=== block 1 ===
**Block 1: cell area per tile**

The bar under the picture is 10 µm long. 8 x 9 tiles, from dark blue (low) to red (high), 0 to 100% covered.
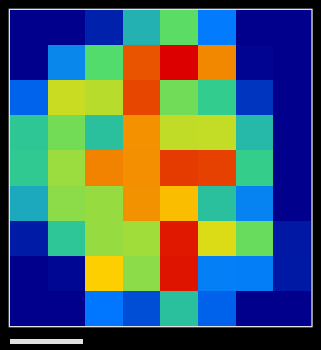

`config.mk`:
```
export PLATFORM = sky130hd
export DESIGN_NAME = parameterized_mux
export DESIGN_NICKNAME = d
export VERILOG_FILES = /design/src/rtl/parameterized_mux.sv
export SDC_FILE = /design/constraint.sdc
export NUM_CORES = 1
export LEC_CHECK = 0
export ABC_AREA = 1
export CORE_AREA = 2 2 39 41
export CTS_CLUSTER_DIAMETER = 60
export DETAILED_ROUTE_END_ITERATION = 7
export DIE_AREA = 0 0 41 43
export HOLD_SLACK_MARGIN = 0.12
export PLACE_DENSITY = 0.79
export SYNTH_ARGS = -nofsm -noshare
export SYNTH_HDL_FRONTEND = slang
export SYNTH_SLANG_ARGS = --single-unit
export TNS_END_PERCENT = 5
```
`constraint.sdc`:
```
create_clock -name clk -period 0.8 [get_ports clk]
set_input_delay 0.08 -clock clk [delete_from_list [all_inputs] [get_ports clk]]
set_output_delay 0.08 -clock clk [all_outputs]
set_load 0.02 [all_outputs]
```
`src/rtl/parameterized_mux.sv`:
```
// Registered fixed-priority request/grant multiplexer: the lowest-index active
// request wins; with no request the DEFAULT_SEL channel is forwarded, ungranted.
module parameterized_mux #(
  parameter int width       = 4,
  parameter int n           = 4,
  parameter int DEFAULT_SEL = 0
) (
  input  logic                 clk,
  input  logic                 rst_n,
  input  logic [n*width-1:0]   in,
  input  logic [n-1:0]         req,
  output logic [n-1:0]         grant,
  output logic [width-1:0]     out
);

  if (width < 1) begin : g_bad_width
    $error("parameterized_mux: width must be >= 1");
  end
  if (n < 1) begin : g_bad_n
    $error("parameterized_mux: n must be >= 1");
  end
  if (DEFAULT_SEL < 0 || DEFAULT_SEL >= n) begin : g_bad_default
    $error("parameterized_mux: DEFAULT_SEL must be in 0..n-1");
  end

  localparam logic [n-1:0] DEFAULT_ONEHOT = (n)'(1) << DEFAULT_SEL;

  function automatic logic [n-1:0] first_set(input logic [n-1:0] r);
    logic [n-1:0] g;
    logic         found;
    g     = '0;
    found = 1'b0;
    for (int i = 0; i < n; i++) begin
      if (r[i] && !found) begin
        g[i]  = 1'b1;
        found = 1'b1;
      end
    end
    return g;
  endfunction

  // AND-OR selection keeps unknowns on deselected channels out of the result.
  function automatic logic [width-1:0] select_data(input logic [n*width-1:0] d,
                                                   input logic [n-1:0]       sel);
    logic [width-1:0] acc;
    acc = '0;
    for (int i = 0; i < n; i++) begin
      acc = acc | (d[i*width +: width] & {width{sel[i]}});
    end
    return acc;
  endfunction

  logic [n-1:0]     grant_p0;
  logic [n-1:0]     sel_p0;
  logic [width-1:0] out_p0;

  // Stage 0: priority decode and data select from the current sample.
  always_comb begin
    grant_p0 = first_set(req);
    sel_p0   = (req == '0) ? DEFAULT_ONEHOT : grant_p0;
    out_p0   = select_data(in, sel_p0);
  end

  // Stage 1: registered outputs.
  always_ff @(posedge clk or negedge rst_n) begin
    if (!rst_n) begin
      grant <= '0;
      out   <= '0;
    end else begin
      grant <= grant_p0;
      out   <= out_p0;
    end
  end

endmodule

```
=== block 2 ===
===== config.mk =====
export PLATFORM = sky130hd
export DESIGN_NAME = ram_burst_master
export DESIGN_NICKNAME = d
export VERILOG_FILES = /design/src/rtl/ram_pkg.sv /design/src/rtl/ram_burst_master.sv
export SDC_FILE = /design/constraint.sdc
export NUM_CORES = 1
export LEC_CHECK = 0
export ABC_AREA = 1
export CAP_MARGIN = 20
export CORE_MARGIN = 3
export CORE_UTILIZATION = 40
export CTS_CLUSTER_SIZE = 16
export DETAILED_ROUTE_END_ITERATION = 16
export GPL_ROUTABILITY_DRIVEN = 0
export HOLD_SLACK_MARGIN = 0.1
export PLACE_DENSITY = 0.83
export SLEW_MARGIN = 10
export SYNTH_ARGS = -nofsm -noshare
export SYNTH_HDL_FRONTEND = slang
export SYNTH_SLANG_ARGS = --single-unit

===== constraint.sdc =====
create_clock -name clk -period 3.47 [get_ports clk]
set_clock_uncertainty 0.1 [all_clocks]
set_input_delay 0.8675 -clock clk [delete_from_list [all_inputs] [get_ports clk]]
set_output_delay 0.8675 -clock clk [all_outputs]
set_load 0.02 [all_outputs]

===== src/rtl/ram_pkg.sv =====
// Shared parameters and FSM state type for the RAM burst master and its RAM.
package ram_pkg;

  localparam int ADDR_W = 4;
  localparam int DATA_W = 8;
  localparam int DEPTH  = 1 << ADDR_W;

  typedef enum logic [1:0] {
    IDLE  = 2'd0,
    WRITE = 2'd1,
    READ  = 2'd2,
    FLUSH = 2'd3
  } ram_mst_state_t;

endpackage


===== src/rtl/ram_burst_master.sv =====
// Burst initiator for single_port_ram: one word per cycle, writes streamed from
// a valid/ready beat port, reads returned on a valid-only port.
module ram_burst_master
  import ram_pkg::*;
#(
  parameter int ADDR_W = ram_pkg::ADDR_W,
  parameter int DATA_W = ram_pkg::DATA_W
) (
  input  logic              clk,
  input  logic              rst,
  input  logic              cmd_valid,
  output logic              cmd_ready,
  input  logic              cmd_wr,
  input  logic [ADDR_W-1:0] cmd_addr,
  input  logic [ADDR_W-1:0] cmd_len,
  input  logic              wr_data_valid,
  output logic              wr_data_ready,
  input  logic [DATA_W-1:0] wr_data,
  output logic              rd_valid,
  output logic [DATA_W-1:0] rd_data,
  output logic [ADDR_W-1:0] rd_addr,
  output logic              done,
  output logic              ram_en,
  output logic              ram_wr_en,
  output logic [ADDR_W-1:0] ram_address,
  output logic [DATA_W-1:0] ram_data_in,
  input  logic [DATA_W-1:0] ram_data_out,
  output ram_mst_state_t    state_dbg
);

  // Handshakes: a transfer happens on a cycle where valid & ready are both
  // high; valid never waits on ready. The read port has no ready.

  localparam logic [ADDR_W-1:0] ADDR_ONE = 1;

  ram_mst_state_t    state;
  logic [ADDR_W-1:0] ptr;
  logic [ADDR_W-1:0] cnt;
  logic              rd_pend;
  logic [ADDR_W-1:0] rd_addr_q;
  logic              done_q;

  always_ff @(posedge clk) begin
    if (rst) begin
      state     <= IDLE;
      ptr       <= '0;
      cnt       <= '0;
      rd_pend   <= 1'b0;
      rd_addr_q <= '0;
      done_q    <= 1'b0;
    end else begin
      done_q  <= 1'b0;
      rd_pend <= 1'b0;
      case (state)
        IDLE: begin
          if (cmd_valid) begin
            ptr   <= cmd_addr;
            cnt   <= cmd_len;
            state <= cmd_wr ? WRITE : READ;
          end
        end
        WRITE: begin
          if (wr_data_valid) begin
            ptr <= ptr + ADDR_ONE;
            cnt <= cnt - ADDR_ONE;
            if (cnt == '0) begin
              state  <= IDLE;
              done_q <= 1'b1;
            end
          end
        end
        READ: begin
          // The word issued now appears on ram_data_out next cycle.
          rd_pend   <= 1'b1;
          rd_addr_q <= ptr;
          ptr       <= ptr + ADDR_ONE;
          cnt       <= cnt - ADDR_ONE;
          if (cnt == '0) state <= FLUSH;
        end
        FLUSH: begin
          state  <= IDLE;
          done_q <= 1'b1;
        end
        default: state <= IDLE;
      endcase
    end
  end

  // Strobes are forced low while rst is high, whatever the registered state.
  always_comb begin
    cmd_ready     = 1'b0;
    wr_data_ready = 1'b0;
    ram_en        = 1'b0;
    ram_wr_en     = 1'b0;
    if (!rst) begin
      case (state)
        IDLE:  cmd_ready = 1'b1;
        WRITE: begin
          wr_data_ready = 1'b1;
          ram_en        = wr_data_valid;
          ram_wr_en     = wr_data_valid;
        end
        READ:    ram_en = 1'b1;
        default: ;
      endcase
    end
  end

  assign ram_address = ptr;
  assign ram_data_in = wr_data;
  assign rd_valid    = rd_pend & ~rst;
  assign rd_data     = ram_data_out;
  assign rd_addr     = rd_addr_q;
  assign done        = done_q & ~rst;
  assign state_dbg   = state;

endmodule


=== block 3 ===
==> src/rtl/out_arbiter.sv <==
// Arbitrates one registered 1-bit output among N_REQ requesters, with a hold limit and forced release.
// Define OUT_ARB_ROUND_ROBIN_EN for round-robin winner selection; the default build uses fixed priority.
module out_arbiter #(
  parameter int N_REQ    = 4,
  parameter int MAX_HOLD = 8
) (
  input  logic             clk,
  input  logic             rst_n,
  input  logic [N_REQ-1:0] req,
  input  logic [N_REQ-1:0] wdata,
  output logic [N_REQ-1:0] gnt,
  output logic             out,
  output logic             out_valid,
  output logic             busy,
  output logic             contend
);

  localparam int IW = (N_REQ > 1) ? $clog2(N_REQ) : 1;
  localparam int HW = $clog2(MAX_HOLD + 1);
  localparam logic [HW-1:0] HOLD_MAX = HW'(MAX_HOLD);

  typedef enum logic {S_IDLE, S_OWN} state_t;

  state_t           r_state;
  logic [N_REQ-1:0] r_gnt;
  logic [N_REQ-1:0] r_mask;
  logic             r_out;
  logic             r_out_valid;
  logic             r_busy;
  logic             r_contend;
  logic [HW-1:0]    r_hold_cnt;
  logic [IW-1:0]    r_owner;

  logic [N_REQ-1:0] w_elig;
  logic [N_REQ-1:0] w_win_oh;
  logic [N_REQ-1:0] w_own_oh;
  logic [IW-1:0]    w_winner;
  logic             w_any;
  logic             w_release;

  assign w_elig    = req & ~r_mask;
  assign w_any     = |w_elig;
  assign w_win_oh  = N_REQ'(1) << w_winner;
  assign w_own_oh  = N_REQ'(1) << r_owner;
  assign w_release = !req[r_owner] || (r_hold_cnt == HOLD_MAX);

`ifdef OUT_ARB_ROUND_ROBIN_EN
  logic [IW-1:0] r_rr_ptr;

  // First eligible index at or above r_rr_ptr, wrapping to 0.
  always_comb begin
    logic [IW:0] sum;
    logic        found;
    sum      = '0;
    found    = 1'b0;
    w_winner = '0;
    for (int k = 0; k < N_REQ; k++) begin
      sum = {1'b0, r_rr_ptr} + (IW+1)'(k);
      if (sum >= (IW+1)'(N_REQ)) sum = sum - (IW+1)'(N_REQ);
      if (!found && w_elig[sum[IW-1:0]]) begin
        w_winner = sum[IW-1:0];
        found    = 1'b1;
      end
    end
  end

  always_ff @(posedge clk or negedge rst_n) begin
    if (!rst_n) begin
      r_rr_ptr <= '0;
    end else if (r_state == S_OWN && w_release) begin
      r_rr_ptr <= (r_owner == IW'(N_REQ - 1)) ? '0 : r_owner + 1'b1;
    end
  end
`else
  always_comb begin
    w_winner = '0;
    for (int k = N_REQ - 1; k >= 0; k--) begin
      if (w_elig[k]) w_winner = IW'(k);
    end
  end
`endif

  always_ff @(posedge clk or negedge rst_n) begin
    if (!rst_n) begin
      r_state     <= S_IDLE;
      r_gnt       <= '0;
      r_mask      <= '0;
      r_out       <= 1'b0;
      r_out_valid <= 1'b0;
      r_busy      <= 1'b0;
      r_contend   <= 1'b0;
      r_hold_cnt  <= '0;
      r_owner     <= '0;
    end else begin
      case (r_state)
        S_IDLE: begin
          r_mask <= '0;
          if (w_any) begin
            r_state     <= S_OWN;
            r_owner     <= w_winner;
            r_gnt       <= w_win_oh;
            r_busy      <= 1'b1;
            r_out       <= wdata[w_winner];
            r_out_valid <= 1'b1;
            r_hold_cnt  <= HW'(1);
            r_contend   <= ($countones(w_elig) > 1);
          end else begin
            r_out_valid <= 1'b0;
            r_contend   <= 1'b0;
          end
        end
        S_OWN: begin
          r_contend <= 1'b0;
          if (w_release) begin
            r_state     <= S_IDLE;
            r_gnt       <= '0;
            r_busy      <= 1'b0;
            r_out_valid <= 1'b0;
            r_hold_cnt  <= '0;
            // A request still held at the limit is a forced release: bar it for one IDLE edge.
            r_mask      <= req[r_owner] ? w_own_oh : '0;
          end else begin
            r_out      <= wdata[r_owner];
            r_hold_cnt <= r_hold_cnt + 1'b1;
          end
        end
        default: r_state <= S_IDLE;
      endcase
    end
  end

  assign gnt       = r_gnt;
  assign out       = r_out;
  assign out_valid = r_out_valid;
  assign busy      = r_busy;
  assign contend   = r_contend;

endmodule

==> config.mk <==
export PLATFORM = sky130hd
export DESIGN_NAME = out_arbiter
export DESIGN_NICKNAME = d
export VERILOG_FILES = /design/src/rtl/out_arbiter.sv
export SDC_FILE = /design/constraint.sdc
export NUM_CORES = 1
export LEC_CHECK = 0
export CORE_UTILIZATION = 46
export DETAILED_ROUTE_END_ITERATION = 8
export PLACE_DENSITY_LB_ADDON = 0.05
export SKIP_LAST_GASP = 1
export SYNTH_ARGS = -nofsm -noshare
export SYNTH_HDL_FRONTEND = slang
export SYNTH_SLANG_ARGS = --single-unit
export TNS_END_PERCENT = 10
==> constraint.sdc <==
create_clock -name clk -period 1.7 [get_ports clk]
set_clock_uncertainty 0.15 [all_clocks]
set_input_delay 0.425 -clock clk [delete_from_list [all_inputs] [get_ports clk]]
set_output_delay 0.425 -clock clk [all_outputs]
set_load 0.05 [all_outputs]
=== block 4 ===
[config.mk]
export PLATFORM = sky130hd
export DESIGN_NAME = pixel_window_buffer
export DESIGN_NICKNAME = d
export VERILOG_FILES = /design/src/rtl/pix_window_pkg.sv /design/src/rtl/pixel_window_order.sv /design/src/rtl/pixel_window_buffer.sv
export SDC_FILE = /design/constraint.sdc
export NUM_CORES = 2
export LEC_CHECK = 0
export CORE_AREA = 4 4 403 405
export CTS_CLUSTER_DIAMETER = 200
export DETAILED_ROUTE_END_ITERATION = 8
export DIE_AREA = 0 0 407 409
export PLACE_DENSITY = 0.73
export SLEW_MARGIN = 10
export SYNTH_ARGS = -nofsm -noshare
export SYNTH_HDL_FRONTEND = slang
export SYNTH_SLANG_ARGS = --single-unit
[constraint.sdc]
create_clock -name clock -period 44.3 [get_ports clock]
set_input_delay 8.86 -clock clock [delete_from_list [all_inputs] [get_ports clock]]
set_output_delay 8.86 -clock clock [all_outputs]
set_load 0.1 [all_outputs]
[src/rtl/pix_window_pkg.sv]
// Shared defaults and index helpers for the pixel window buffer.
// Pixel (r,c) lives at a row-major or column-major flat index.
package pix_window_pkg;

  localparam int PIX_W_DEF   = 8;
  localparam int ROW_PIX_DEF = 8;
  localparam int DEPTH_DEF   = 15;
  localparam int WCNT_W_DEF  = 16;

  function automatic int rm_idx(input int r, input int c, input int row_pix);
    return (r * row_pix) + c;
  endfunction

  function automatic int cm_idx(input int r, input int c, input int depth);
    return (c * depth) + r;
  endfunction

  // Width needed to count 0..depth held rows.
  function automatic int fill_width(input int depth);
    return $clog2(depth + 1);
  endfunction

endpackage

[src/rtl/pixel_window_order.sv]
// Maps a row-major row array onto the output window in row-major or
// column-major (transposed) order. Purely combinational.
module pixel_window_order
  import pix_window_pkg::*;
#(
  parameter int PIX_W   = PIX_W_DEF,
  parameter int ROW_PIX = ROW_PIX_DEF,
  parameter int DEPTH   = DEPTH_DEF
) (
  input  logic [DEPTH*ROW_PIX*PIX_W-1:0] rows_flat,
  input  logic                           transpose,
  output logic [DEPTH*ROW_PIX*PIX_W-1:0] win_flat
);

  always_comb begin
    win_flat = '0;
    for (int r = 0; r < DEPTH; r++) begin
      for (int c = 0; c < ROW_PIX; c++) begin
        if (transpose)
          win_flat[cm_idx(r, c, DEPTH)*PIX_W +: PIX_W] = rows_flat[rm_idx(r, c, ROW_PIX)*PIX_W +: PIX_W];
        else
          win_flat[rm_idx(r, c, ROW_PIX)*PIX_W +: PIX_W] = rows_flat[rm_idx(r, c, ROW_PIX)*PIX_W +: PIX_W];
      end
    end
  end

endmodule

[src/rtl/pixel_window_buffer.sv]
// Holds the last DEPTH input rows and emits a registered DEPTH x ROW_PIX
// window (sliding or block) under valid/ready flow control.
module pixel_window_buffer
  import pix_window_pkg::*;
#(
  parameter int PIX_W   = PIX_W_DEF,
  parameter int ROW_PIX = ROW_PIX_DEF,
  parameter int DEPTH   = DEPTH_DEF,
  parameter int WCNT_W  = WCNT_W_DEF
) (
  input  logic                           clock,
  input  logic                           reset,
  input  logic                           in_valid,
  output logic                           in_ready,
  input  logic [ROW_PIX*PIX_W-1:0]       in_data,
  input  logic                           slide,
  input  logic                           transpose,
  input  logic                           flush,
  output logic                           out_valid,
  input  logic                           out_ready,
  output logic [DEPTH*ROW_PIX*PIX_W-1:0] out_data,
  output logic [$clog2(DEPTH+1)-1:0]     fill_level,
  output logic [WCNT_W-1:0]              win_cnt
);

  localparam int ROW_W  = ROW_PIX * PIX_W;
  localparam int WIN_W  = DEPTH * ROW_W;
  localparam int FILL_W = fill_width(DEPTH);

  logic [ROW_W-1:0] row_q [DEPTH];
  logic [WIN_W-1:0] shifted_flat;
  logic [WIN_W-1:0] ordered;
  logic             accept;
  logic             capture;
  logic             handoff;
  logic             fill_full;
  logic             fill_pre;

  assign in_ready  = !reset && !(out_valid && !out_ready);
  assign accept    = in_valid && in_ready && !flush;
  assign fill_full = (fill_level == FILL_W'(DEPTH));
  assign fill_pre  = (fill_level == FILL_W'(DEPTH - 1));
  assign capture   = accept && (fill_pre || (fill_full && slide));
  assign handoff   = out_valid && out_ready;

  // Capture sees the array as it will look after this accept's shift.
  always_comb begin
    shifted_flat = '0;
    for (int i = 0; i < DEPTH - 1; i++)
      shifted_flat[i*ROW_W +: ROW_W] = row_q[i+1];
    shifted_flat[(DEPTH-1)*ROW_W +: ROW_W] = in_data;
  end

  pixel_window_order #(
    .PIX_W  (PIX_W),
    .ROW_PIX(ROW_PIX),
    .DEPTH  (DEPTH)
  ) u_order (
    .rows_flat(shifted_flat),
    .transpose(transpose),
    .win_flat (ordered)
  );

  always_ff @(posedge clock) begin
    if (reset) begin
      for (int i = 0; i < DEPTH; i++)
        row_q[i] <= '0;
      out_data   <= '0;
      out_valid  <= 1'b0;
      fill_level <= '0;
      win_cnt    <= '0;
    end else if (flush) begin
      fill_level <= '0;
      out_valid  <= 1'b0;
    end else begin
      if (accept) begin
        for (int i = 0; i < DEPTH - 1; i++)
          row_q[i] <= row_q[i+1];
        row_q[DEPTH-1] <= in_data;
        // A completed block window restarts the fill from empty.
        if (capture && !slide)
          fill_level <= '0;
        else if (!fill_full)
          fill_level <= fill_level + FILL_W'(1);
      end
      if (capture) begin
        out_data  <= ordered;
        out_valid <= 1'b1;
      end else if (handoff) begin
        out_valid <= 1'b0;
      end
      if (handoff)
        win_cnt <= win_cnt + WCNT_W'(1);
    end
  end

endmodule

=== block 5 ===
<file path="src/rtl/gain_serializer.sv">
// Serializes one frame of band gains (optionally led by the VAD word) into 32-bit words over valid/ready.
// Optional feature macro: GAIN_SERIALIZER_VAD_EN (VAD value sent as word 0).
module gain_serializer #(
  parameter int FLOAT     = 32,
  parameter int NUM_GAINS = 22,
  parameter int IDX_W     = 5
) (
  input  logic                       clk,
  input  logic                       rst_n,
  input  logic [NUM_GAINS*FLOAT-1:0] gains_in,
  input  logic [FLOAT-1:0]           vad_in,
  input  logic                       in_valid,
  output logic                       in_ready,
  output logic [FLOAT-1:0]           out_data,
  output logic [IDX_W-1:0]           out_idx,
  output logic                       out_valid,
  input  logic                       out_ready,
  output logic                       out_last,
  output logic [15:0]                frame_cnt
);

`ifdef GAIN_SERIALIZER_VAD_EN
  localparam int L = NUM_GAINS + 1;
`else
  localparam int L = NUM_GAINS;
`endif
  localparam logic [IDX_W-1:0] LAST_IDX = IDX_W'(L - 1);

  typedef enum logic {IDLE, SEND} state_t;

  state_t                 state;
  logic [FLOAT-1:0]       in_words  [L];
  logic [FLOAT-1:0]       frame_buf [L];
  logic [IDX_W-1:0]       idx_nxt;

  // Incoming frame laid out in transmit order
  always_comb begin
    for (int k = 0; k < L; k++) in_words[k] = '0;
`ifdef GAIN_SERIALIZER_VAD_EN
    in_words[0] = vad_in;
    for (int k = 0; k < NUM_GAINS; k++) in_words[k+1] = gains_in[k*FLOAT +: FLOAT];
`else
    for (int k = 0; k < NUM_GAINS; k++) in_words[k] = gains_in[k*FLOAT +: FLOAT];
`endif
  end

`ifndef GAIN_SERIALIZER_VAD_EN
  logic unused_vad;
  assign unused_vad = ^vad_in;
`endif

  assign idx_nxt = out_idx + IDX_W'(1);

  // out_idx doubles as the word counter; all outputs are registered
  always_ff @(posedge clk or negedge rst_n) begin
    if (!rst_n) begin
      state     <= IDLE;
      in_ready  <= 1'b1;
      out_valid <= 1'b0;
      out_last  <= 1'b0;
      out_data  <= '0;
      out_idx   <= '0;
      frame_cnt <= '0;
      for (int k = 0; k < L; k++) frame_buf[k] <= '0;
    end else begin
      case (state)
        IDLE: begin
          if (in_valid) begin
            for (int k = 0; k < L; k++) frame_buf[k] <= in_words[k];
            out_data  <= in_words[0];
            out_idx   <= '0;
            out_last  <= (LAST_IDX == '0);
            out_valid <= 1'b1;
            in_ready  <= 1'b0;
            state     <= SEND;
          end
        end
        SEND: begin
          if (out_ready) begin
            if (out_last) begin
              out_valid <= 1'b0;
              out_last  <= 1'b0;
              out_idx   <= '0;
              in_ready  <= 1'b1;
              frame_cnt <= frame_cnt + 16'd1;
              state     <= IDLE;
            end else begin
              out_idx  <= idx_nxt;
              out_data <= frame_buf[idx_nxt];
              out_last <= (idx_nxt == LAST_IDX);
            end
          end
        end
        default: state <= IDLE;
      endcase
    end
  end

endmodule

</file>
<file path="config.mk">
export PLATFORM = sky130hd
export DESIGN_NAME = gain_serializer
export DESIGN_NICKNAME = d
export VERILOG_FILES = /design/src/rtl/gain_serializer.sv
export SDC_FILE = /design/constraint.sdc
export NUM_CORES = 2
export LEC_CHECK = 0
export CORE_ASPECT_RATIO = 1.5
export CORE_UTILIZATION = 32
export DETAILED_ROUTE_END_ITERATION = 10
export DONT_BUFFER_PORTS = 1
export REMOVE_ABC_BUFFERS = 1
export SYNTH_ARGS = -nofsm -noshare
export SYNTH_HDL_FRONTEND = slang
export SYNTH_SLANG_ARGS = --single-unit
</file>
<file path="constraint.sdc">
create_clock -name clk -period 2.6 [get_ports clk]
set_input_delay 0.52 -clock clk [delete_from_list [all_inputs] [get_ports clk]]
set_output_delay 0.52 -clock clk [all_outputs]
set_load 0.01 [all_outputs]
</file>
**Block 4: floorplan with the power grid**

Pins as bars on the die edge.
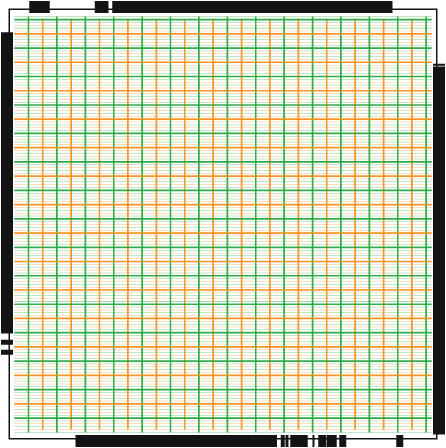
VSS -> green
VDD -> orange
signal pins = 1053
met4 straps = 29
met5 straps = 29

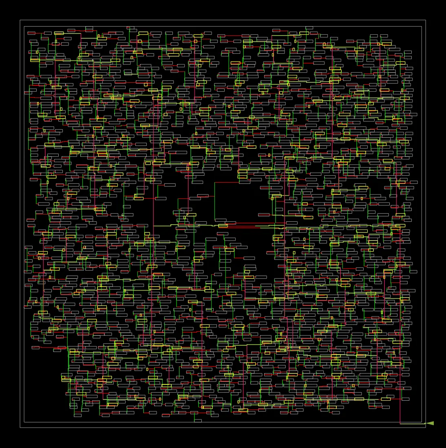
**Above:** block 4 (clock nets).
Seq cells: 1877
clk_buf instances: 300
Fin Clk Skew: 0.0448 ns
clk pwr: 1650 µW

==> ci_impl_report.md, block 4 <==
## PnR job results

| Metric | Value |
|---|---|
| Status | finished clean |
| P_seq | 2000 µW |
| Buffering overhead | 0.117 |
| DR top layer | met5 |
| Final setup fails | 0 |
| Critical Path Stages | 4 |
| Final Power | around 3900 µW |
| Warnings, synthesis | 0 |
| Commonest flop | dfxtp_1 |
| Yosys stat cell total | 6384 |
| Reg2reg start | fill_level[1] |
| Worst hold start | out_data[818] |
| Inserted Clock Buffers | 194 |
| DR WL/cell | 36.7 µm |
| Row count | around 150 |
| CTS clk-pin slew, worst paths | 0.07 ns |
| WHS Endpoint | out_data[818] |
| Share of cells above drive strength 1 | 0.0862 |
| Synth Area in Adders | 0.000480 |
| Via Count | about 60k |
| Worst IR Drop VDD | between 0.00003 and 0.00004 V |
| Cells after synthesis | ~6.4k |
| Longest Clk Path Bufs | 3 |
| Max-slew violations | 0 |
| Routing usage on met3 | 0.112 |
| Antenna viol nets, final | 0 |
| Post-synth cell types | 41 |
| Multi-input gates | 3867 |
| Combinational power share | 0.054 |
| Max Clock Freq | 50.5 MHz |
| Synth top cells by count | dfxtp_1, a21oi_1, mux2i_1 |
| Buf/Inv on CP | 2 |
| CTS tree | done |
| Final-layout clock-cell area share | 0.0666 |
| Flip-flops with a built-in enable | 896 |
| Final period util | 0.447 |
| Gates resized, CTS repair | 0 |
| Placer Congestion | approximately 0.95 |
| Pint | 2880 µW |
| Most flop-heavy register | out_data |
| Number of global-route vias before repair | approximately 55k |
| Cell area after placement | 0.0887 mm² |
| Largest net degree at the start of global routing | 242 |
| Max reg flops | 960 |
| Area Overhead vs Synth | 21.5% |
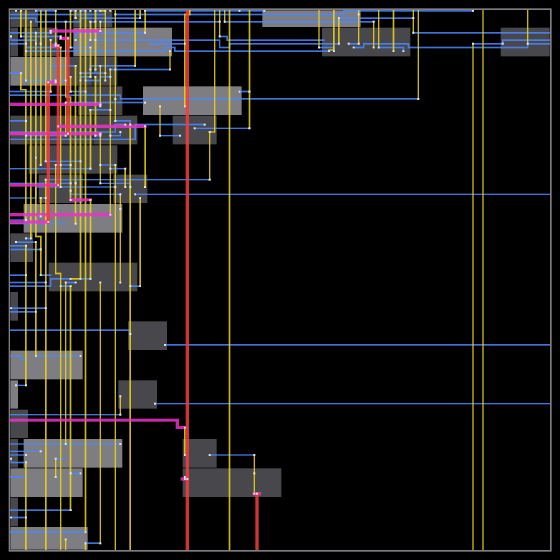
**Above:** block 5 (a small window of the routed layout).
Region (42, 278) to (92, 328) µm. Cells in grey, sequential cells in the stronger grey; small squares are vias.
M2 -> yellow
M4 -> red
M3 -> magenta
M1 -> blue
cells with their middle in the window = 29
sequential cells in the window = 9
most frequent = dfrtp_1 (9), mux2_2 (4)
netlist names of flops here include = `frame_buf` (7), `out_data` (2)

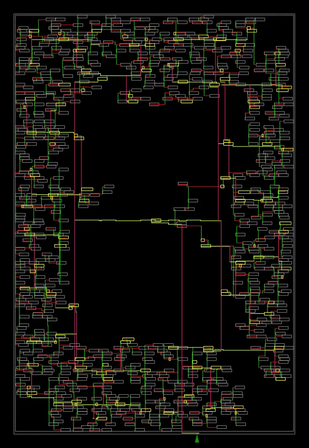
**Above:** block 5 (clock nets).
Seq cells: 761
clock latency (worst-skew pair): 0.65 ns

==> ci_impl_report.md, block 5 <==
## PnR job results

| Metric | Value |
|---|---|
| First-pass GRT wire length | approximately 160000 µm |
| Clk_buf instances | 104 |
| MaxCap Viol Count | 0 |
| Initial antenna violation count | 21 |
| DR WL/cell | between 20 and 25 µm |
| Flop share of the area | 0.411 |
| Area Overhead vs Synth | 34.6% |
| Violated checks | negative hold slack |
| Number of global-route vias before repair | 26.1k |
| Commonest Layout Cell | dfrtp_1 |
| Status | finished with violations |
| Final Hold Fails | 42 |
| Die Size | 0.109 mm² |
| Pint | 26900 µW |
| Most flop-heavy register | frame_buf |
| Metal-1 WL | 41900 µm |
| Via Count | between 20k and 25k |
| Commonest flop | dfrtp_1 |
| Ao+oa area frac | 0.0363 |
| DR pass1 iterations | 5 |
| Hold_ws | -0.0547 ns |
| Most numerous logic cells after layout | dfrtp_1, mux2_2, dlygate4sd3_1 |
| Worst path arrival time | between 2 and 3 ns |
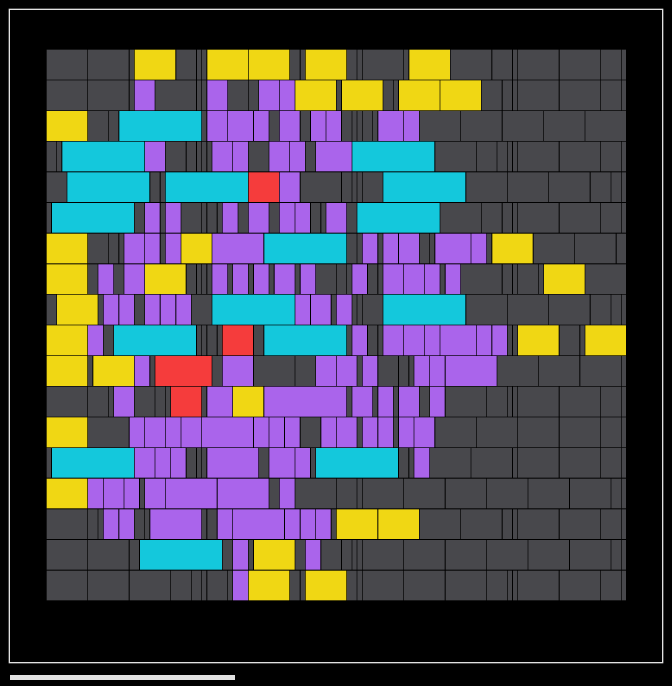
**Above:** block 2 (cell classes on the final placement).
The bar under the picture is 20 µm long. Fill, decap, tap and diode cells in grey.
registers -> cyan  # cells 16, share of their area 26%
remaining logic cells -> purple  # cells 117, share of their area 48%
remaining buffers and delay cells -> yellow  # cells 30, share of their area 24%
clock drivers and dummy loads -> red  # cells 4, share of their area 2.9%
fin area: 0.00128 mm²
flop share of the area: 0.250

==> ci_impl_report.md, block 2 <==
## PnR job results

| Metric | Value |
|---|---|
| Synth top cells by count | nand2_1, inv_1, nor2_1 |
| IO Port Bufs | 28 |
| Async set or reset register ratio after synthesis | 0 |
| CTS tree | done |
| Core footprint | 0.00252 mm² |
| Sw Ratio | 0.452 |
| Met2 usage | 0.202 |
| Cell area leaders | dfxtp_1, buf_4, nand2_1, ha_1, inv_1 |
| FP Core Util | 0.427 |
| Status | finished clean |
| Non-clock buffer count | 30 |
| Setup TNS | 0 ns |
| Cells after synthesis | 154 |
| Buf/Inv on CP | 2 |
| Worst flop-to-flop path endpoint | ram_address[2] |
| Hold depth | 2 |
| Nets@finish | ~200 |
| Antenna viol nets, final | 0 |
| Worst path arrival time | 2.32 ns |
| Inserted Clock Buffers | 3 |
| RSZ-0062 raised after global routing | false |
| Post-synth cell types | 21 |
| Max Clock Freq | 304 MHz |
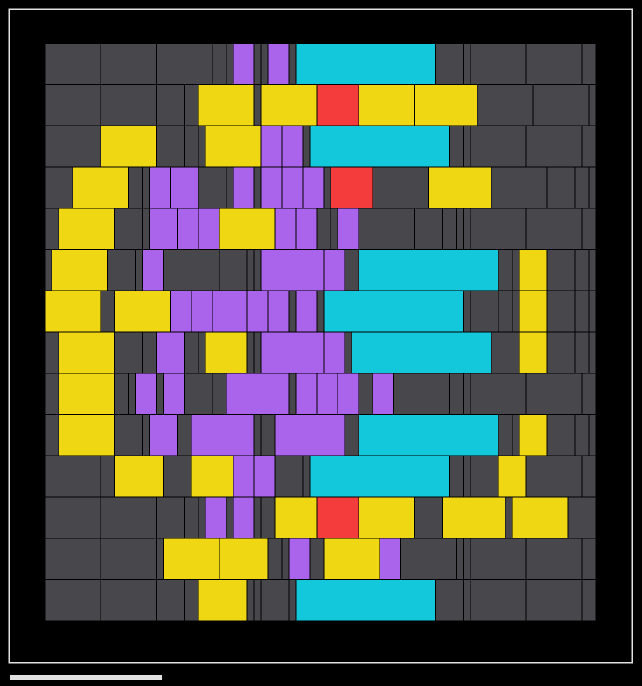
**Above:** block 1 (cell classes on the final placement).
The bar under the picture is 10 µm long. Fill, decap, tap and diode cells in grey.
remaining logic cells -> purple  # cells 44, share of their area 29%
registers -> cyan  # cells 8, share of their area 28%
remaining buffers and delay cells -> yellow  # cells 32, share of their area 40%
clock-net drivers -> red  # cells 3, share of their area 3.1%

About 'cell area per tile' of block 1:
tiles over 75% full = 19%
mean over tiles = 41%
fullest tile = 100%

==> ci_impl_report.md, block 1 <==
## PnR job results

| Metric | Value |
|---|---|
| Most numerous logic cells after layout | clkdlybuf4s50_1, nand2_1, nor2_1 |
| Row count | 14 |
| Status | finished with violations |
| PnR worst setup slack | -0.0271 ns |
| # Taps | 16 |
| Async set or reset register ratio after synthesis | 1.00 |
| Pwr dens | 1370 mW/mm² |
| Number of global-route vias before repair | around 370 |
| Violated checks | negative setup slack |
| Worst IR Drop VDD | 0.000549 V |
| Commonest Layout Cell | clkdlybuf4s50_1 |
| Synthesized area | just under 400 µm² |
| Die Ht | 43 µm |
| Fin area | 742 µm² |
| Final setup fails | 8 |
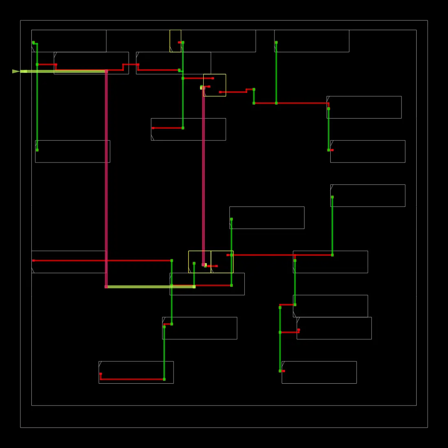
**Above:** block 3 (clock nets).
Inserted Clock Buffers: 3
Seq cells: 19
clock latency (worst-skew pair): 0.30 ns
clk sinks: 19

==> ci_impl_report.md, block 3 <==
## PnR job results

| Metric | Value |
|---|---|
| Synth Area in Adders | 0.0352 |
| IO Port Bufs | 17 |
| Core footprint | 0.00219 mm² |
| Setup crit end kind | flip-flop |
| Top cell area share | 0.446 |
| Initial antenna violation count | 0 |
| Die Size | roughly 0.0025 mm² |
| Longest Clk Path Bufs | 2 |
| Critical setup path kind | primary input to flip-flop |
| Met2 wire length | approximately 1200 µm |
| Combinational power share | 0.549 |
| Setup TNS | 0 ns |
| Routed WL | 2410 µm |
| H-tree depth | 1 |
| Async set or reset register ratio after synthesis | 1.00 |
| Status | finished clean |
| Largest class | multi-input combinational cells |
| # Taps | 28 |
| Synth top cells by count | dfrtp_1, nor2_1, a21oi_1 |
| Startpoint Class | primary input |
| Yosys xor share | 0.0164 |
| Hold_ws | 0.296 ns |
| Placer Congestion | 0.795 |
| Slew margin rel. | 0.754 |
| Tally of OpenROAD warnings | 30 |
| PnR worst setup slack | between 0.03 and 0.04 ns |
| Reg2reg start | r_mask[0] |
| Dpl hpwl | 1750 µm |
| Antenna viol nets, final | 0 |
| Leakage | 0.000685 µW |
| Delay-heaviest family, CP | simple AND/OR/NAND/NOR gates |
| Synthesis area per yosys | around 0.0011 mm² |
| Row count | 17 |
| Synthesized area | ~0.0011 mm² |
| Placed cell count | about 160 |
| Area Overhead vs Synth | 40.8% |
| Reg-to-reg setup timing slack | 0.03 ns |
| Met1 GRT Util | 0.267 |
| Setup bufs post-CTS | 1 |

==> gallery <==
Register map, names as in the netlist.
Other sequential cells in the stronger grey, the rest of the logic in the fainter grey.
shot_01.png
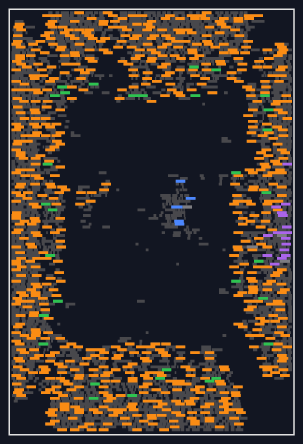
shot_02.png
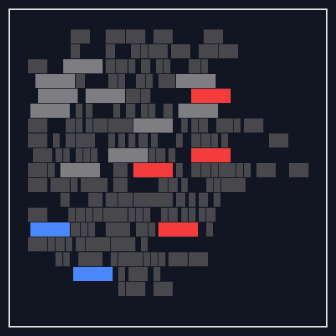
shot_03.png
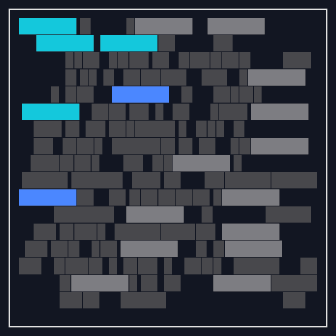
shot_04.png
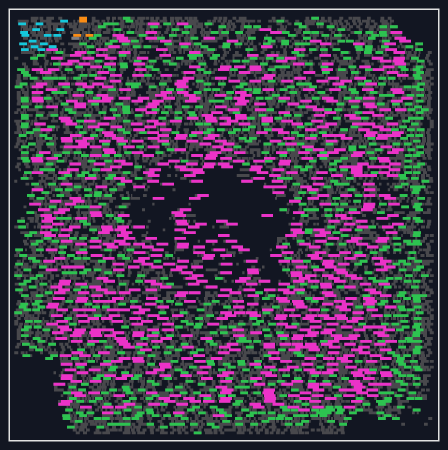
- most sequential cells: shot_04.png
shot_01.png comes from block 5.
shot_04.png comes from block 4.
shot_02.png comes from block 2.
shot_03.png comes from block 3.

Key to shot_03.png:
`r_mask` -> cyan  # flops 4, where top left
`r_owner` -> blue  # flops 2
not coloured = 13


=== block 6 ===
**src/rtl/writeback_pipe_if.sv**
```systemverilog
// Bundle between the memory stage and the MEM/WB register, including the
// registered write-back outputs seen by the register file and forwarding unit.
interface writeback_pipe_if #(
   parameter int DATA_W = 32,
   parameter int REG_AW = 5,
   parameter int CNT_W  = 32
);
   logic              InValid;
   logic              Stall;
   logic              Flush;
   logic [REG_AW-1:0] WriteReg;
   logic              RegWrite;
   logic [1:0]        ResultSrc;
   logic [1:0]        MemSize;
   logic              MemUnsigned;
   logic [DATA_W-1:0] ALUResult;
   logic [DATA_W-1:0] ReadData;
   logic [DATA_W-1:0] LinkAddr;

   logic [DATA_W-1:0] Result;
   logic [REG_AW-1:0] WriteRegOut;
   logic              RegWriteOut;
   logic              ResultValid;
   logic [CNT_W-1:0]  RetireCount;

   // Memory-stage side drives the bundle and observes write-back.
   modport master (
      output InValid, Stall, Flush, WriteReg, RegWrite, ResultSrc, MemSize,
             MemUnsigned, ALUResult, ReadData, LinkAddr,
      input  Result, WriteRegOut, RegWriteOut, ResultValid, RetireCount
   );

   // The pipeline register itself.
   modport slave (
      input  InValid, Stall, Flush, WriteReg, RegWrite, ResultSrc, MemSize,
             MemUnsigned, ALUResult, ReadData, LinkAddr,
      output Result, WriteRegOut, RegWriteOut, ResultValid, RetireCount
   );
endinterface

```
**src/rtl/writeback_pipe.sv**
```systemverilog
// MEM/WB pipeline register with write-back source selection, sub-word load
// extraction/extension, valid/stall/flush control and a retired-instruction counter.
module writeback_pipe #(
   parameter int DATA_W = 32,
   parameter int REG_AW = 5,
   parameter int CNT_W  = 32
) (
   input  logic           CLK,
   input  logic           Reset,
   writeback_pipe_if.slave bus
);
   localparam int OFF_W = $clog2(DATA_W / 8);
   localparam int NB    = DATA_W / 8;
   localparam int NH    = DATA_W / 16;
   localparam int NW    = DATA_W / 32;

   logic [OFF_W-1:0]  off;
   logic [7:0]        byte_lane [NB];
   logic [15:0]       half_lane [NH];
   logic [31:0]       word_lane [NW];
   logic [7:0]        byte_sel;
   logic [15:0]       half_sel;
   logic [31:0]       word_sel;
   logic [DATA_W-1:0] load_value;
   logic [DATA_W-1:0] wb_value;

   logic [DATA_W-1:0] result_q, result_d;
   logic [REG_AW-1:0] write_reg_q, write_reg_d;
   logic              reg_write_q, reg_write_d;
   logic              valid_q, valid_d;
   logic [CNT_W-1:0]  retire_q, retire_d;

   assign off = bus.ALUResult[OFF_W-1:0];

   genvar gi;
   generate
      for (gi = 0; gi < NB; gi++) begin : g_byte
         assign byte_lane[gi] = bus.ReadData[8*gi +: 8];
      end
      for (gi = 0; gi < NH; gi++) begin : g_half
         assign half_lane[gi] = bus.ReadData[16*gi +: 16];
      end
      for (gi = 0; gi < NW; gi++) begin : g_word
         assign word_lane[gi] = bus.ReadData[32*gi +: 32];
      end
      // A 32-bit datapath has a single word lane and no word-select offset bits.
      if (NW > 1) begin : g_word_mux
         assign word_sel = word_lane[off[OFF_W-1:2]];
      end else begin : g_word_only
         assign word_sel = word_lane[0];
      end
   endgenerate

   // Low offset bits below the access size are ignored: misaligned loads do not trap.
   assign byte_sel = byte_lane[off];
   assign half_sel = half_lane[off[OFF_W-1:1]];

   always_comb begin
      load_value = '0;
      case (bus.MemSize)
         2'b00: begin
            if (bus.MemUnsigned) load_value = DATA_W'(byte_sel);
            else                 load_value = DATA_W'($signed(byte_sel));
         end
         2'b01: begin
            if (bus.MemUnsigned) load_value = DATA_W'(half_sel);
            else                 load_value = DATA_W'($signed(half_sel));
         end
         2'b10: begin
            if (bus.MemUnsigned) load_value = DATA_W'(word_sel);
            else                 load_value = DATA_W'($signed(word_sel));
         end
         default: load_value = bus.ReadData;
      endcase
   end

   always_comb begin
      case (bus.ResultSrc)
         2'b01:   wb_value = load_value;
         2'b10:   wb_value = bus.LinkAddr;
         default: wb_value = bus.ALUResult;
      endcase
   end

   always_comb begin
      result_d    = result_q;
      write_reg_d = write_reg_q;
      reg_write_d = reg_write_q;
      valid_d     = valid_q;
      retire_d    = retire_q;
      if (bus.Flush) begin
         valid_d     = 1'b0;
         reg_write_d = 1'b0;
      end else if (!bus.Stall) begin
         result_d    = wb_value;
         write_reg_d = bus.WriteReg;
         reg_write_d = bus.RegWrite & bus.InValid & (|bus.WriteReg);
         valid_d     = bus.InValid;
         // The instruction currently held is retired as it leaves the stage.
         if (valid_q) retire_d = retire_q + 1'b1;
      end
   end

   always_ff @(posedge CLK) begin
      if (Reset) begin
         result_q    <= '0;
         write_reg_q <= '0;
         reg_write_q <= 1'b0;
         valid_q     <= 1'b0;
         retire_q    <= '0;
      end else begin
         result_q    <= result_d;
         write_reg_q <= write_reg_d;
         reg_write_q <= reg_write_d;
         valid_q     <= valid_d;
         retire_q    <= retire_d;
      end
   end

   assign bus.Result      = result_q;
   assign bus.WriteRegOut = write_reg_q;
   assign bus.RegWriteOut = reg_write_q;
   assign bus.ResultValid = valid_q;
   assign bus.RetireCount = retire_q;
endmodule

```
**src/flat_wrapper.sv**
```systemverilog
// flat-port wrapper written by rule: the top's interface ports become plain ports
module writeback_pipe_flat 
#(
   parameter int DATA_W = 32,
   parameter int REG_AW = 5,
   parameter int CNT_W  = 32
)
  (CLK, Reset, bus_InValid, bus_Stall, bus_Flush, bus_WriteReg, bus_RegWrite, bus_ResultSrc, bus_MemSize, bus_MemUnsigned, bus_ALUResult, bus_ReadData, bus_LinkAddr, bus_Result, bus_WriteRegOut, bus_RegWriteOut, bus_ResultValid, bus_RetireCount);
  writeback_pipe_if #(.DATA_W(DATA_W), .REG_AW(REG_AW), .CNT_W(CNT_W)) bus_i ();
  input  logic CLK;
  input  logic Reset;
  input wire logic [$bits(bus_i.InValid)-1:0] bus_InValid;
  input wire logic [$bits(bus_i.Stall)-1:0] bus_Stall;
  input wire logic [$bits(bus_i.Flush)-1:0] bus_Flush;
  input wire logic [$bits(bus_i.WriteReg)-1:0] bus_WriteReg;
  input wire logic [$bits(bus_i.RegWrite)-1:0] bus_RegWrite;
  input wire logic [$bits(bus_i.ResultSrc)-1:0] bus_ResultSrc;
  input wire logic [$bits(bus_i.MemSize)-1:0] bus_MemSize;
  input wire logic [$bits(bus_i.MemUnsigned)-1:0] bus_MemUnsigned;
  input wire logic [$bits(bus_i.ALUResult)-1:0] bus_ALUResult;
  input wire logic [$bits(bus_i.ReadData)-1:0] bus_ReadData;
  input wire logic [$bits(bus_i.LinkAddr)-1:0] bus_LinkAddr;
  output wire logic [$bits(bus_i.Result)-1:0] bus_Result;
  output wire logic [$bits(bus_i.WriteRegOut)-1:0] bus_WriteRegOut;
  output wire logic [$bits(bus_i.RegWriteOut)-1:0] bus_RegWriteOut;
  output wire logic [$bits(bus_i.ResultValid)-1:0] bus_ResultValid;
  output wire logic [$bits(bus_i.RetireCount)-1:0] bus_RetireCount;
  assign bus_i.InValid = bus_InValid;
  assign bus_i.Stall = bus_Stall;
  assign bus_i.Flush = bus_Flush;
  assign bus_i.WriteReg = bus_WriteReg;
  assign bus_i.RegWrite = bus_RegWrite;
  assign bus_i.ResultSrc = bus_ResultSrc;
  assign bus_i.MemSize = bus_MemSize;
  assign bus_i.MemUnsigned = bus_MemUnsigned;
  assign bus_i.ALUResult = bus_ALUResult;
  assign bus_i.ReadData = bus_ReadData;
  assign bus_i.LinkAddr = bus_LinkAddr;
  assign bus_Result = bus_i.Result;
  assign bus_WriteRegOut = bus_i.WriteRegOut;
  assign bus_RegWriteOut = bus_i.RegWriteOut;
  assign bus_ResultValid = bus_i.ResultValid;
  assign bus_RetireCount = bus_i.RetireCount;
  writeback_pipe #(.DATA_W(DATA_W), .REG_AW(REG_AW), .CNT_W(CNT_W)) u_core (.CLK(CLK), .Reset(Reset), .bus(bus_i));
endmodule
```
**config.mk**
```make
export PLATFORM = sky130hd
export DESIGN_NAME = writeback_pipe_flat
export DESIGN_NICKNAME = d
export VERILOG_FILES = /design/src/rtl/writeback_pipe_if.sv /design/src/rtl/writeback_pipe.sv /design/src/flat_wrapper.sv
export SDC_FILE = /design/constraint.sdc
export NUM_CORES = 1
export LEC_CHECK = 0
export CORE_MARGIN = 8
export CORE_UTILIZATION = 40
export CTS_CLUSTER_SIZE = 24
export DETAILED_ROUTE_END_ITERATION = 10
export PLACE_DENSITY = 0.88
export SETUP_SLACK_MARGIN = 0.4
export SLEW_MARGIN = 20
export SYNTH_ARGS = -nofsm -noshare
export SYNTH_HDL_FRONTEND = slang
export SYNTH_SLANG_ARGS = --single-unit
```
**constraint.sdc**
```tcl
create_clock -name CLK -period 2.5 [get_ports CLK]
set_input_delay 0.5 -clock CLK [delete_from_list [all_inputs] [get_ports CLK]]
set_output_delay 0.5 -clock CLK [all_outputs]
set_load 0.01 [all_outputs]
```
=== block 7 ===
File: src/rtl/lock_controller.sv
// lock_controller: serial-bit code lock with timed open window, failure lockout and optional code programming (LOCK_PROGRAM_EN)
module lock_controller #(
  parameter int                  CODE_LEN       = 5,
  parameter logic [CODE_LEN-1:0] DEFAULT_CODE   = 5'b01011,
  parameter int                  MAX_FAILS      = 3,
  parameter int                  UNLOCK_CYCLES  = 8,
  parameter int                  LOCKOUT_CYCLES = 16,
  parameter int                  TIMEOUT_CYCLES = 12
) (
  input  logic                clk,
  input  logic                rst,
  input  logic                zero,
  input  logic                one,
  input  logic                prog_valid,
  input  logic [CODE_LEN-1:0] prog_code,
  output logic                unlocked,
  output logic                locked_out,
  output logic [2:0]          state,
  output logic [1:0]          fail_count
);
  localparam logic [2:0] IDLE    = 3'd0;
  localparam logic [2:0] ENTRY   = 3'd1;
  localparam logic [2:0] CHECK   = 3'd2;
  localparam logic [2:0] OPEN    = 3'd3;
  localparam logic [2:0] LOCKOUT = 3'd4;
  localparam int T_A  = UNLOCK_CYCLES > LOCKOUT_CYCLES ? UNLOCK_CYCLES : LOCKOUT_CYCLES;
  localparam int TMAX = T_A > TIMEOUT_CYCLES ? T_A : TIMEOUT_CYCLES;
  localparam int TW   = $clog2(TMAX + 1);
  localparam int CW   = $clog2(CODE_LEN + 1);
  localparam logic [1:0] MAX_F = 2'(MAX_FAILS);
  logic [2:0]          state_q, state_d;
  logic [1:0]          fail_q, fail_d;
  logic [CODE_LEN-1:0] entry_q, entry_d;
  logic [CODE_LEN-1:0] code_q, code_d;
  logic [CW-1:0]       cnt_q, cnt_d;
  logic [TW-1:0]       timer_q, timer_d;
  logic                bit_v;
  assign bit_v      = zero ^ one;
  assign state      = state_q;
  assign unlocked   = state_q == OPEN;
  assign locked_out = state_q == LOCKOUT;
  assign fail_count = fail_q;
`ifndef LOCK_PROGRAM_EN
  logic unused_prog;
  assign unused_prog = ^{prog_valid, prog_code};
`endif
  // next-state logic: one shared timer serves the entry timeout, the open window and the lockout period
  always_comb begin
    state_d = state_q;
    fail_d  = fail_q;
    entry_d = entry_q;
    code_d  = code_q;
    cnt_d   = cnt_q;
    timer_d = timer_q;
    case (state_q)
      IDLE: if (bit_v) begin
        state_d = ENTRY;
        entry_d = CODE_LEN'(one);
        cnt_d   = CW'(1);
        timer_d = '0;
      end
      ENTRY: if (cnt_q == CW'(CODE_LEN)) begin
        state_d = CHECK;
        timer_d = '0;
      end else if (bit_v) begin
        entry_d = CODE_LEN'({entry_q, one});
        cnt_d   = cnt_q + CW'(1);
        timer_d = '0;
      end else if (timer_q == TW'(TIMEOUT_CYCLES - 1)) begin
        state_d = IDLE;
        entry_d = '0;
        cnt_d   = '0;
        timer_d = '0;
      end else begin
        timer_d = timer_q + TW'(1);
      end
      CHECK: begin
        entry_d = '0;
        cnt_d   = '0;
        timer_d = '0;
        if (entry_q == code_q) begin
          state_d = OPEN;
          fail_d  = '0;
        end else begin
          fail_d  = fail_q == MAX_F ? fail_q : fail_q + 2'd1;
          state_d = fail_q + 2'd1 == MAX_F ? LOCKOUT : IDLE;
        end
      end
      OPEN: begin
`ifdef LOCK_PROGRAM_EN
        code_d = prog_valid ? prog_code : code_q;
`endif
        state_d = timer_q == TW'(UNLOCK_CYCLES - 1) ? IDLE : OPEN;
        timer_d = timer_q == TW'(UNLOCK_CYCLES - 1) ? '0 : timer_q + TW'(1);
      end
      LOCKOUT: if (timer_q == TW'(LOCKOUT_CYCLES - 1)) begin
        state_d = IDLE;
        fail_d  = '0;
        timer_d = '0;
      end else begin
        timer_d = timer_q + TW'(1);
      end
      default: state_d = IDLE;
    endcase
  end
  // state registers with synchronous reset reloading the default code
  always_ff @(posedge clk) begin
    if (rst) begin
      state_q <= IDLE;
      fail_q  <= '0;
      entry_q <= '0;
      code_q  <= DEFAULT_CODE;
      cnt_q   <= '0;
      timer_q <= '0;
    end else begin
      state_q <= state_d;
      fail_q  <= fail_d;
      entry_q <= entry_d;
      code_q  <= code_d;
      cnt_q   <= cnt_d;
      timer_q <= timer_d;
    end
  end
endmodule

File: config.mk
export PLATFORM = sky130hd
export DESIGN_NAME = lock_controller
export DESIGN_NICKNAME = d
export VERILOG_FILES = /design/src/rtl/lock_controller.sv
export SDC_FILE = /design/constraint.sdc
export NUM_CORES = 1
export LEC_CHECK = 0
export CORE_ASPECT_RATIO = 1.25
export CORE_MARGIN = 2
export CORE_UTILIZATION = 30
export DETAILED_ROUTE_END_ITERATION = 12
export PLACE_DENSITY_LB_ADDON = 0.05
export SETUP_SLACK_MARGIN = 0.1
export SKIP_LAST_GASP = 1
export SLEW_MARGIN = 5
export SYNTH_ARGS = -nofsm -noshare
export SYNTH_HDL_FRONTEND = slang
export SYNTH_SLANG_ARGS = --single-unit
File: constraint.sdc
create_clock -name clk -period 1.81 [get_ports clk]
set_input_delay 0.2715 -clock clk [delete_from_list [all_inputs] [get_ports clk]]
set_output_delay 0.2715 -clock clk [all_outputs]
set_load 0.03 [all_outputs]
=== block 8 ===
--- src/rtl/display_scan.sv ---
// Time-multiplexed driver for a four-digit seven-segment display fed through
// an external hex-to-segment decoder, with anti-ghost guard and leading-zero blanking.
module display_scan #(
  parameter int DIV_W = 17,
  parameter int GUARD = 4
) (
  input  logic        clk,
  input  logic        rst,
  input  logic        load,
  input  logic [15:0] hexs,
  input  logic [3:0]  points,
  input  logic [3:0]  les,
  input  logic        lzb_en,
  output logic [3:0]  hex,
  output logic        LE,
  output logic        point,
  output logic [3:0]  AN,
  output logic        frame
);

  localparam logic [DIV_W-1:0] GUARD_CNT = DIV_W'(GUARD);
  localparam logic [DIV_W-1:0] CNT_MAX   = '1;

  logic [DIV_W-1:0] cnt;
  logic [1:0]       sel;
  logic [15:0]      sh_hex;
  logic [3:0]       sh_pt;
  logic [3:0]       sh_le;
  logic [3:0]       lz;
  logic [3:0]       digit_hex;

  // A digit is a leading zero when it and every more significant digit are zero;
  // digit 0 is always shown so an all-zero value still displays "0".
  always_comb begin
    lz        = 4'b0000;
    lz[1]     = lzb_en & (sh_hex[15:4] == 12'h000);
    lz[2]     = lzb_en & (sh_hex[15:8] == 8'h00);
    lz[3]     = lzb_en & (sh_hex[15:12] == 4'h0);
    digit_hex = sh_hex[4*sel +: 4];
  end

  always_ff @(posedge clk or posedge rst) begin
    if (rst) begin
      cnt    <= '0;
      sel    <= 2'd0;
      sh_hex <= 16'h0000;
      sh_pt  <= 4'h0;
      sh_le  <= 4'hF;
      hex    <= 4'h0;
      LE     <= 1'b1;
      point  <= 1'b0;
      AN     <= 4'hF;
      frame  <= 1'b0;
    end else begin
      cnt <= cnt + DIV_W'(1);
      if (cnt == CNT_MAX)
        sel <= sel + 2'd1;

      // Capturing mid-slot leaves the scan position alone.
      if (load) begin
        sh_hex <= hexs;
        sh_pt  <= points;
        sh_le  <= les;
      end

      hex   <= digit_hex;
      point <= sh_pt[sel];
      LE    <= sh_le[sel] | lz[sel];
      AN    <= (cnt < GUARD_CNT) ? 4'hF : ~(4'b0001 << sel);
      frame <= (sel == 2'd0) && (cnt == '0);
    end
  end

endmodule

--- config.mk ---
export PLATFORM = sky130hd
export DESIGN_NAME = display_scan
export DESIGN_NICKNAME = d
export VERILOG_FILES = /design/src/rtl/display_scan.sv
export SDC_FILE = /design/constraint.sdc
export NUM_CORES = 1
export LEC_CHECK = 0
export CAP_MARGIN = 20
export CORE_MARGIN = 2
export CORE_UTILIZATION = 50
export CTS_CLUSTER_SIZE = 25
export DETAILED_ROUTE_END_ITERATION = 8
export PLACE_DENSITY = 0.76
export SYNTH_ARGS = -nofsm -noshare
export SYNTH_HDL_FRONTEND = slang
export SYNTH_SLANG_ARGS = --single-unit
--- constraint.sdc ---
create_clock -name clk -period 3.7 [get_ports clk]
set_input_delay 0.74 -clock clk [delete_from_list [all_inputs] [get_ports clk]]
set_output_delay 0.74 -clock clk [all_outputs]
set_load 0.05 [all_outputs]
=== block 9 ===
**src/rtl/sdram_port_arbiter.sv**
```systemverilog
// Round-robin arbiter sharing one SDRAM controller port among
// NUM_PORTS requesters, with a watchdog that aborts unacked accesses.
module sdram_port_arbiter #(
  parameter int NUM_PORTS      = 2,
  parameter int DATA_WIDTH     = 32,
  parameter int ADDR_WIDTH     = 16,
  parameter int TIMEOUT_CYCLES = 1024
) (
  input  logic                            sys_clk,
  input  logic                            sys_rst,
  input  logic [NUM_PORTS*ADDR_WIDTH-1:0] req_addr_i,
  input  logic [NUM_PORTS*DATA_WIDTH-1:0] req_data_i,
  input  logic [NUM_PORTS-1:0]            req_we_i,
  input  logic [NUM_PORTS-1:0]            req_re_i,
  output logic [DATA_WIDTH-1:0]           req_data_o,
  output logic [NUM_PORTS-1:0]            req_ack_o,
  output logic [NUM_PORTS-1:0]            req_err_o,
  output logic [ADDR_WIDTH-1:0]           mem_addr_o,
  output logic [DATA_WIDTH-1:0]           mem_data_o,
  output logic                            mem_we_o,
  output logic                            mem_re_o,
  input  logic [DATA_WIDTH-1:0]           mem_data_i,
  input  logic                            mem_ack_i,
  output logic [$clog2(NUM_PORTS)-1:0]    grant_o,
  output logic                            busy_o
);

  localparam int GW = $clog2(NUM_PORTS);
  localparam int WW = $clog2(TIMEOUT_CYCLES);
  localparam logic [WW-1:0] WD_MAX = WW'(TIMEOUT_CYCLES - 1);
  localparam logic [GW-1:0] LAST_RST = GW'(NUM_PORTS - 1);

  typedef enum logic [1:0] {
    S_IDLE,
    S_BUSY,
    S_RESP
  } state_t;

  state_t            state_q;
  logic [GW-1:0]     last_q;
  logic [WW-1:0]     wd_q;
  logic [NUM_PORTS-1:0] req;
  logic [GW-1:0]     win_d;
  logic [GW-1:0]     cand;
  logic              found;

  assign req = req_we_i | req_re_i;

  // Round-robin search starting just after the last granted port
  always_comb begin
    win_d = last_q;
    found = 1'b0;
    cand  = '0;
    for (int i = 1; i <= NUM_PORTS; i++) begin
      cand = GW'((int'(last_q) + i) % NUM_PORTS);
      if (!found && req[cand]) begin
        win_d = cand;
        found = 1'b1;
      end
    end
  end

  // Arbitration FSM with registered strobes, acks and watchdog
  always_ff @(posedge sys_clk) begin
    if (sys_rst) begin
      state_q    <= S_IDLE;
      last_q     <= LAST_RST;
      wd_q       <= '0;
      grant_o    <= '0;
      busy_o     <= 1'b0;
      mem_we_o   <= 1'b0;
      mem_re_o   <= 1'b0;
      mem_addr_o <= '0;
      mem_data_o <= '0;
      req_data_o <= '0;
      req_ack_o  <= '0;
      req_err_o  <= '0;
    end else begin
      req_ack_o <= '0;
      req_err_o <= '0;
      case (state_q)
        S_IDLE: begin
          if (found) begin
            grant_o    <= win_d;
            last_q     <= win_d;
            mem_addr_o <= req_addr_i[win_d*ADDR_WIDTH +: ADDR_WIDTH];
            mem_data_o <= req_data_i[win_d*DATA_WIDTH +: DATA_WIDTH];
            mem_we_o   <= req_we_i[win_d];
            mem_re_o   <= ~req_we_i[win_d];
            wd_q       <= '0;
            busy_o     <= 1'b1;
            state_q    <= S_BUSY;
          end
        end
        S_BUSY: begin
          if (mem_ack_i) begin
            req_data_o         <= mem_data_i;
            mem_we_o           <= 1'b0;
            mem_re_o           <= 1'b0;
            req_ack_o[grant_o] <= 1'b1;
            state_q            <= S_RESP;
          end else if (wd_q == WD_MAX) begin
            req_data_o         <= '0;
            mem_we_o           <= 1'b0;
            mem_re_o           <= 1'b0;
            req_ack_o[grant_o] <= 1'b1;
            req_err_o[grant_o] <= 1'b1;
            state_q            <= S_RESP;
          end else begin
            wd_q <= wd_q + 1'b1;
          end
        end
        S_RESP: begin
          wd_q    <= '0;
          busy_o  <= 1'b0;
          state_q <= S_IDLE;
        end
        default: begin
          state_q <= S_IDLE;
        end
      endcase
    end
  end

endmodule

```
**config.mk**
```make
export PLATFORM = sky130hd
export DESIGN_NAME = sdram_port_arbiter
export DESIGN_NICKNAME = d
export VERILOG_FILES = /design/src/rtl/sdram_port_arbiter.sv
export SDC_FILE = /design/constraint.sdc
export NUM_CORES = 1
export LEC_CHECK = 0
export ABC_CLOCK_PERIOD_IN_PS = 1800
export CAP_MARGIN = 15
export CORE_ASPECT_RATIO = 1.1
export CORE_MARGIN = 8
export CORE_UTILIZATION = 30
export DETAILED_ROUTE_END_ITERATION = 8
export PLACE_DENSITY = 0.66
export SYNTH_ARGS = -nofsm -noshare
export SYNTH_HDL_FRONTEND = slang
export SYNTH_SLANG_ARGS = --single-unit
```
**constraint.sdc**
```tcl
create_clock -name sys_clk -period 1.8 [get_ports sys_clk]
set_input_delay 0.54 -clock sys_clk [delete_from_list [all_inputs] [get_ports sys_clk]]
set_output_delay 0.54 -clock sys_clk [all_outputs]
set_load 0.01 [all_outputs]
```

==> notes/layouts.md <==
Pictures saved along the way, in no particular order.

Floorplan with the power grid.
Pins as bars on the die edge.
image #1
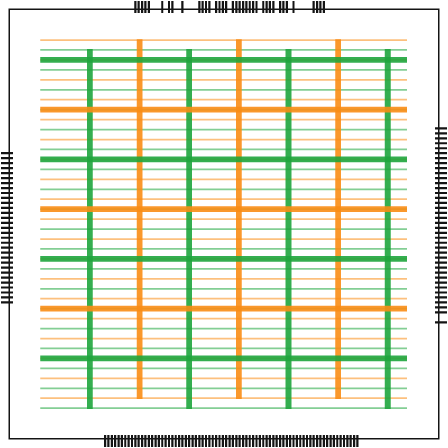
image #2
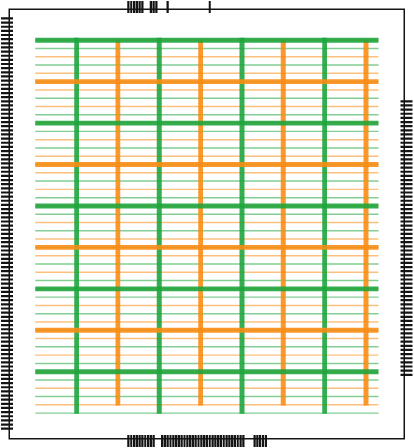
image #3
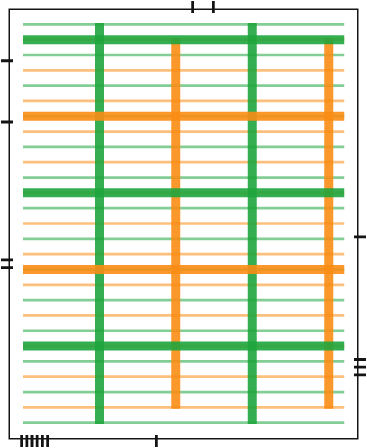
image #4
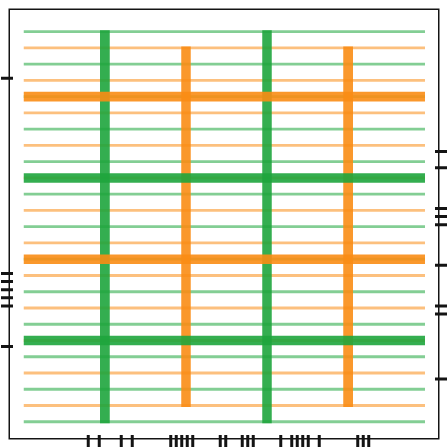
image #3 -> block 7
image #1 -> block 6
image #2 -> block 9
image #4 -> block 8
The one with the fewest pins is image #3.
The one with the largest die is image #2.

Key to image #3:
VDD -> orange
VSS -> green
met4 straps = 4
rows = 26

**Block 9: clock nets**

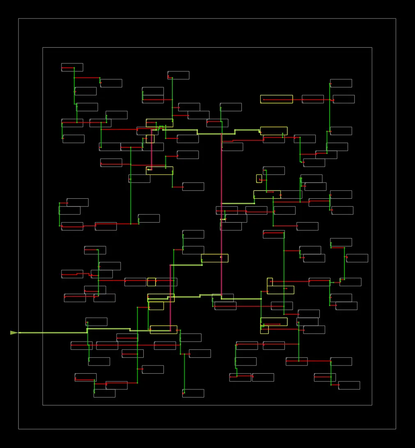
clock latency (worst-skew pair): 0.34 ns
Fin Clk Skew: 0.00637 ns
clk pwr: 1960 µW
clk_buf instances: 10

==> ci_impl_report.md, block 9 <==
## PnR job results

| Metric | Value |
|---|---|
| CP startpoint | req_data_o[1] |
| Warnings, synthesis | 0 |
| Met2 wire length | 7250 µm |
| MaxCap Viol Count | 0 |
| Die Ht | 140 µm |
| Number of global-route vias before repair | 4512 |
| Longest Clk Path Bufs | 2 |
| Met2 usage | 0.272 |
| Status | finished clean |
| Core footprint | 0.0138 mm² |
| CP endpoint | req_data_o[1] |
| FP Core Util | 0.306 |
| # DRC | 0 |
| Most used routing layer | met2 |
| Combinational power share | 0.278 |
| CTS tree | done |
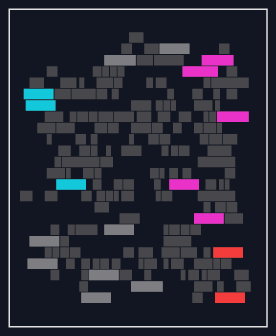
**Above:** block 7 (register map, names as in the netlist).
Other sequential cells in the stronger grey, the rest of the logic in the fainter grey.
`cnt_q` -> cyan  # flops 3
`timer_q` -> magenta  # flops 5
`fail_count` -> red  # flops 2
register area: 369 µm²
Core Util, Final: 0.416
P_seq: 416 µW

==> ci_impl_report.md, block 7 <==
## PnR job results

| Metric | Value |
|---|---|
| Most numerous cell in the Yosys netlist | dfxtp_1 |
| Vias per cell | 5.20 |
| Status | finished clean |
| Top cell area share | 0.290 |
| Antenna viol nets, final | 0 |
| Placed cell count | ~220 |
| Dpl hpwl | 2370 µm |
| Crit path cell chain | ha_4 > nand3_2 > inv_2 > ha_4 > and4bb_2 > a21oi_2 > or4_1 > a21oi_1 |
| Routed WL | 3210 µm |
| Synth top cells by count | dfxtp_1, a21oi_1, inv_1 |
| Worst flop-to-flop path endpoint | fail_count[1] |
| Overall Global Routing Usage | 0.151 |
| PnR worst setup slack | between 0.1 and 0.15 ns |
| Async set or reset register ratio after synthesis | 0 |
| IO Port Bufs | 10 |
| Gates resized, CTS repair | 14 |
| MaxCap Viol Count | 0 |
| FP Core Util | 0.308 |
| Row count | 26 |
| Critical setup path kind | flip-flop to flip-flop |
| Die Ht | 76.0 µm |
| Commonest flop | dfxtp_1 |
| NetSw | 263 µW |
| Largest net degree at the start of global routing | 20 |
| DR top layer | met4 |
| Antenna diodes | 0 |
| Final period util | 0.936 |
| Setup crit end kind | flip-flop |
| Startpoint Class | flip-flop |
| Crit path max fanout | 4 |
| Synthesized Nets | 160 |
| Clock Power Share | 0.363 |
| Cells after synthesis | roughly 140 |
| Via Count | 1185 |
| Clk sinks | 18 |
| Worst min path class | flip-flop to flip-flop |
| Largest class | multi-input combinational cells |
| Inverters, non-clock | 9 |
| Leakage | between 0.0006 and 0.0007 µW |
| Final Power | 959 µW |
| Clock latency (worst-skew pair) | ~0.26 ns |
| Setup TNS | 0 ns |
| Cell area after placement | 0.00153 mm² |
| WHS Endpoint | entry_q[4] |
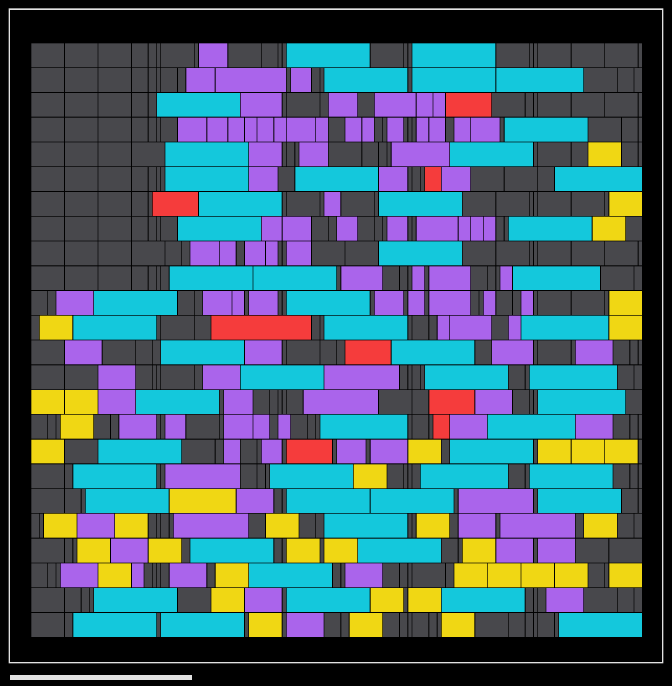
**Above:** block 8 (cell classes on the final placement).
The bar under the picture is 20 µm long. Fill, decap, tap and diode cells in grey.
registers -> cyan  # cells 54, share of their area 49%
remaining logic cells -> purple  # cells 99, share of their area 32%
remaining buffers and delay cells -> yellow  # cells 39, share of their area 14%
clock drivers and dummy loads -> red  # cells 8, share of their area 3.9%
Core Util, Final: 0.647
flop share of the area: 0.480

==> ci_impl_report.md, block 8 <==
## PnR job results

| Metric | Value |
|---|---|
| Initial antenna violation count | 0 |
| Critical Path Stages | 1 |
| Delay-heaviest family, CP | buffers and inverters |
| Final Power | 1160 µW |
| Placer Congestion | 0.788 |
| Top cell area share | 0.493 |
| Startpoint Class | flip-flop |
| Critical Path Slowest Stage Cell | clkdlybuf4s50_1 |
| Reg2reg start | cnt[2] |
| Status | finished clean |
| Cts-stage hold buffer count | 0 |
| Yosys xor share | 0.0575 |
| Mux area share | 0.177 |
| Die Size | 0.00513 mm² |
| Buf/Inv on CP | 1 |
| Metal-1 WL | 1710 µm |
| IO Port Bufs | 38 |
| Cell type with the largest total area | dfrtp_1 |
| Die Ht | 71.6 µm |
| Most used routing layer | met2 |
| Reg-to-reg setup timing slack | 1.99 ns |
| Largest class | flip-flops and latches |
| Clock Power Share | 0.331 |
| Most numerous logic cells after layout | dfrtp_1, clkdlybuf4s50_1, mux2_2 |
| Share of cells above drive strength 1 | 0.275 |
| # fillers | 321 |
| Sequential-to-total area share from yosys stat | 0.596 |
| Io pins | 39 |
| Max Clock Freq | 420 MHz |
| Area Overhead vs Synth | 24.1% |
| Max power group | registers |
| Met2 wire length | approximately 2100 µm |
| Flip-flops with a built-in enable | 0 |
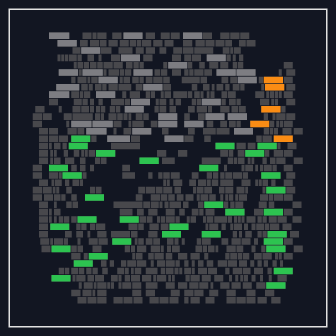
**Above:** block 6 (register map, names as in the netlist).
Other sequential cells in the stronger grey, the rest of the logic in the fainter grey.
`u_core.bus.Result` -> green  # flops 32
`u_core.bus.WriteRegOut` -> orange  # flops 5
not coloured = 34

==> ci_impl_report.md, block 6 <==
## PnR job results

| Metric | Value |
|---|---|
| Register area | 0.00144 mm² |
| Yosys stat cell total | between 500 and 600 |
| WHS Endpoint | u_core.bus.WriteRegOut[1] |
| Pint | 2090 µW |
| Io pins | 183 |
| Status | finished clean |
| Synthesized area | 0.00408 mm² |
| Commonest Layout Cell | clkdlybuf4s50_1 |
| Flop share of the area | 0.222 |
| Mapped Avg Cell Area | approximately 7.7 µm² |
| Reg2reg start | u_core.bus.RetireCount[5] |
| Setup crit end kind | flip-flop |
| Leakage | 0.00220 µW |
| Startpoint Class | flip-flop |
| Synth Area in Adders | 0.00920 |
| Commonest flop | dfxtp_1 |
| Routing usage on met3 | 0.0446 |
| Antenna diodes | 1 |
| Top cell area share | 0.348 |

=== block 10 ===
**Block 10: floorplan with the power grid**

Pins as bars on the die edge.
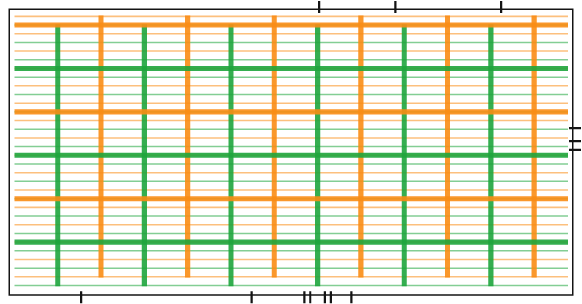

`config.mk`:
```
export PLATFORM = sky130hd
export DESIGN_NAME = sd_init_ctrl
export DESIGN_NICKNAME = d
export VERILOG_FILES = /design/src/rtl/sd_init_ctrl.sv
export SDC_FILE = /design/constraint.sdc
export NUM_CORES = 1
export LEC_CHECK = 0
export CAP_MARGIN = 20
export CORE_ASPECT_RATIO = 0.5
export CORE_MARGIN = 1
export CORE_UTILIZATION = 57
export CTS_CLUSTER_SIZE = 30
export DETAILED_ROUTE_END_ITERATION = 10
export PLACE_DENSITY = 0.85
export SETUP_SLACK_MARGIN = 0.1
export SYNTH_ARGS = -nofsm -noshare
export SYNTH_HDL_FRONTEND = slang
export SYNTH_SLANG_ARGS = --single-unit
```
`constraint.sdc`:
```
create_clock -name sd_clk -period 3.3 [get_ports sd_clk]
set_input_delay 0.66 -clock sd_clk [delete_from_list [all_inputs] [get_ports sd_clk]]
set_output_delay 0.66 -clock sd_clk [all_outputs]
set_load 0.05 [all_outputs]
```
`src/rtl/sd_init_ctrl.sv`:
```
// SPI-mode SD card power-up sequencer: dummy clocks, CMD0, CMD8, then CMD55/ACMD41
// until the card leaves idle. All pin outputs are registered.
module sd_init_ctrl #(
    parameter int unsigned DUMMY_CLKS   = 80,
    parameter int unsigned WAIT_GAP     = 8,
    parameter int unsigned RESP_TIMEOUT = 255,
    parameter int unsigned CMD0_RETRY   = 8,
    parameter int unsigned ACMD41_RETRY = 1023
) (
    input  logic       sd_clk,
    input  logic       rst_n,
    input  logic       start,
    input  logic       sd_miso,
    output logic       sd_cs_n,
    output logic       sd_mosi,
    output logic [3:0] state_o,
    output logic       init_o,
    output logic       init_fail_o,
    output logic       card_v2_o
);

    typedef enum logic [3:0] {
        StIdle       = 4'd0,
        StSendCmd0   = 4'd1,
        StWait01     = 4'd2,
        StWaitB      = 4'd3,
        StSendCmd8   = 4'd4,
        StWaitA      = 4'd5,
        StSendCmd55  = 4'd6,
        StSendAcmd41 = 4'd7,
        StInitDone   = 4'd8,
        StInitFail   = 4'd9,
        StDummy      = 4'd10
    } state_e;

    localparam logic [47:0] FrameCmd0   = 48'h40_00000000_95;
    localparam logic [47:0] FrameCmd8   = 48'h48_000001AA_87;
    localparam logic [47:0] FrameCmd55  = 48'h77_00000000_65;
    localparam logic [47:0] FrameAcmd41 = 48'h69_40000000_77;

    function automatic logic [47:0] frame_of(input state_e s);
        case (s)
            StSendCmd0:   frame_of = FrameCmd0;
            StSendCmd8:   frame_of = FrameCmd8;
            StSendCmd55:  frame_of = FrameCmd55;
            StSendAcmd41: frame_of = FrameAcmd41;
            default:      frame_of = '1;
        endcase
    endfunction

    state_e      state_q, state_d;
    state_e      next_cmd_q, next_cmd_d;
    logic [47:0] sh_q, sh_d;
    logic [5:0]  bit_cnt_q, bit_cnt_d;
    logic [15:0] cnt_q, cnt_d;
    logic [38:0] resp_q, resp_d;
    logic        started_q, started_d;
    logic        rx_q, rx_d;
    logic [15:0] cmd0_cnt_q, cmd0_cnt_d;
    logic [15:0] acmd_cnt_q, acmd_cnt_d;
    logic        card_v2_q, card_v2_d;
    logic        sd_cs_n_q, sd_cs_n_d;
    logic        sd_mosi_q, sd_mosi_d;

    logic        load, send_done, rsp_done, rsp_tmo, in_send, in_resp;
    logic [39:0] rsp_word;
    logic [5:0]  resp_len;
    logic [47:0] frame;

    always_comb begin
        state_d    = state_q;
        next_cmd_d = next_cmd_q;
        sh_d       = sh_q;
        bit_cnt_d  = bit_cnt_q;
        cnt_d      = cnt_q;
        resp_d     = resp_q;
        started_d  = started_q;
        rx_d       = rx_q;
        cmd0_cnt_d = cmd0_cnt_q;
        acmd_cnt_d = acmd_cnt_q;
        card_v2_d  = card_v2_q;
        sd_mosi_d  = 1'b1;
        load       = 1'b0;
        send_done  = 1'b0;
        rsp_done   = 1'b0;
        rsp_tmo    = 1'b0;
        frame      = '1;
        rsp_word   = {resp_q, sd_miso};
        resp_len   = (state_q == StWaitA) ? 6'd40 : 6'd8;
        in_send    = (state_q inside {StSendCmd0, StSendCmd8, StSendCmd55, StSendAcmd41}) && !rx_q;
        in_resp    = (state_q inside {StWait01, StWaitA}) ||
                     ((state_q inside {StSendCmd55, StSendAcmd41}) && rx_q);

        // bit_cnt_q == 48 means bit 0 is on the wire this cycle
        if (in_send) begin
            if (bit_cnt_q == 6'd48) begin
                send_done = 1'b1;
                bit_cnt_d = 6'd0;
                cnt_d     = 16'd0;
                started_d = 1'b0;
            end else begin
                sd_mosi_d = sh_q[47];
                sh_d      = {sh_q[46:0], 1'b1};
                bit_cnt_d = bit_cnt_q + 6'd1;
            end
        end

        if (in_resp) begin
            if (!started_q) begin
                if (!sd_miso) begin
                    started_d = 1'b1;
                    resp_d    = rsp_word[38:0];
                    bit_cnt_d = 6'd1;
                end else begin
                    cnt_d   = cnt_q + 16'd1;
                    rsp_tmo = (cnt_q + 16'd1 == 16'(RESP_TIMEOUT));
                end
            end else begin
                resp_d    = rsp_word[38:0];
                bit_cnt_d = bit_cnt_q + 6'd1;
                rsp_done  = (bit_cnt_q + 6'd1 == resp_len);
            end
        end

        case (state_q)
            StIdle, StInitDone, StInitFail: begin
                if (start) begin
                    state_d    = StDummy;
                    cnt_d      = 16'd0;
                    cmd0_cnt_d = 16'd0;
                    acmd_cnt_d = 16'd0;
                    card_v2_d  = 1'b0;
                end
            end
            StDummy: begin
                if (cnt_q == 16'(DUMMY_CLKS - 1)) begin
                    state_d    = StSendCmd0;
                    load       = 1'b1;
                    cmd0_cnt_d = cmd0_cnt_q + 16'd1;
                end else begin
                    cnt_d = cnt_q + 16'd1;
                end
            end
            StSendCmd0: if (send_done) state_d = StWait01;
            StWait01: begin
                if (rsp_done && rsp_word[7:0] == 8'h01) begin
                    state_d    = StWaitB;
                    next_cmd_d = StSendCmd8;
                    cnt_d      = 16'd0;
                end else if (rsp_done || rsp_tmo) begin
                    if (cmd0_cnt_q < 16'(CMD0_RETRY)) begin
                        state_d    = StSendCmd0;
                        load       = 1'b1;
                        cmd0_cnt_d = cmd0_cnt_q + 16'd1;
                    end else begin
                        state_d = StInitFail;
                    end
                end
            end
            StWaitB: begin
                if (cnt_q == 16'(WAIT_GAP - 1)) begin
                    state_d = next_cmd_q;
                    load    = 1'b1;
                end else begin
                    cnt_d = cnt_q + 16'd1;
                end
            end
            StSendCmd8: if (send_done) state_d = StWaitA;
            StWaitA: begin
                if (rsp_done) begin
                    if (rsp_word[39:32] == 8'h01 && rsp_word[11:0] == 12'h1AA) begin
                        card_v2_d  = 1'b1;
                        state_d    = StWaitB;
                        next_cmd_d = StSendCmd55;
                        cnt_d      = 16'd0;
                    end else if (rsp_word[39:32] == 8'h05) begin
                        card_v2_d  = 1'b0;
                        state_d    = StWaitB;
                        next_cmd_d = StSendCmd55;
                        cnt_d      = 16'd0;
                    end else begin
                        state_d = StInitFail;
                    end
                end else if (rsp_tmo) begin
                    state_d = StInitFail;
                end
            end
            StSendCmd55: begin
                if (send_done) begin
                    rx_d = 1'b1;
                end else if (rsp_done && rsp_word[7:1] == 7'd0) begin
                    state_d = StSendAcmd41;
                    load    = 1'b1;
                end else if (rsp_done || rsp_tmo) begin
                    state_d = StInitFail;
                end
            end
            StSendAcmd41: begin
                if (send_done) begin
                    rx_d = 1'b1;
                end else if (rsp_done && rsp_word[7:0] == 8'h00) begin
                    state_d = StInitDone;
                end else if (rsp_done && rsp_word[7:0] == 8'h01) begin
                    acmd_cnt_d = acmd_cnt_q + 16'd1;
                    if (acmd_cnt_q + 16'd1 < 16'(ACMD41_RETRY)) begin
                        state_d    = StWaitB;
                        next_cmd_d = StSendCmd55;
                        cnt_d      = 16'd0;
                    end else begin
                        state_d = StInitFail;
                    end
                end else if (rsp_done || rsp_tmo) begin
                    state_d = StInitFail;
                end
            end
            default: state_d = StIdle;
        endcase

        if (state_d != state_q) rx_d = 1'b0;

        // First send cycle already presents bit 47
        if (load) begin
            frame     = frame_of(state_d);
            sd_mosi_d = frame[47];
            sh_d      = {frame[46:0], 1'b1};
            bit_cnt_d = 6'd1;
            rx_d      = 1'b0;
        end

        sd_cs_n_d = state_d inside {StIdle, StDummy, StInitFail};
    end

    always_ff @(posedge sd_clk or negedge rst_n) begin
        if (!rst_n) begin
            state_q    <= StIdle;
            next_cmd_q <= StSendCmd0;
            sh_q       <= '1;
            bit_cnt_q  <= 6'd0;
            cnt_q      <= 16'd0;
            resp_q     <= '1;
            started_q  <= 1'b0;
            rx_q       <= 1'b0;
            cmd0_cnt_q <= 16'd0;
            acmd_cnt_q <= 16'd0;
            card_v2_q  <= 1'b0;
            sd_cs_n_q  <= 1'b1;
            sd_mosi_q  <= 1'b1;
        end else begin
            state_q    <= state_d;
            next_cmd_q <= next_cmd_d;
            sh_q       <= sh_d;
            bit_cnt_q  <= bit_cnt_d;
            cnt_q      <= cnt_d;
            resp_q     <= resp_d;
            started_q  <= started_d;
            rx_q       <= rx_d;
            cmd0_cnt_q <= cmd0_cnt_d;
            acmd_cnt_q <= acmd_cnt_d;
            card_v2_q  <= card_v2_d;
            sd_cs_n_q  <= sd_cs_n_d;
            sd_mosi_q  <= sd_mosi_d;
        end
    end

    assign sd_cs_n     = sd_cs_n_q;
    assign sd_mosi     = sd_mosi_q;
    assign state_o     = state_q;
    assign init_o      = (state_q == StInitDone);
    assign init_fail_o = (state_q == StInitFail);
    assign card_v2_o   = card_v2_q;

endmodule

```
=== block 11 ===
### src/rtl/ei_axi4_mon_pkg.sv
// Shared encodings, error-bit map and address-rule helpers for the AXI4 interface monitor.
package ei_axi4_mon_pkg;

  typedef enum logic [1:0] {
    BURST_FIXED = 2'd0,
    BURST_INCR  = 2'd1,
    BURST_WRAP  = 2'd2,
    BURST_RSVD  = 2'd3
  } burst_e;

  localparam int CH_AW = 0;
  localparam int CH_W  = 1;
  localparam int CH_B  = 2;
  localparam int CH_AR = 3;
  localparam int CH_R  = 4;

  localparam int ERR_VDROP_BASE = 0;
  localparam int ERR_PCHG_BASE  = 5;
  localparam int ERR_WLAST      = 10;
  localparam int ERR_RLAST      = 11;
  localparam int ERR_W_NO_AW    = 12;
  localparam int ERR_BURST      = 13;
  localparam int ERR_4K         = 14;
  localparam int ERR_OVERFLOW   = 15;

  localparam int BOUNDARY_4K = 4096;

  function automatic logic burst_illegal(input logic [1:0] burst, input logic [7:0] len);
    burst_illegal = (burst == BURST_RSVD) ||
                    ((burst == BURST_WRAP) &&
                     !((len == 8'd1) || (len == 8'd3) || (len == 8'd7) || (len == 8'd15)));
  endfunction

  // Byte span of an INCR burst is (len+1) << size; up to 32 KiB, so 17 bits hold the end address.
  function automatic logic crosses_4k(input logic [11:0] addr_lo, input logic [7:0] len,
                                      input logic [2:0] size, input logic [1:0] burst);
    logic [16:0] end_addr;
    end_addr   = {5'd0, addr_lo} + ({8'd0, ({1'b0, len} + 9'd1)} << size);
    crosses_4k = (burst == BURST_INCR) && (end_addr > 17'(BOUNDARY_4K));
  endfunction

endpackage

### src/rtl/ei_axi4_len_fifo.sv
// In-order burst-length tracker: DEPTH x 8 FIFO; a pop frees its slot for a same-edge push.
module ei_axi4_len_fifo #(
  parameter int DEPTH = 4
) (
  input  logic       i_clk,
  input  logic       i_rst,
  input  logic       i_push,
  input  logic       i_pop,
  input  logic [7:0] i_din,
  output logic [7:0] o_head,
  output logic       o_full,
  output logic       o_empty
);

  localparam int PW = $clog2(DEPTH);

  logic [7:0]  r_mem [DEPTH];
  logic [PW-1:0] r_rd_ptr;
  logic [PW-1:0] r_wr_ptr;
  logic [PW:0]   r_count;
  logic          w_do_push;
  logic          w_do_pop;

  assign o_full    = (r_count == (PW+1)'(DEPTH));
  assign o_empty   = (r_count == '0);
  assign o_head    = r_mem[r_rd_ptr];
  assign w_do_pop  = i_pop && !o_empty;
  assign w_do_push = i_push && (!o_full || w_do_pop);

  always_ff @(posedge i_clk) begin
    if (i_rst) begin
      r_rd_ptr <= '0;
      r_wr_ptr <= '0;
      r_count  <= '0;
    end else begin
      if (w_do_push) r_wr_ptr <= r_wr_ptr + 1'b1;
      if (w_do_pop)  r_rd_ptr <= r_rd_ptr + 1'b1;
      r_count <= r_count + (PW+1)'(w_do_push) - (PW+1)'(w_do_pop);
    end
  end

  // NOTE: storage is deliberately not reset; r_count alone decides which entries are valid.
  always_ff @(posedge i_clk) begin
    if (w_do_push) r_mem[r_wr_ptr] <= i_din;
  end

endmodule

### src/rtl/ei_axi4_interface_monitor.sv
// Passive AXI4 monitor: flags handshake/protocol violations in sticky bits and counts completions.
module ei_axi4_interface_monitor #(
  parameter int ADDR_WIDTH = 32,
  parameter int DATA_WIDTH = 32,
  parameter int ID_WIDTH   = 4,
  parameter int MAX_OUTST  = 4
) (
  input  logic                    aclk,
  input  logic                    areset,
  input  logic [ID_WIDTH-1:0]     awid,
  input  logic [ADDR_WIDTH-1:0]   awaddr,
  input  logic [7:0]              awlen,
  input  logic [2:0]              awsize,
  input  logic [1:0]              awburst,
  input  logic                    awvalid,
  input  logic                    awready,
  input  logic [DATA_WIDTH-1:0]   wdata,
  input  logic [DATA_WIDTH/8-1:0] wstrb,
  input  logic                    wlast,
  input  logic                    wvalid,
  input  logic                    wready,
  input  logic [ID_WIDTH-1:0]     bid,
  input  logic [1:0]              bresp,
  input  logic                    bvalid,
  input  logic                    bready,
  input  logic [ID_WIDTH-1:0]     arid,
  input  logic [ADDR_WIDTH-1:0]   araddr,
  input  logic [7:0]              arlen,
  input  logic [2:0]              arsize,
  input  logic [1:0]              arburst,
  input  logic                    arvalid,
  input  logic                    arready,
  input  logic [ID_WIDTH-1:0]     rid,
  input  logic [DATA_WIDTH-1:0]   rdata,
  input  logic [1:0]              rresp,
  input  logic                    rlast,
  input  logic                    rvalid,
  input  logic                    rready,
  output logic [15:0]             err,
  output logic                    err_any,
  output logic [15:0]             wr_done_cnt,
  output logic [15:0]             rd_done_cnt
);

  import ei_axi4_mon_pkg::*;

  localparam int AX_PW = ID_WIDTH + ADDR_WIDTH + 13;
  localparam int W_PW  = DATA_WIDTH + DATA_WIDTH/8 + 1;
  localparam int B_PW  = ID_WIDTH + 2;
  localparam int R_PW  = ID_WIDTH + DATA_WIDTH + 3;

  logic [AX_PW-1:0] w_aw_pay, r_aw_pay, w_ar_pay, r_ar_pay;
  logic [W_PW-1:0]  w_w_pay,  r_w_pay;
  logic [B_PW-1:0]  w_b_pay,  r_b_pay;
  logic [R_PW-1:0]  w_r_pay,  r_r_pay;

  logic [4:0]  w_valid, w_ready, w_hs, w_pay_diff, r_stall;
  logic        r_rst_d;
  logic [7:0]  r_wbeat, r_rbeat;
  logic [15:0] r_err, w_err_new;
  logic        r_err_any;
  logic [15:0] r_wr_cnt, r_rd_cnt;

  logic [7:0] w_aw_head, w_ar_head, w_w_exp_len, w_r_exp_len;
  logic       w_aw_full, w_aw_empty, w_ar_full, w_ar_empty;
  logic       w_aw_have, w_ar_have, w_w_consume, w_r_consume;
  logic       w_aw_push, w_aw_pop, w_ar_push, w_ar_pop, w_aw_ovf, w_ar_ovf;

  assign w_aw_pay = {awid, awaddr, awlen, awsize, awburst};
  assign w_w_pay  = {wdata, wstrb, wlast};
  assign w_b_pay  = {bid, bresp};
  assign w_ar_pay = {arid, araddr, arlen, arsize, arburst};
  assign w_r_pay  = {rid, rdata, rresp, rlast};

  assign w_valid    = {rvalid, arvalid, bvalid, wvalid, awvalid};
  assign w_ready    = {rready, arready, bready, wready, awready};
  assign w_hs       = w_valid & w_ready;
  assign w_pay_diff = {w_r_pay != r_r_pay, w_ar_pay != r_ar_pay, w_b_pay != r_b_pay,
                       w_w_pay != r_w_pay, w_aw_pay != r_aw_pay};

  // An address handshake on the same edge as a data beat counts as outstanding: its len bypasses the FIFO.
  assign w_aw_have   = !w_aw_empty || w_hs[CH_AW];
  assign w_w_exp_len = w_aw_empty ? awlen : w_aw_head;
  assign w_w_consume = w_hs[CH_W] && wlast && w_aw_have;
  assign w_aw_pop    = w_hs[CH_W] && wlast && !w_aw_empty;
  assign w_aw_push   = w_hs[CH_AW] && !(w_aw_empty && w_w_consume);
  assign w_aw_ovf    = w_hs[CH_AW] && w_aw_full && !w_aw_pop;

  assign w_ar_have   = !w_ar_empty || w_hs[CH_AR];
  assign w_r_exp_len = w_ar_empty ? arlen : w_ar_head;
  assign w_r_consume = w_hs[CH_R] && rlast && w_ar_have;
  assign w_ar_pop    = w_hs[CH_R] && rlast && !w_ar_empty;
  assign w_ar_push   = w_hs[CH_AR] && !(w_ar_empty && w_r_consume);
  assign w_ar_ovf    = w_hs[CH_AR] && w_ar_full && !w_ar_pop;

  ei_axi4_len_fifo #(.DEPTH(MAX_OUTST)) u_aw_fifo (
    .i_clk(aclk), .i_rst(areset), .i_push(w_aw_push), .i_pop(w_aw_pop), .i_din(awlen),
    .o_head(w_aw_head), .o_full(w_aw_full), .o_empty(w_aw_empty)
  );

  ei_axi4_len_fifo #(.DEPTH(MAX_OUTST)) u_ar_fifo (
    .i_clk(aclk), .i_rst(areset), .i_push(w_ar_push), .i_pop(w_ar_pop), .i_din(arlen),
    .o_head(w_ar_head), .o_full(w_ar_full), .o_empty(w_ar_empty)
  );

  // NOTE: every output of this block gets a default first so no latch is inferred.
  always_comb begin
    w_err_new = '0;
    if (!r_rst_d) begin
      w_err_new[ERR_VDROP_BASE +: 5] = r_stall & ~w_valid;
      w_err_new[ERR_PCHG_BASE +: 5]  = r_stall & w_valid & w_pay_diff;
      w_err_new[ERR_WLAST]    = w_hs[CH_W] && w_aw_have && (wlast != (r_wbeat == w_w_exp_len));
      w_err_new[ERR_RLAST]    = w_hs[CH_R] && w_ar_have && (rlast != (r_rbeat == w_r_exp_len));
      w_err_new[ERR_W_NO_AW]  = w_hs[CH_W] && !w_aw_have;
      w_err_new[ERR_BURST]    = (w_hs[CH_AW] && burst_illegal(awburst, awlen)) ||
                                (w_hs[CH_AR] && burst_illegal(arburst, arlen));
      w_err_new[ERR_4K]       = (w_hs[CH_AW] && crosses_4k(awaddr[11:0], awlen, awsize, awburst)) ||
                                (w_hs[CH_AR] && crosses_4k(araddr[11:0], arlen, arsize, arburst));
      w_err_new[ERR_OVERFLOW] = w_aw_ovf || w_ar_ovf;
    end
  end

  // r_rst_d masks checks on the edge right after reset, when stall history is not yet meaningful.
  always_ff @(posedge aclk) begin
    if (areset) begin
      r_rst_d   <= 1'b1;
      r_stall   <= '0;
      r_wbeat   <= '0;
      r_rbeat   <= '0;
      r_err     <= '0;
      r_err_any <= 1'b0;
      r_wr_cnt  <= '0;
      r_rd_cnt  <= '0;
    end else begin
      r_rst_d   <= 1'b0;
      r_stall   <= w_valid & ~w_ready;
      if (w_hs[CH_W]) r_wbeat <= wlast ? 8'd0 : r_wbeat + 8'd1;
      if (w_hs[CH_R]) r_rbeat <= rlast ? 8'd0 : r_rbeat + 8'd1;
      r_err     <= r_err | w_err_new;
      r_err_any <= |(r_err | w_err_new);
      if (w_hs[CH_B])          r_wr_cnt <= r_wr_cnt + 16'd1;
      if (w_hs[CH_R] && rlast) r_rd_cnt <= r_rd_cnt + 16'd1;
    end
  end

  // Payload snapshots are only compared when the stall bit says they were captured under a stall.
  always_ff @(posedge aclk) begin
    r_aw_pay <= w_aw_pay;
    r_w_pay  <= w_w_pay;
    r_b_pay  <= w_b_pay;
    r_ar_pay <= w_ar_pay;
    r_r_pay  <= w_r_pay;
  end

  assign err         = r_err;
  assign err_any     = r_err_any;
  assign wr_done_cnt = r_wr_cnt;
  assign rd_done_cnt = r_rd_cnt;

endmodule

### config.mk
export PLATFORM = sky130hd
export DESIGN_NAME = ei_axi4_interface_monitor
export DESIGN_NICKNAME = d
export VERILOG_FILES = /design/src/rtl/ei_axi4_mon_pkg.sv /design/src/rtl/ei_axi4_len_fifo.sv /design/src/rtl/ei_axi4_interface_monitor.sv
export SDC_FILE = /design/constraint.sdc
export NUM_CORES = 1
export LEC_CHECK = 0
export ABC_AREA = 1
export CAP_MARGIN = 20
export CORE_ASPECT_RATIO = 1.75
export CORE_MARGIN = 8
export CORE_UTILIZATION = 49
export DETAILED_ROUTE_END_ITERATION = 7
export GPL_TIMING_DRIVEN = 0
export PLACE_DENSITY = 0.78
export SETUP_SLACK_MARGIN = 0.2
export SLEW_MARGIN = 20
export SYNTH_ARGS = -nofsm -noshare
export SYNTH_HDL_FRONTEND = slang
export SYNTH_SLANG_ARGS = --single-unit
### constraint.sdc
create_clock -name aclk -period 3.3 [get_ports aclk]
set_input_delay 0.66 -clock aclk [delete_from_list [all_inputs] [get_ports aclk]]
set_output_delay 0.66 -clock aclk [all_outputs]
set_load 0.005 [all_outputs]
=== block 12 ===
`config.mk`:
```
export PLATFORM = sky130hd
export DESIGN_NAME = l2_request_arbiter
export DESIGN_NICKNAME = d
export VERILOG_FILES = /design/src/rtl/l1_l2_pkg.sv /design/src/rtl/l2_req_fifo.sv /design/src/rtl/l2_request_arbiter.sv
export SDC_FILE = /design/constraint.sdc
export NUM_CORES = 1
export LEC_CHECK = 0
export ABC_AREA = 1
export CORE_ASPECT_RATIO = 1.75
export CORE_MARGIN = 1
export CORE_UTILIZATION = 30
export DETAILED_ROUTE_END_ITERATION = 7
export PLACE_DENSITY = 0.54
export SETUP_SLACK_MARGIN = 0.15
export SYNTH_ARGS = -nofsm -noshare
export SYNTH_HDL_FRONTEND = slang
export SYNTH_SLANG_ARGS = --single-unit
```
`constraint.sdc`:
```
create_clock -name Clock -period 2.4 [get_ports Clock]
set_clock_uncertainty 0.2 [all_clocks]
set_input_delay 0.36 -clock Clock [delete_from_list [all_inputs] [get_ports Clock]]
set_output_delay 0.36 -clock Clock [all_outputs]
set_load 0.1 [all_outputs]
```
`src/rtl/l1_l2_pkg.sv`:
```
// Shared L1->L2 request encodings: command codes, source ids and line address width.
package l1_l2_pkg;

    localparam int ADDR_W = 26;

    typedef enum logic [1:0] {
        CMD_NOP   = 2'b00,
        CMD_READ  = 2'b01,
        CMD_WRITE = 2'b10,
        CMD_RFO   = 2'b11
    } l2_cmd_e;

    localparam logic SRC_I = 1'b0;
    localparam logic SRC_D = 1'b1;

    localparam int NUM_SRC = 2;

endpackage

```
`src/rtl/l2_req_fifo.sv`:
```
// Synchronous request FIFO; full/empty derive from the registered occupancy count,
// so a full queue refuses a push even in a cycle where it also pops.
module l2_req_fifo #(
    parameter int DEPTH = 4,
    parameter int WIDTH = 28
) (
    input  logic             Clock,
    input  logic             Reset,
    input  logic             push,
    input  logic [WIDTH-1:0] din,
    input  logic             pop,
    output logic [WIDTH-1:0] head,
    output logic             full,
    output logic             empty
);
    localparam int AW = $clog2(DEPTH);

    logic [WIDTH-1:0] mem [DEPTH];
    logic [AW-1:0]    wr_ptr;
    logic [AW-1:0]    rd_ptr;
    logic [AW:0]      count;
    logic             do_push;
    logic             do_pop;

    assign full    = (count == (AW+1)'(DEPTH));
    assign empty   = (count == '0);
    assign do_push = push & ~full;
    assign do_pop  = pop & ~empty;
    assign head    = mem[rd_ptr];

    // Pointers wrap naturally since DEPTH is a power of two.
    always_ff @(posedge Clock) begin
        if (Reset) begin
            wr_ptr <= '0;
            rd_ptr <= '0;
            count  <= '0;
        end else begin
            if (do_push) wr_ptr <= wr_ptr + AW'(1);
            if (do_pop)  rd_ptr <= rd_ptr + AW'(1);
            count <= count + (AW+1)'(do_push) - (AW+1)'(do_pop);
        end
    end

    always_ff @(posedge Clock) begin
        if (do_push) mem[wr_ptr] <= din;
    end

endmodule

```
`src/rtl/l2_request_arbiter.sv`:
```
// Arbitrates the I- and D-cache request queues onto the single L2 command bus
// (writeback priority, otherwise round-robin) and keeps grant/stall statistics.
module l2_request_arbiter #(
    parameter int FIFO_DEPTH = 4,
    parameter int ADDR_W     = l1_l2_pkg::ADDR_W
) (
    input  logic              Clock,
    input  logic              Reset,
    input  logic              i_req_valid,
    input  logic [ADDR_W-1:0] i_req_addr,
    input  logic [1:0]        i_req_cmd,
    output logic              i_req_ready,
    input  logic              d_req_valid,
    input  logic [ADDR_W-1:0] d_req_addr,
    input  logic [1:0]        d_req_cmd,
    output logic              d_req_ready,
    output logic [ADDR_W-1:0] addr_to_L2,
    output logic [1:0]        command_to_L2,
    output logic              l2_src,
    output logic              l2_valid,
    input  logic              l2_ready,
    output logic [31:0]       grant_i_count,
    output logic [31:0]       grant_d_count,
    output logic [31:0]       stall_count,
    output logic [31:0]       bad_cmd_count
);
    import l1_l2_pkg::*;

    localparam int EW = ADDR_W + 2;

    typedef enum logic {ST_IDLE, ST_ISSUE} state_e;

    state_e state, state_nxt;

    logic [NUM_SRC-1:0]         f_push, f_pop, f_full, f_empty;
    logic [NUM_SRC-1:0][EW-1:0] f_din, f_head;

    logic rr_ptr;       // last granted source; the other side wins a tie
    logic any_pending;
    logic issue_done;
    logic load;
    logic sel_d;
    logic i_bad;

    // Entry layout: {cmd, addr}
    assign f_din[SRC_I] = {i_req_cmd, i_req_addr};
    assign f_din[SRC_D] = {d_req_cmd, d_req_addr};

    assign i_req_ready = ~f_full[SRC_I];
    assign d_req_ready = ~f_full[SRC_D];

    // The I side only issues fills; anything else is dropped and counted.
    assign i_bad         = i_req_valid & i_req_ready & (i_req_cmd != CMD_READ);
    assign f_push[SRC_I] = i_req_valid & (i_req_cmd == CMD_READ);
    assign f_push[SRC_D] = d_req_valid & (d_req_cmd != CMD_NOP);

    for (genvar s = 0; s < NUM_SRC; s++) begin : g_fifo
        l2_req_fifo #(
            .DEPTH (FIFO_DEPTH),
            .WIDTH (EW)
        ) u_fifo (
            .Clock (Clock),
            .Reset (Reset),
            .push  (f_push[s]),
            .din   (f_din[s]),
            .pop   (f_pop[s]),
            .head  (f_head[s]),
            .full  (f_full[s]),
            .empty (f_empty[s])
        );
    end

    assign l2_valid = (state == ST_ISSUE);

    always_comb begin
        state_nxt   = state;
        any_pending = ~f_empty[SRC_I] | ~f_empty[SRC_D];
        issue_done  = l2_valid & l2_ready;
        load        = any_pending & ((state == ST_IDLE) | issue_done);
        // Writeback at the D head beats a pending fill regardless of the pointer.
        sel_d       = ~f_empty[SRC_D] &
                      (f_empty[SRC_I] | (f_head[SRC_D][EW-1 -: 2] == CMD_WRITE) | (rr_ptr == SRC_I));
        f_pop       = '0;
        f_pop[SRC_D] = load & sel_d;
        f_pop[SRC_I] = load & ~sel_d;
        case (state)
            ST_IDLE:  if (any_pending) state_nxt = ST_ISSUE;
            ST_ISSUE: if (issue_done & ~any_pending) state_nxt = ST_IDLE;
            default:  state_nxt = ST_IDLE;
        endcase
    end

    always_ff @(posedge Clock) begin
        if (Reset) begin
            state         <= ST_IDLE;
            rr_ptr        <= SRC_I;
            addr_to_L2    <= '0;
            command_to_L2 <= CMD_NOP;
            l2_src        <= SRC_I;
        end else begin
            state <= state_nxt;
            if (load) begin
                rr_ptr        <= sel_d;
                l2_src        <= sel_d;
                addr_to_L2    <= f_head[sel_d][ADDR_W-1:0];
                command_to_L2 <= f_head[sel_d][EW-1 -: 2];
            end else if (issue_done) begin
                command_to_L2 <= CMD_NOP;
            end
        end
    end

    always_ff @(posedge Clock) begin
        if (Reset) begin
            grant_i_count <= '0;
            grant_d_count <= '0;
            stall_count   <= '0;
            bad_cmd_count <= '0;
        end else begin
            if (issue_done & (l2_src == SRC_I)) grant_i_count <= grant_i_count + 32'd1;
            if (issue_done & (l2_src == SRC_D)) grant_d_count <= grant_d_count + 32'd1;
            if (l2_valid & ~l2_ready)           stall_count   <= stall_count + 32'd1;
            if (i_bad)                          bad_cmd_count <= bad_cmd_count + 32'd1;
        end
    end

endmodule
```
**Block 10: a small window of the routed layout**

Region (19, 39) to (69, 89) µm. Cells in grey, sequential cells in the stronger grey; small squares are vias.
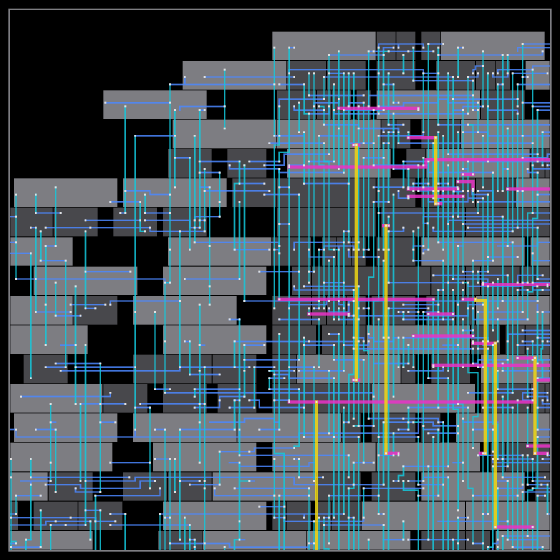
M1 -> blue
M2 -> cyan
M4 -> yellow
M3 -> magenta
cells with their middle in the window = 138
sequential cells in the window = 44
netlist names of flops here include = `resp_q` (26), `sh_q` (14), `bit_cnt_q` (4)
most frequent = dfstp_2 (40), mux2_2 (24)

About 'floorplan with the power grid' of block 10:
VSS -> green
VDD -> orange
rows = 31
met5 straps = 6

==> ci_impl_report.md, block 10 <==
## PnR job results

| Metric | Value |
|---|---|
| Delay-heaviest family, CP | simple AND/OR/NAND/NOR gates |
| R2R depth | 11 |
| Most used routing layer | met2 |
| Status | finished clean |
| Critical Path Slowest Stage Cell | or4b_4 |
| Clk pwr | 2050 µW |
| Core Util, Final | 0.709 |
| Antenna diodes | 0 |
| Combinational power share | 0.316 |
| Worst path arrival time | between 3 and 4 ns |
| Flop share of the area | 0.376 |
| Placed cell count | 1127 |
| Seq cells | between 150 and 200 |
| IO Port Bufs | 12 |
| Multi-input gates | 674 |
| Row count | 31 |
| Flops after synth | 151 |
| Cell area after placement | 0.00935 mm² |
| CP startpoint | cnt_q[1] |
| DR pass1 iterations | 8 |
| Synthesized area | between 0.008 and 0.009 mm² |
| Pint | 4420 µW |
| Metal-1 WL | 9640 µm |
| Share of cells above drive strength 1 | 0.347 |
| Final setup fails | 0 |
| Warnings, synthesis | 0 |
| Final Hold Fails | 0 |
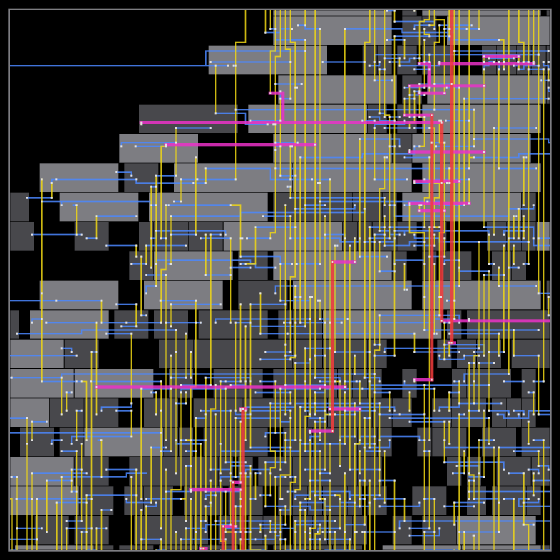
**Above:** block 11 (a small window of the routed layout).
Region (12, 160) to (62, 210) µm. Cells in grey, sequential cells in the stronger grey; small squares are vias.
M2 -> yellow
M4 -> red
M3 -> magenta
M1 -> blue
netlist names of flops here include = `u_aw_fifo.r_mem` (19), `r_aw_pay` (13)
most frequent = nand2_1 (22), xor2_1 (20), edfxtp_1 (19)
cells with their middle in the window = 168
sequential cells in the window = 33

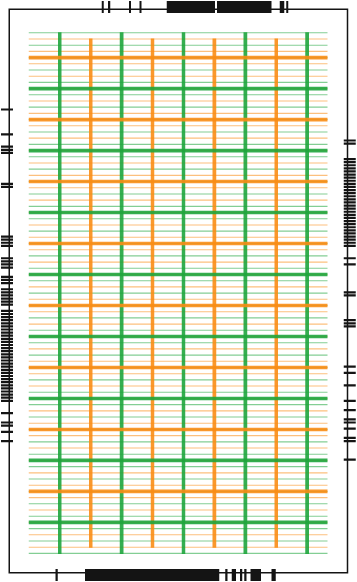
**Above:** block 11 (floorplan with the power grid).
Pins as bars on the die edge.
VSS -> green
VDD -> orange
signal pins = 241
rows = 84
width of the die: 148 µm
Die Ht: 247 µm
core footprint: 0.0300 mm²
Worst IR Drop VDD: 0.000480 V

==> ci_impl_report.md, block 11 <==
## PnR job results

| Metric | Value |
|---|---|
| Warnings, synthesis | 0 |
| Final setup fails | 0 |
| Reg-to-reg setup timing slack | 0.65 ns |
| Flop share of the area | 0.377 |
| Setup bufs post-CTS | 5 |
| Dpl hpwl | 30300 µm |
| Final-layout clock-cell area share | 0.0508 |
| Fin Clk Skew | 0.00850 ns |
| CTS Root Cell | clkbuf_16 |
| Total grt overflow | 0 |
| Status | finished clean |
| Final Power | 9650 µW |
| Worst hold start | arlen[1] |
| CP startpoint | awlen[0] |
| Leakage | 0.00796 µW |
| Inserted Clock Buffers | 31 |
| Post-synth cell types | 50 |
| Hold depth | 1 |
| Io pins | 241 |
| Largest class | flip-flops and latches |
| Synthesis area per yosys | 0.0149 mm² |
| Clk pwr | between 3000 and 4000 µW |
| Buf/Inv on CP | 3 |
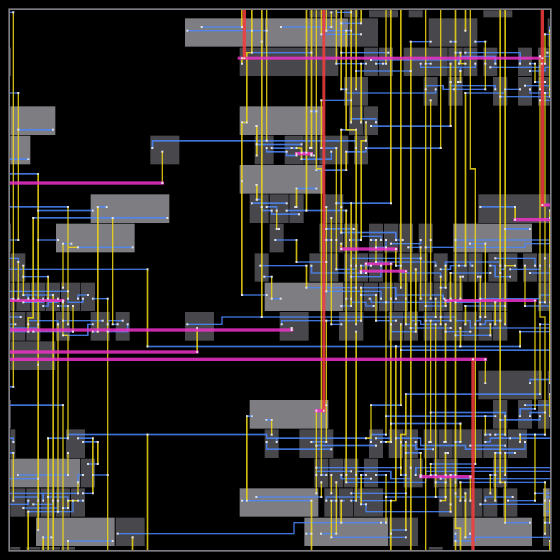
**Above:** block 12 (a small window of the routed layout).
Region (22, 220) to (72, 270) µm. Cells in grey, sequential cells in the stronger grey; small squares are vias.
M4 -> red
M1 -> blue
M3 -> magenta
M2 -> yellow
sequential cells in the window = 15
most frequent = nand2_1 (36), nor2_1 (23), inv_1 (16)
netlist names of flops here include = `grant_d_count` (10), `stall_count` (5)
cells with their middle in the window = 132

==> ci_impl_report.md, block 12 <==
## PnR job results

| Metric | Value |
|---|---|
| Non-clock buffer count | roughly 320 |
| Status | finished clean |
| Worst path arrival time | 2.57 ns |
| Combinational cell power | 7260 µW |
| Startpoint Class | flip-flop |
| Slew @ Worst Pin | about 0.6 ns |
| First-pass GRT wire length | 83100 µm |
| Commonest flop | edfxtp_1 |
| Async set or reset register ratio after synthesis | 0 |
| Reg-to-reg setup timing slack | 0.08 ns |
| Crit path max fanout | 6 |
| Nets@finish | 2496 |
| Routed WL | approximately 54000 µm |
| Seq cells | 400 |
| Slew margin rel. | 0.609 |
| DR top layer | met5 |
| RSZ-0062 raised after global routing | true |
| Cell type with the largest total area | edfxtp_1 |
| Top cell area share | 0.371 |

=== block 13 ===
**Block 13: register map, names as in the netlist**

Other sequential cells in the stronger grey, the rest of the logic in the fainter grey.
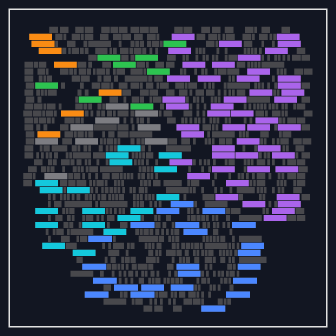
**Block 13: floorplan with the power grid**

Pins as bars on the die edge.
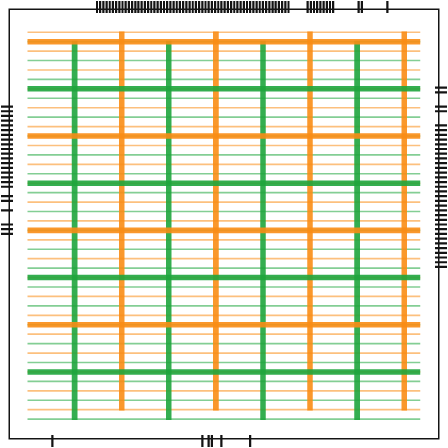
**Block 13: a small window of the routed layout**

Region (6, 68) to (56, 118) µm. Cells in grey, sequential cells in the stronger grey; small squares are vias.
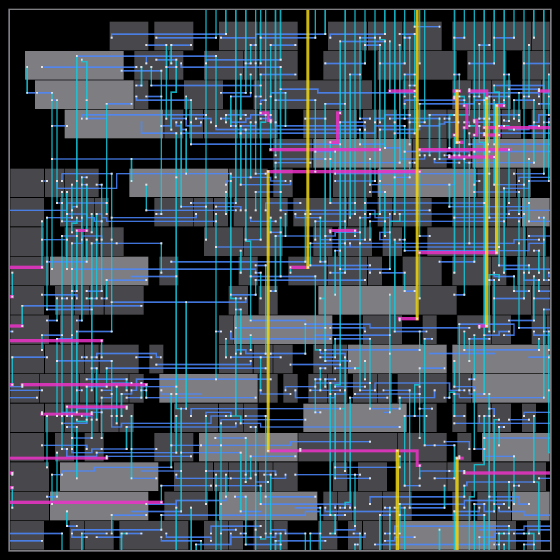
===== config.mk =====
export PLATFORM = sky130hd
export DESIGN_NAME = i2c_sensor_sequencer_flat
export DESIGN_NICKNAME = d
export VERILOG_FILES = /design/src/rtl/sensor_seq_pkg.sv /design/src/rtl/i2c_sensor_sequencer_if.sv /design/src/rtl/seq_poll_timer.sv /design/src/rtl/i2c_sensor_sequencer.sv /design/src/flat_wrapper.sv
export SDC_FILE = /design/constraint.sdc
export NUM_CORES = 1
export LEC_CHECK = 0
export ABC_AREA = 1
export CAP_MARGIN = 0
export CORE_MARGIN = 5
export CORE_UTILIZATION = 45
export CTS_CLUSTER_DIAMETER = 120
export DETAILED_ROUTE_END_ITERATION = 10
export GPL_TIMING_DRIVEN = 0
export PLACE_DENSITY = 0.76
export SLEW_MARGIN = 20
export SYNTH_ARGS = -nofsm -noshare
export SYNTH_HDL_FRONTEND = slang
export SYNTH_HIERARCHICAL = 1
export SYNTH_SLANG_ARGS = --single-unit
export TNS_END_PERCENT = 30

===== constraint.sdc =====
create_clock -name clk -period 2.6 [get_ports clk]
set_input_delay 0.39 -clock clk [delete_from_list [all_inputs] [get_ports clk]]
set_output_delay 0.39 -clock clk [all_outputs]
set_load 0.02 [all_outputs]

===== src/rtl/sensor_seq_pkg.sv =====
`default_nettype none
// ============================================================================
//  Module   : sensor_seq_pkg
//  Purpose  : Shared types and constants for the I2C sensor scan sequencer.
//  Revision : 1.0  initial release
// ============================================================================
package sensor_seq_pkg;

   localparam int CH_W            = 16;
   localparam int DEF_POLL_PERIOD = 5_000_000;
   localparam int DEF_TIMEOUT     = 200_000;

   typedef enum logic [2:0] {
      ST_IDLE      = 3'd0,
      ST_ISSUE     = 3'd1,
      ST_WAIT_DONE = 3'd2,
      ST_NEXT      = 3'd3,
      ST_PRESENT   = 3'd4
   } state_t;

endpackage
`default_nettype wire


===== src/rtl/i2c_sensor_sequencer_if.sv =====
`default_nettype none
// ============================================================================
//  Module   : i2c_sensor_sequencer_if
//  Purpose  : Bundles the I2C master handshake, channel config and MLP frame port.
//  Revision : 1.0  initial release
// ============================================================================
interface i2c_sensor_sequencer_if
   import sensor_seq_pkg::*;
#(
   parameter int NUM_CH = 3
);
   logic                     enable;
   logic                     trig;
   logic [7*NUM_CH-1:0]      ch_dev_addr;
   logic [8*NUM_CH-1:0]      ch_reg_addr;
   logic                     i2c_start;
   logic [6:0]               i2c_dev_addr;
   logic [7:0]               i2c_reg_addr;
   logic                     i2c_busy;
   logic                     i2c_done;
   logic [CH_W-1:0]          i2c_read_data;
   logic [CH_W*NUM_CH-1:0]   frame_data;
   logic                     frame_valid;
   logic                     frame_ready;
   logic [NUM_CH-1:0]        err_mask;
   logic                     overrun;
   logic                     scan_active;

   modport master (
      input  enable, trig, ch_dev_addr, ch_reg_addr,
      input  i2c_busy, i2c_done, i2c_read_data, frame_ready,
      output i2c_start, i2c_dev_addr, i2c_reg_addr,
      output frame_data, frame_valid, err_mask, overrun, scan_active
   );

   modport slave (
      output enable, trig, ch_dev_addr, ch_reg_addr,
      output i2c_busy, i2c_done, i2c_read_data, frame_ready,
      input  i2c_start, i2c_dev_addr, i2c_reg_addr,
      input  frame_data, frame_valid, err_mask, overrun, scan_active
   );
endinterface
`default_nettype wire


===== src/rtl/seq_poll_timer.sv =====
`default_nettype none
// ============================================================================
//  Module   : seq_poll_timer
//  Purpose  : Free-running down-counter emitting a one-cycle tick every PERIOD.
//  Revision : 1.0  initial release
// ============================================================================
module seq_poll_timer #(
   parameter int POLL_PERIOD = 5_000_000
) (
   input  wire logic clk,
   input  wire logic rst,
   output logic      o_tick
);
   localparam int CNT_W = $clog2(POLL_PERIOD);
   localparam logic [CNT_W-1:0] c_reload = CNT_W'(POLL_PERIOD - 1);

   logic [CNT_W-1:0] r_cnt;

   always_ff @(posedge clk or posedge rst) begin
      if (rst) begin
         r_cnt <= c_reload;
      end else if (r_cnt == '0) begin
         r_cnt <= c_reload;
      end else begin
         r_cnt <= r_cnt - 1'b1;
      end
   end

   assign o_tick = (r_cnt == '0);
endmodule
`default_nettype wire


===== src/rtl/i2c_sensor_sequencer.sv =====
`default_nettype none
// ============================================================================
//  Module   : i2c_sensor_sequencer
//  Purpose  : Polls NUM_CH sensor registers over I2C and presents one frame to the MLP.
//  Revision : 1.0  initial release
// ============================================================================
module i2c_sensor_sequencer
   import sensor_seq_pkg::*;
#(
   parameter int NUM_CH      = 3,
   parameter int POLL_PERIOD = DEF_POLL_PERIOD,
   parameter int TIMEOUT     = DEF_TIMEOUT
) (
   input  wire logic               clk,
   input  wire logic               rst,
   i2c_sensor_sequencer_if.master  bus
);
   localparam int IDX_W = (NUM_CH > 1) ? $clog2(NUM_CH) : 1;
   localparam int WD_W  = $clog2(TIMEOUT);
   localparam logic [IDX_W-1:0] c_last_idx = IDX_W'(NUM_CH - 1);
   localparam logic [WD_W-1:0]  c_wd_limit = WD_W'(TIMEOUT - 1);

   state_t             r_state;
   state_t             w_state_nxt;
   logic [IDX_W-1:0]   r_ch_idx;
   logic [IDX_W-1:0]   w_issue_idx;
   logic [WD_W-1:0]    r_wdog;
   logic [6:0]         r_dev_addr;
   logic [6:0]         w_dev_sel;
   logic [7:0]         r_reg_addr;
   logic [7:0]         w_reg_sel;
   logic [CH_W-1:0]    r_slot [NUM_CH];
   logic [NUM_CH-1:0]  r_err_mask;
   logic               r_overrun;
   logic               w_tick;
   logic               w_req;
   logic               w_scan_start;
   logic               w_wd_exp;
   logic               w_capture;
   logic               w_timeout;
   logic               w_issue_entry;

   seq_poll_timer #(
      .POLL_PERIOD (POLL_PERIOD)
   ) u_poll_timer (
      .clk    (clk),
      .rst    (rst),
      .o_tick (w_tick)
   );

   assign w_req        = (w_tick & bus.enable) | bus.trig;
   assign w_scan_start = (r_state == ST_IDLE) && w_req;
   assign w_wd_exp     = (r_wdog == c_wd_limit);

   always_ff @(posedge clk or posedge rst) begin
      if (rst) begin
         r_state <= ST_IDLE;
      end else begin
         r_state <= w_state_nxt;
      end
   end

   always_comb begin
      w_state_nxt = r_state;
      w_capture   = 1'b0;
      w_timeout   = 1'b0;
      case (r_state)
         ST_IDLE: begin
            if (w_req) w_state_nxt = ST_ISSUE;
         end
         ST_ISSUE: begin
            // start is held until the master acknowledges with busy
            if (bus.i2c_busy) begin
               w_state_nxt = ST_WAIT_DONE;
            end else if (w_wd_exp) begin
               w_timeout   = 1'b1;
               w_state_nxt = ST_NEXT;
            end
         end
         ST_WAIT_DONE: begin
            if (bus.i2c_done) begin
               w_capture   = 1'b1;
               w_state_nxt = ST_NEXT;
            end else if (w_wd_exp) begin
               w_timeout   = 1'b1;
               w_state_nxt = ST_NEXT;
            end
         end
         ST_NEXT: begin
            w_state_nxt = (r_ch_idx == c_last_idx) ? ST_PRESENT : ST_ISSUE;
         end
         ST_PRESENT: begin
            if (bus.frame_ready) w_state_nxt = ST_IDLE;
         end
         default: w_state_nxt = ST_IDLE;
      endcase
   end

   assign w_issue_entry = (w_state_nxt == ST_ISSUE) && (r_state != ST_ISSUE);
   assign w_issue_idx   = (r_state == ST_IDLE) ? '0 : r_ch_idx + 1'b1;

   always_comb begin
      w_dev_sel = '0;
      w_reg_sel = '0;
      for (int k = 0; k < NUM_CH; k++) begin
         if (w_issue_idx == IDX_W'(k)) begin
            w_dev_sel = bus.ch_dev_addr[7*k +: 7];
            w_reg_sel = bus.ch_reg_addr[8*k +: 8];
         end
      end
   end

   always_ff @(posedge clk or posedge rst) begin
      if (rst) begin
         r_ch_idx   <= '0;
         r_wdog     <= '0;
         r_dev_addr <= '0;
         r_reg_addr <= '0;
         r_err_mask <= '0;
         r_overrun  <= 1'b0;
         for (int k = 0; k < NUM_CH; k++) r_slot[k] <= '0;
      end else begin
         if (w_scan_start) begin
            r_ch_idx <= '0;
         end else if ((r_state == ST_NEXT) && (r_ch_idx != c_last_idx)) begin
            r_ch_idx <= r_ch_idx + 1'b1;
         end

         // watchdog restarts on every state change so each wait phase gets a full budget
         if (w_state_nxt != r_state) begin
            r_wdog <= '0;
         end else if ((r_state == ST_ISSUE) || (r_state == ST_WAIT_DONE)) begin
            r_wdog <= r_wdog + 1'b1;
         end

         if (w_issue_entry) begin
            r_dev_addr <= w_dev_sel;
            r_reg_addr <= w_reg_sel;
         end

         if (w_scan_start) r_err_mask <= '0;

         for (int k = 0; k < NUM_CH; k++) begin
            if (r_ch_idx == IDX_W'(k)) begin
               if (w_capture) begin
                  r_slot[k] <= bus.i2c_read_data;
               end else if (w_timeout) begin
                  r_slot[k]     <= '0;
                  r_err_mask[k] <= 1'b1;
               end
            end
         end

         if ((r_state != ST_IDLE) && w_req) r_overrun <= 1'b1;
      end
   end

   for (genvar k = 0; k < NUM_CH; k++) begin : g_frame
      assign bus.frame_data[CH_W*k +: CH_W] = r_slot[k];
   end

   assign bus.i2c_start    = (r_state == ST_ISSUE);
   assign bus.i2c_dev_addr = r_dev_addr;
   assign bus.i2c_reg_addr = r_reg_addr;
   assign bus.frame_valid  = (r_state == ST_PRESENT);
   assign bus.err_mask     = r_err_mask;
   assign bus.overrun      = r_overrun;
   assign bus.scan_active  = (r_state == ST_ISSUE) || (r_state == ST_WAIT_DONE) ||
                             (r_state == ST_NEXT);
endmodule
`default_nettype wire


===== src/flat_wrapper.sv =====
// flat-port wrapper written by rule: the top's interface ports become plain ports
module i2c_sensor_sequencer_flat import sensor_seq_pkg::*;
#(
   parameter int NUM_CH      = 3,
   parameter int POLL_PERIOD = DEF_POLL_PERIOD,
   parameter int TIMEOUT     = DEF_TIMEOUT
)
  (clk, rst, bus_enable, bus_trig, bus_ch_dev_addr, bus_ch_reg_addr, bus_i2c_busy, bus_i2c_done, bus_i2c_read_data, bus_frame_ready, bus_i2c_start, bus_i2c_dev_addr, bus_i2c_reg_addr, bus_frame_data, bus_frame_valid, bus_err_mask, bus_overrun, bus_scan_active);
  i2c_sensor_sequencer_if #(.NUM_CH(NUM_CH)) bus_i ();
  input  wire logic clk;
  input  wire logic rst;
  input wire logic [$bits(bus_i.enable)-1:0] bus_enable;
  input wire logic [$bits(bus_i.trig)-1:0] bus_trig;
  input wire logic [$bits(bus_i.ch_dev_addr)-1:0] bus_ch_dev_addr;
  input wire logic [$bits(bus_i.ch_reg_addr)-1:0] bus_ch_reg_addr;
  input wire logic [$bits(bus_i.i2c_busy)-1:0] bus_i2c_busy;
  input wire logic [$bits(bus_i.i2c_done)-1:0] bus_i2c_done;
  input wire logic [$bits(bus_i.i2c_read_data)-1:0] bus_i2c_read_data;
  input wire logic [$bits(bus_i.frame_ready)-1:0] bus_frame_ready;
  output wire logic [$bits(bus_i.i2c_start)-1:0] bus_i2c_start;
  output wire logic [$bits(bus_i.i2c_dev_addr)-1:0] bus_i2c_dev_addr;
  output wire logic [$bits(bus_i.i2c_reg_addr)-1:0] bus_i2c_reg_addr;
  output wire logic [$bits(bus_i.frame_data)-1:0] bus_frame_data;
  output wire logic [$bits(bus_i.frame_valid)-1:0] bus_frame_valid;
  output wire logic [$bits(bus_i.err_mask)-1:0] bus_err_mask;
  output wire logic [$bits(bus_i.overrun)-1:0] bus_overrun;
  output wire logic [$bits(bus_i.scan_active)-1:0] bus_scan_active;
  assign bus_i.enable = bus_enable;
  assign bus_i.trig = bus_trig;
  assign bus_i.ch_dev_addr = bus_ch_dev_addr;
  assign bus_i.ch_reg_addr = bus_ch_reg_addr;
  assign bus_i.i2c_busy = bus_i2c_busy;
  assign bus_i.i2c_done = bus_i2c_done;
  assign bus_i.i2c_read_data = bus_i2c_read_data;
  assign bus_i.frame_ready = bus_frame_ready;
  assign bus_i2c_start = bus_i.i2c_start;
  assign bus_i2c_dev_addr = bus_i.i2c_dev_addr;
  assign bus_i2c_reg_addr = bus_i.i2c_reg_addr;
  assign bus_frame_data = bus_i.frame_data;
  assign bus_frame_valid = bus_i.frame_valid;
  assign bus_err_mask = bus_i.err_mask;
  assign bus_overrun = bus_i.overrun;
  assign bus_scan_active = bus_i.scan_active;
  i2c_sensor_sequencer #(.NUM_CH(NUM_CH), .POLL_PERIOD(POLL_PERIOD), .TIMEOUT(TIMEOUT)) u_core (.clk(clk), .rst(rst), .bus(bus_i));
endmodule

==> ci_impl_report.md <==
## PnR job results

| Metric | Value |
|---|---|
| Status | finished clean |
| Clk pwr | 2420 µW |
| Final Power | around 8800 µW |
| CP startpoint | u_core/r_ch_idx[0] |
| Place WS | -0.285 ns |
| Commonest Layout Cell | nand2_1 |
| Yosys stat cell total | 753 |
| Cell area leaders | dfrtp_1, nand2_1, nor2_1, dfstp_2, nand3_1 |
| Clk_buf instances | 24 |
| Non-clock buffer count | 166 |
| Flops after synth | 113 |
| Critical Path Slowest Stage Cell | dfrtp_2 |
| Critical setup path kind | flip-flop to flip-flop |
| Logic area | 0.00252 mm² |
| Setup TNS | 0 ns |
| Logic share of the area | 0.310 |
| Synthesized area | just under 0.006 mm² |
| Placed cell count | around 1.1k |
| Startpoint Class | flip-flop |
| Met2 usage | 0.336 |
| Commonest flop | dfrtp_1 |
| Largest net degree at the start of global routing | 32 |
| Hold_ws | 0.340 ns |
| CP endpoint | u_core/bus.i2c_reg_addr[6] |
| Io pins | 138 |
| Combinational power share | 0.433 |
| CTS Root Cell | clkbuf_16 |
| Top non-seq family | simple AND/OR/NAND/NOR gates |
| Antenna viol nets, final | 0 |
| Clk sinks | ~110 |
## Picture notes: 'register map, names as in the netlist' of block 13
`u_core/bus.frame_data` -> purple  # flops 48
`u_core/u_poll_timer/r_cnt` -> blue  # flops 23
`u_core/bus.i2c_dev_addr` -> orange  # flops 7, where top left
`u_core/bus.i2c_reg_addr` -> green  # flops 8
`u_core/r_wdog` -> cyan  # flops 18
register area: 0.00285 mm²
Core Util, Final: 0.644
flop share of the area: 0.350
P_seq: 2590 µW

## Picture notes: 'floorplan with the power grid' of block 13
VDD -> orange
VSS -> green
rows = 41
met1 rails = 42
Die Ht: 123 µm
core footprint: 0.0126 mm²
Worst IR Drop VDD: 0.000644 V
width of the die: 123 µm

## Picture notes: 'a small window of the routed layout' of block 13
M4 -> yellow
M1 -> blue
M2 -> cyan
M3 -> magenta
netlist names of flops here include = `u_core/bus.i2c_dev_addr` (7), `u_core/bus.i2c_reg_addr` (6), `u_core/bus.err_mask` (2)
most frequent = clkdlybuf4s50_1 (52), nand3_1 (34), nand2_1 (23)
sequential cells in the window = 21
cells with their middle in the window = 203



## Gallery

Clock nets.
Plate I
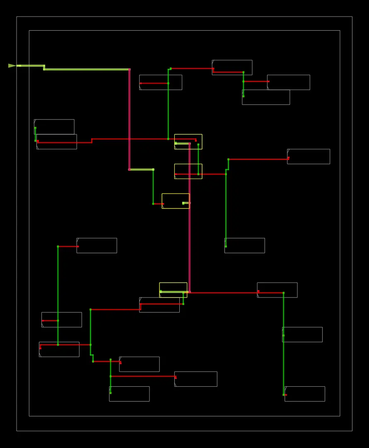
Plate II
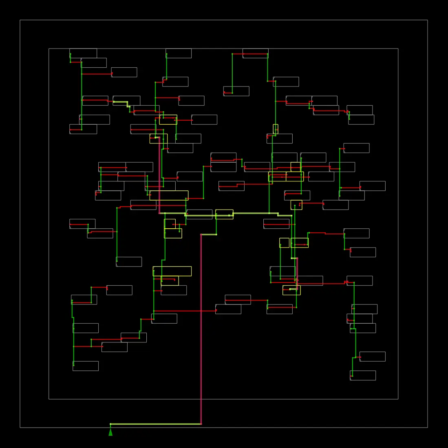
Plate III
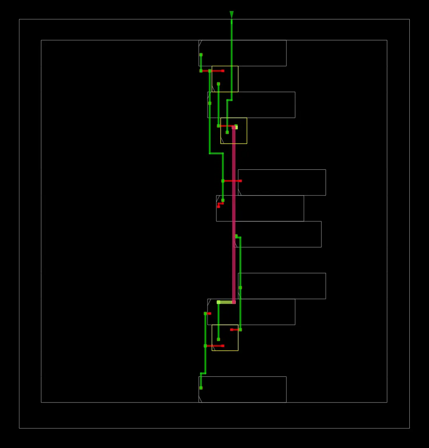
Plate IV
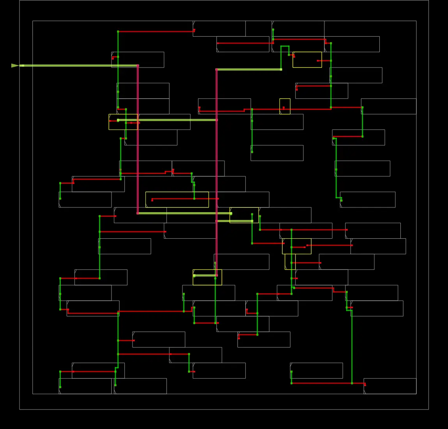
Plate V
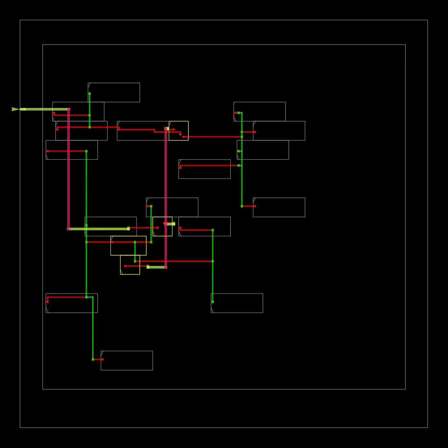
Plate VI
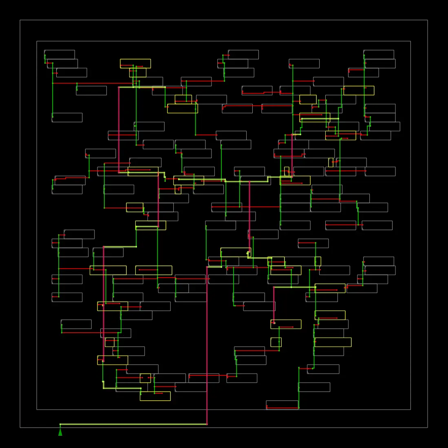
| from | picture |
|---|---|
| block 7 | Plate I |
| block 6 | Plate II |
| block 13 | Plate VI |
| block 8 | Plate IV |
| block 2 | Plate V |
| block 1 | Plate III |
The one with the fewest sequential cells is Plate III.
The one with the most sequential cells is Plate VI.


## Gallery

Floorplan with the power grid.
Pins as bars on the die edge.
panel A
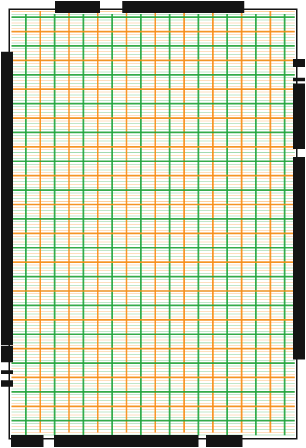
panel B
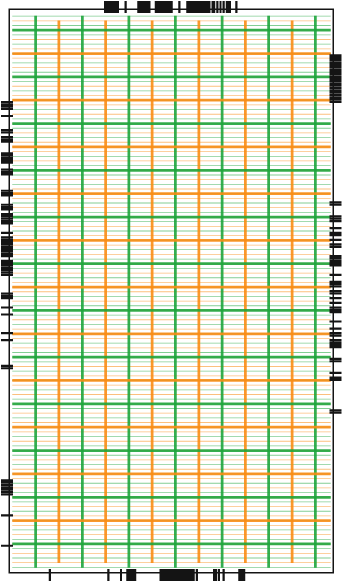
panel C
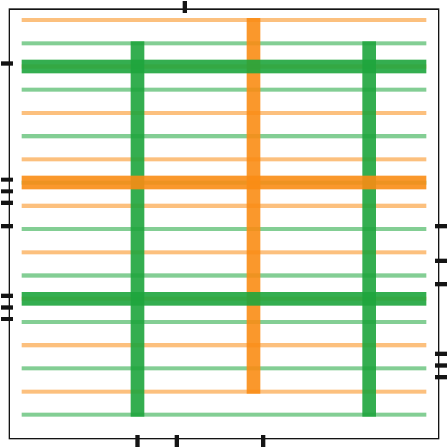
panel D
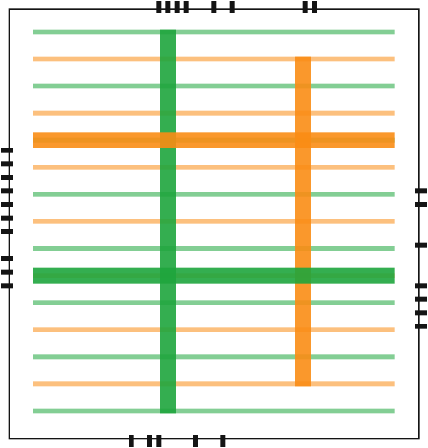
panel E
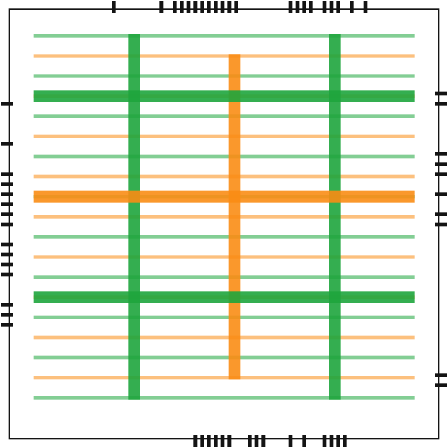
- smallest die: panel D
| picture | from |
|---|---|
| panel D | block 1 |
| panel E | block 2 |
| panel A | block 5 |
| panel B | block 12 |
| panel C | block 3 |

Power is estimated from default activity; no workload was simulated.
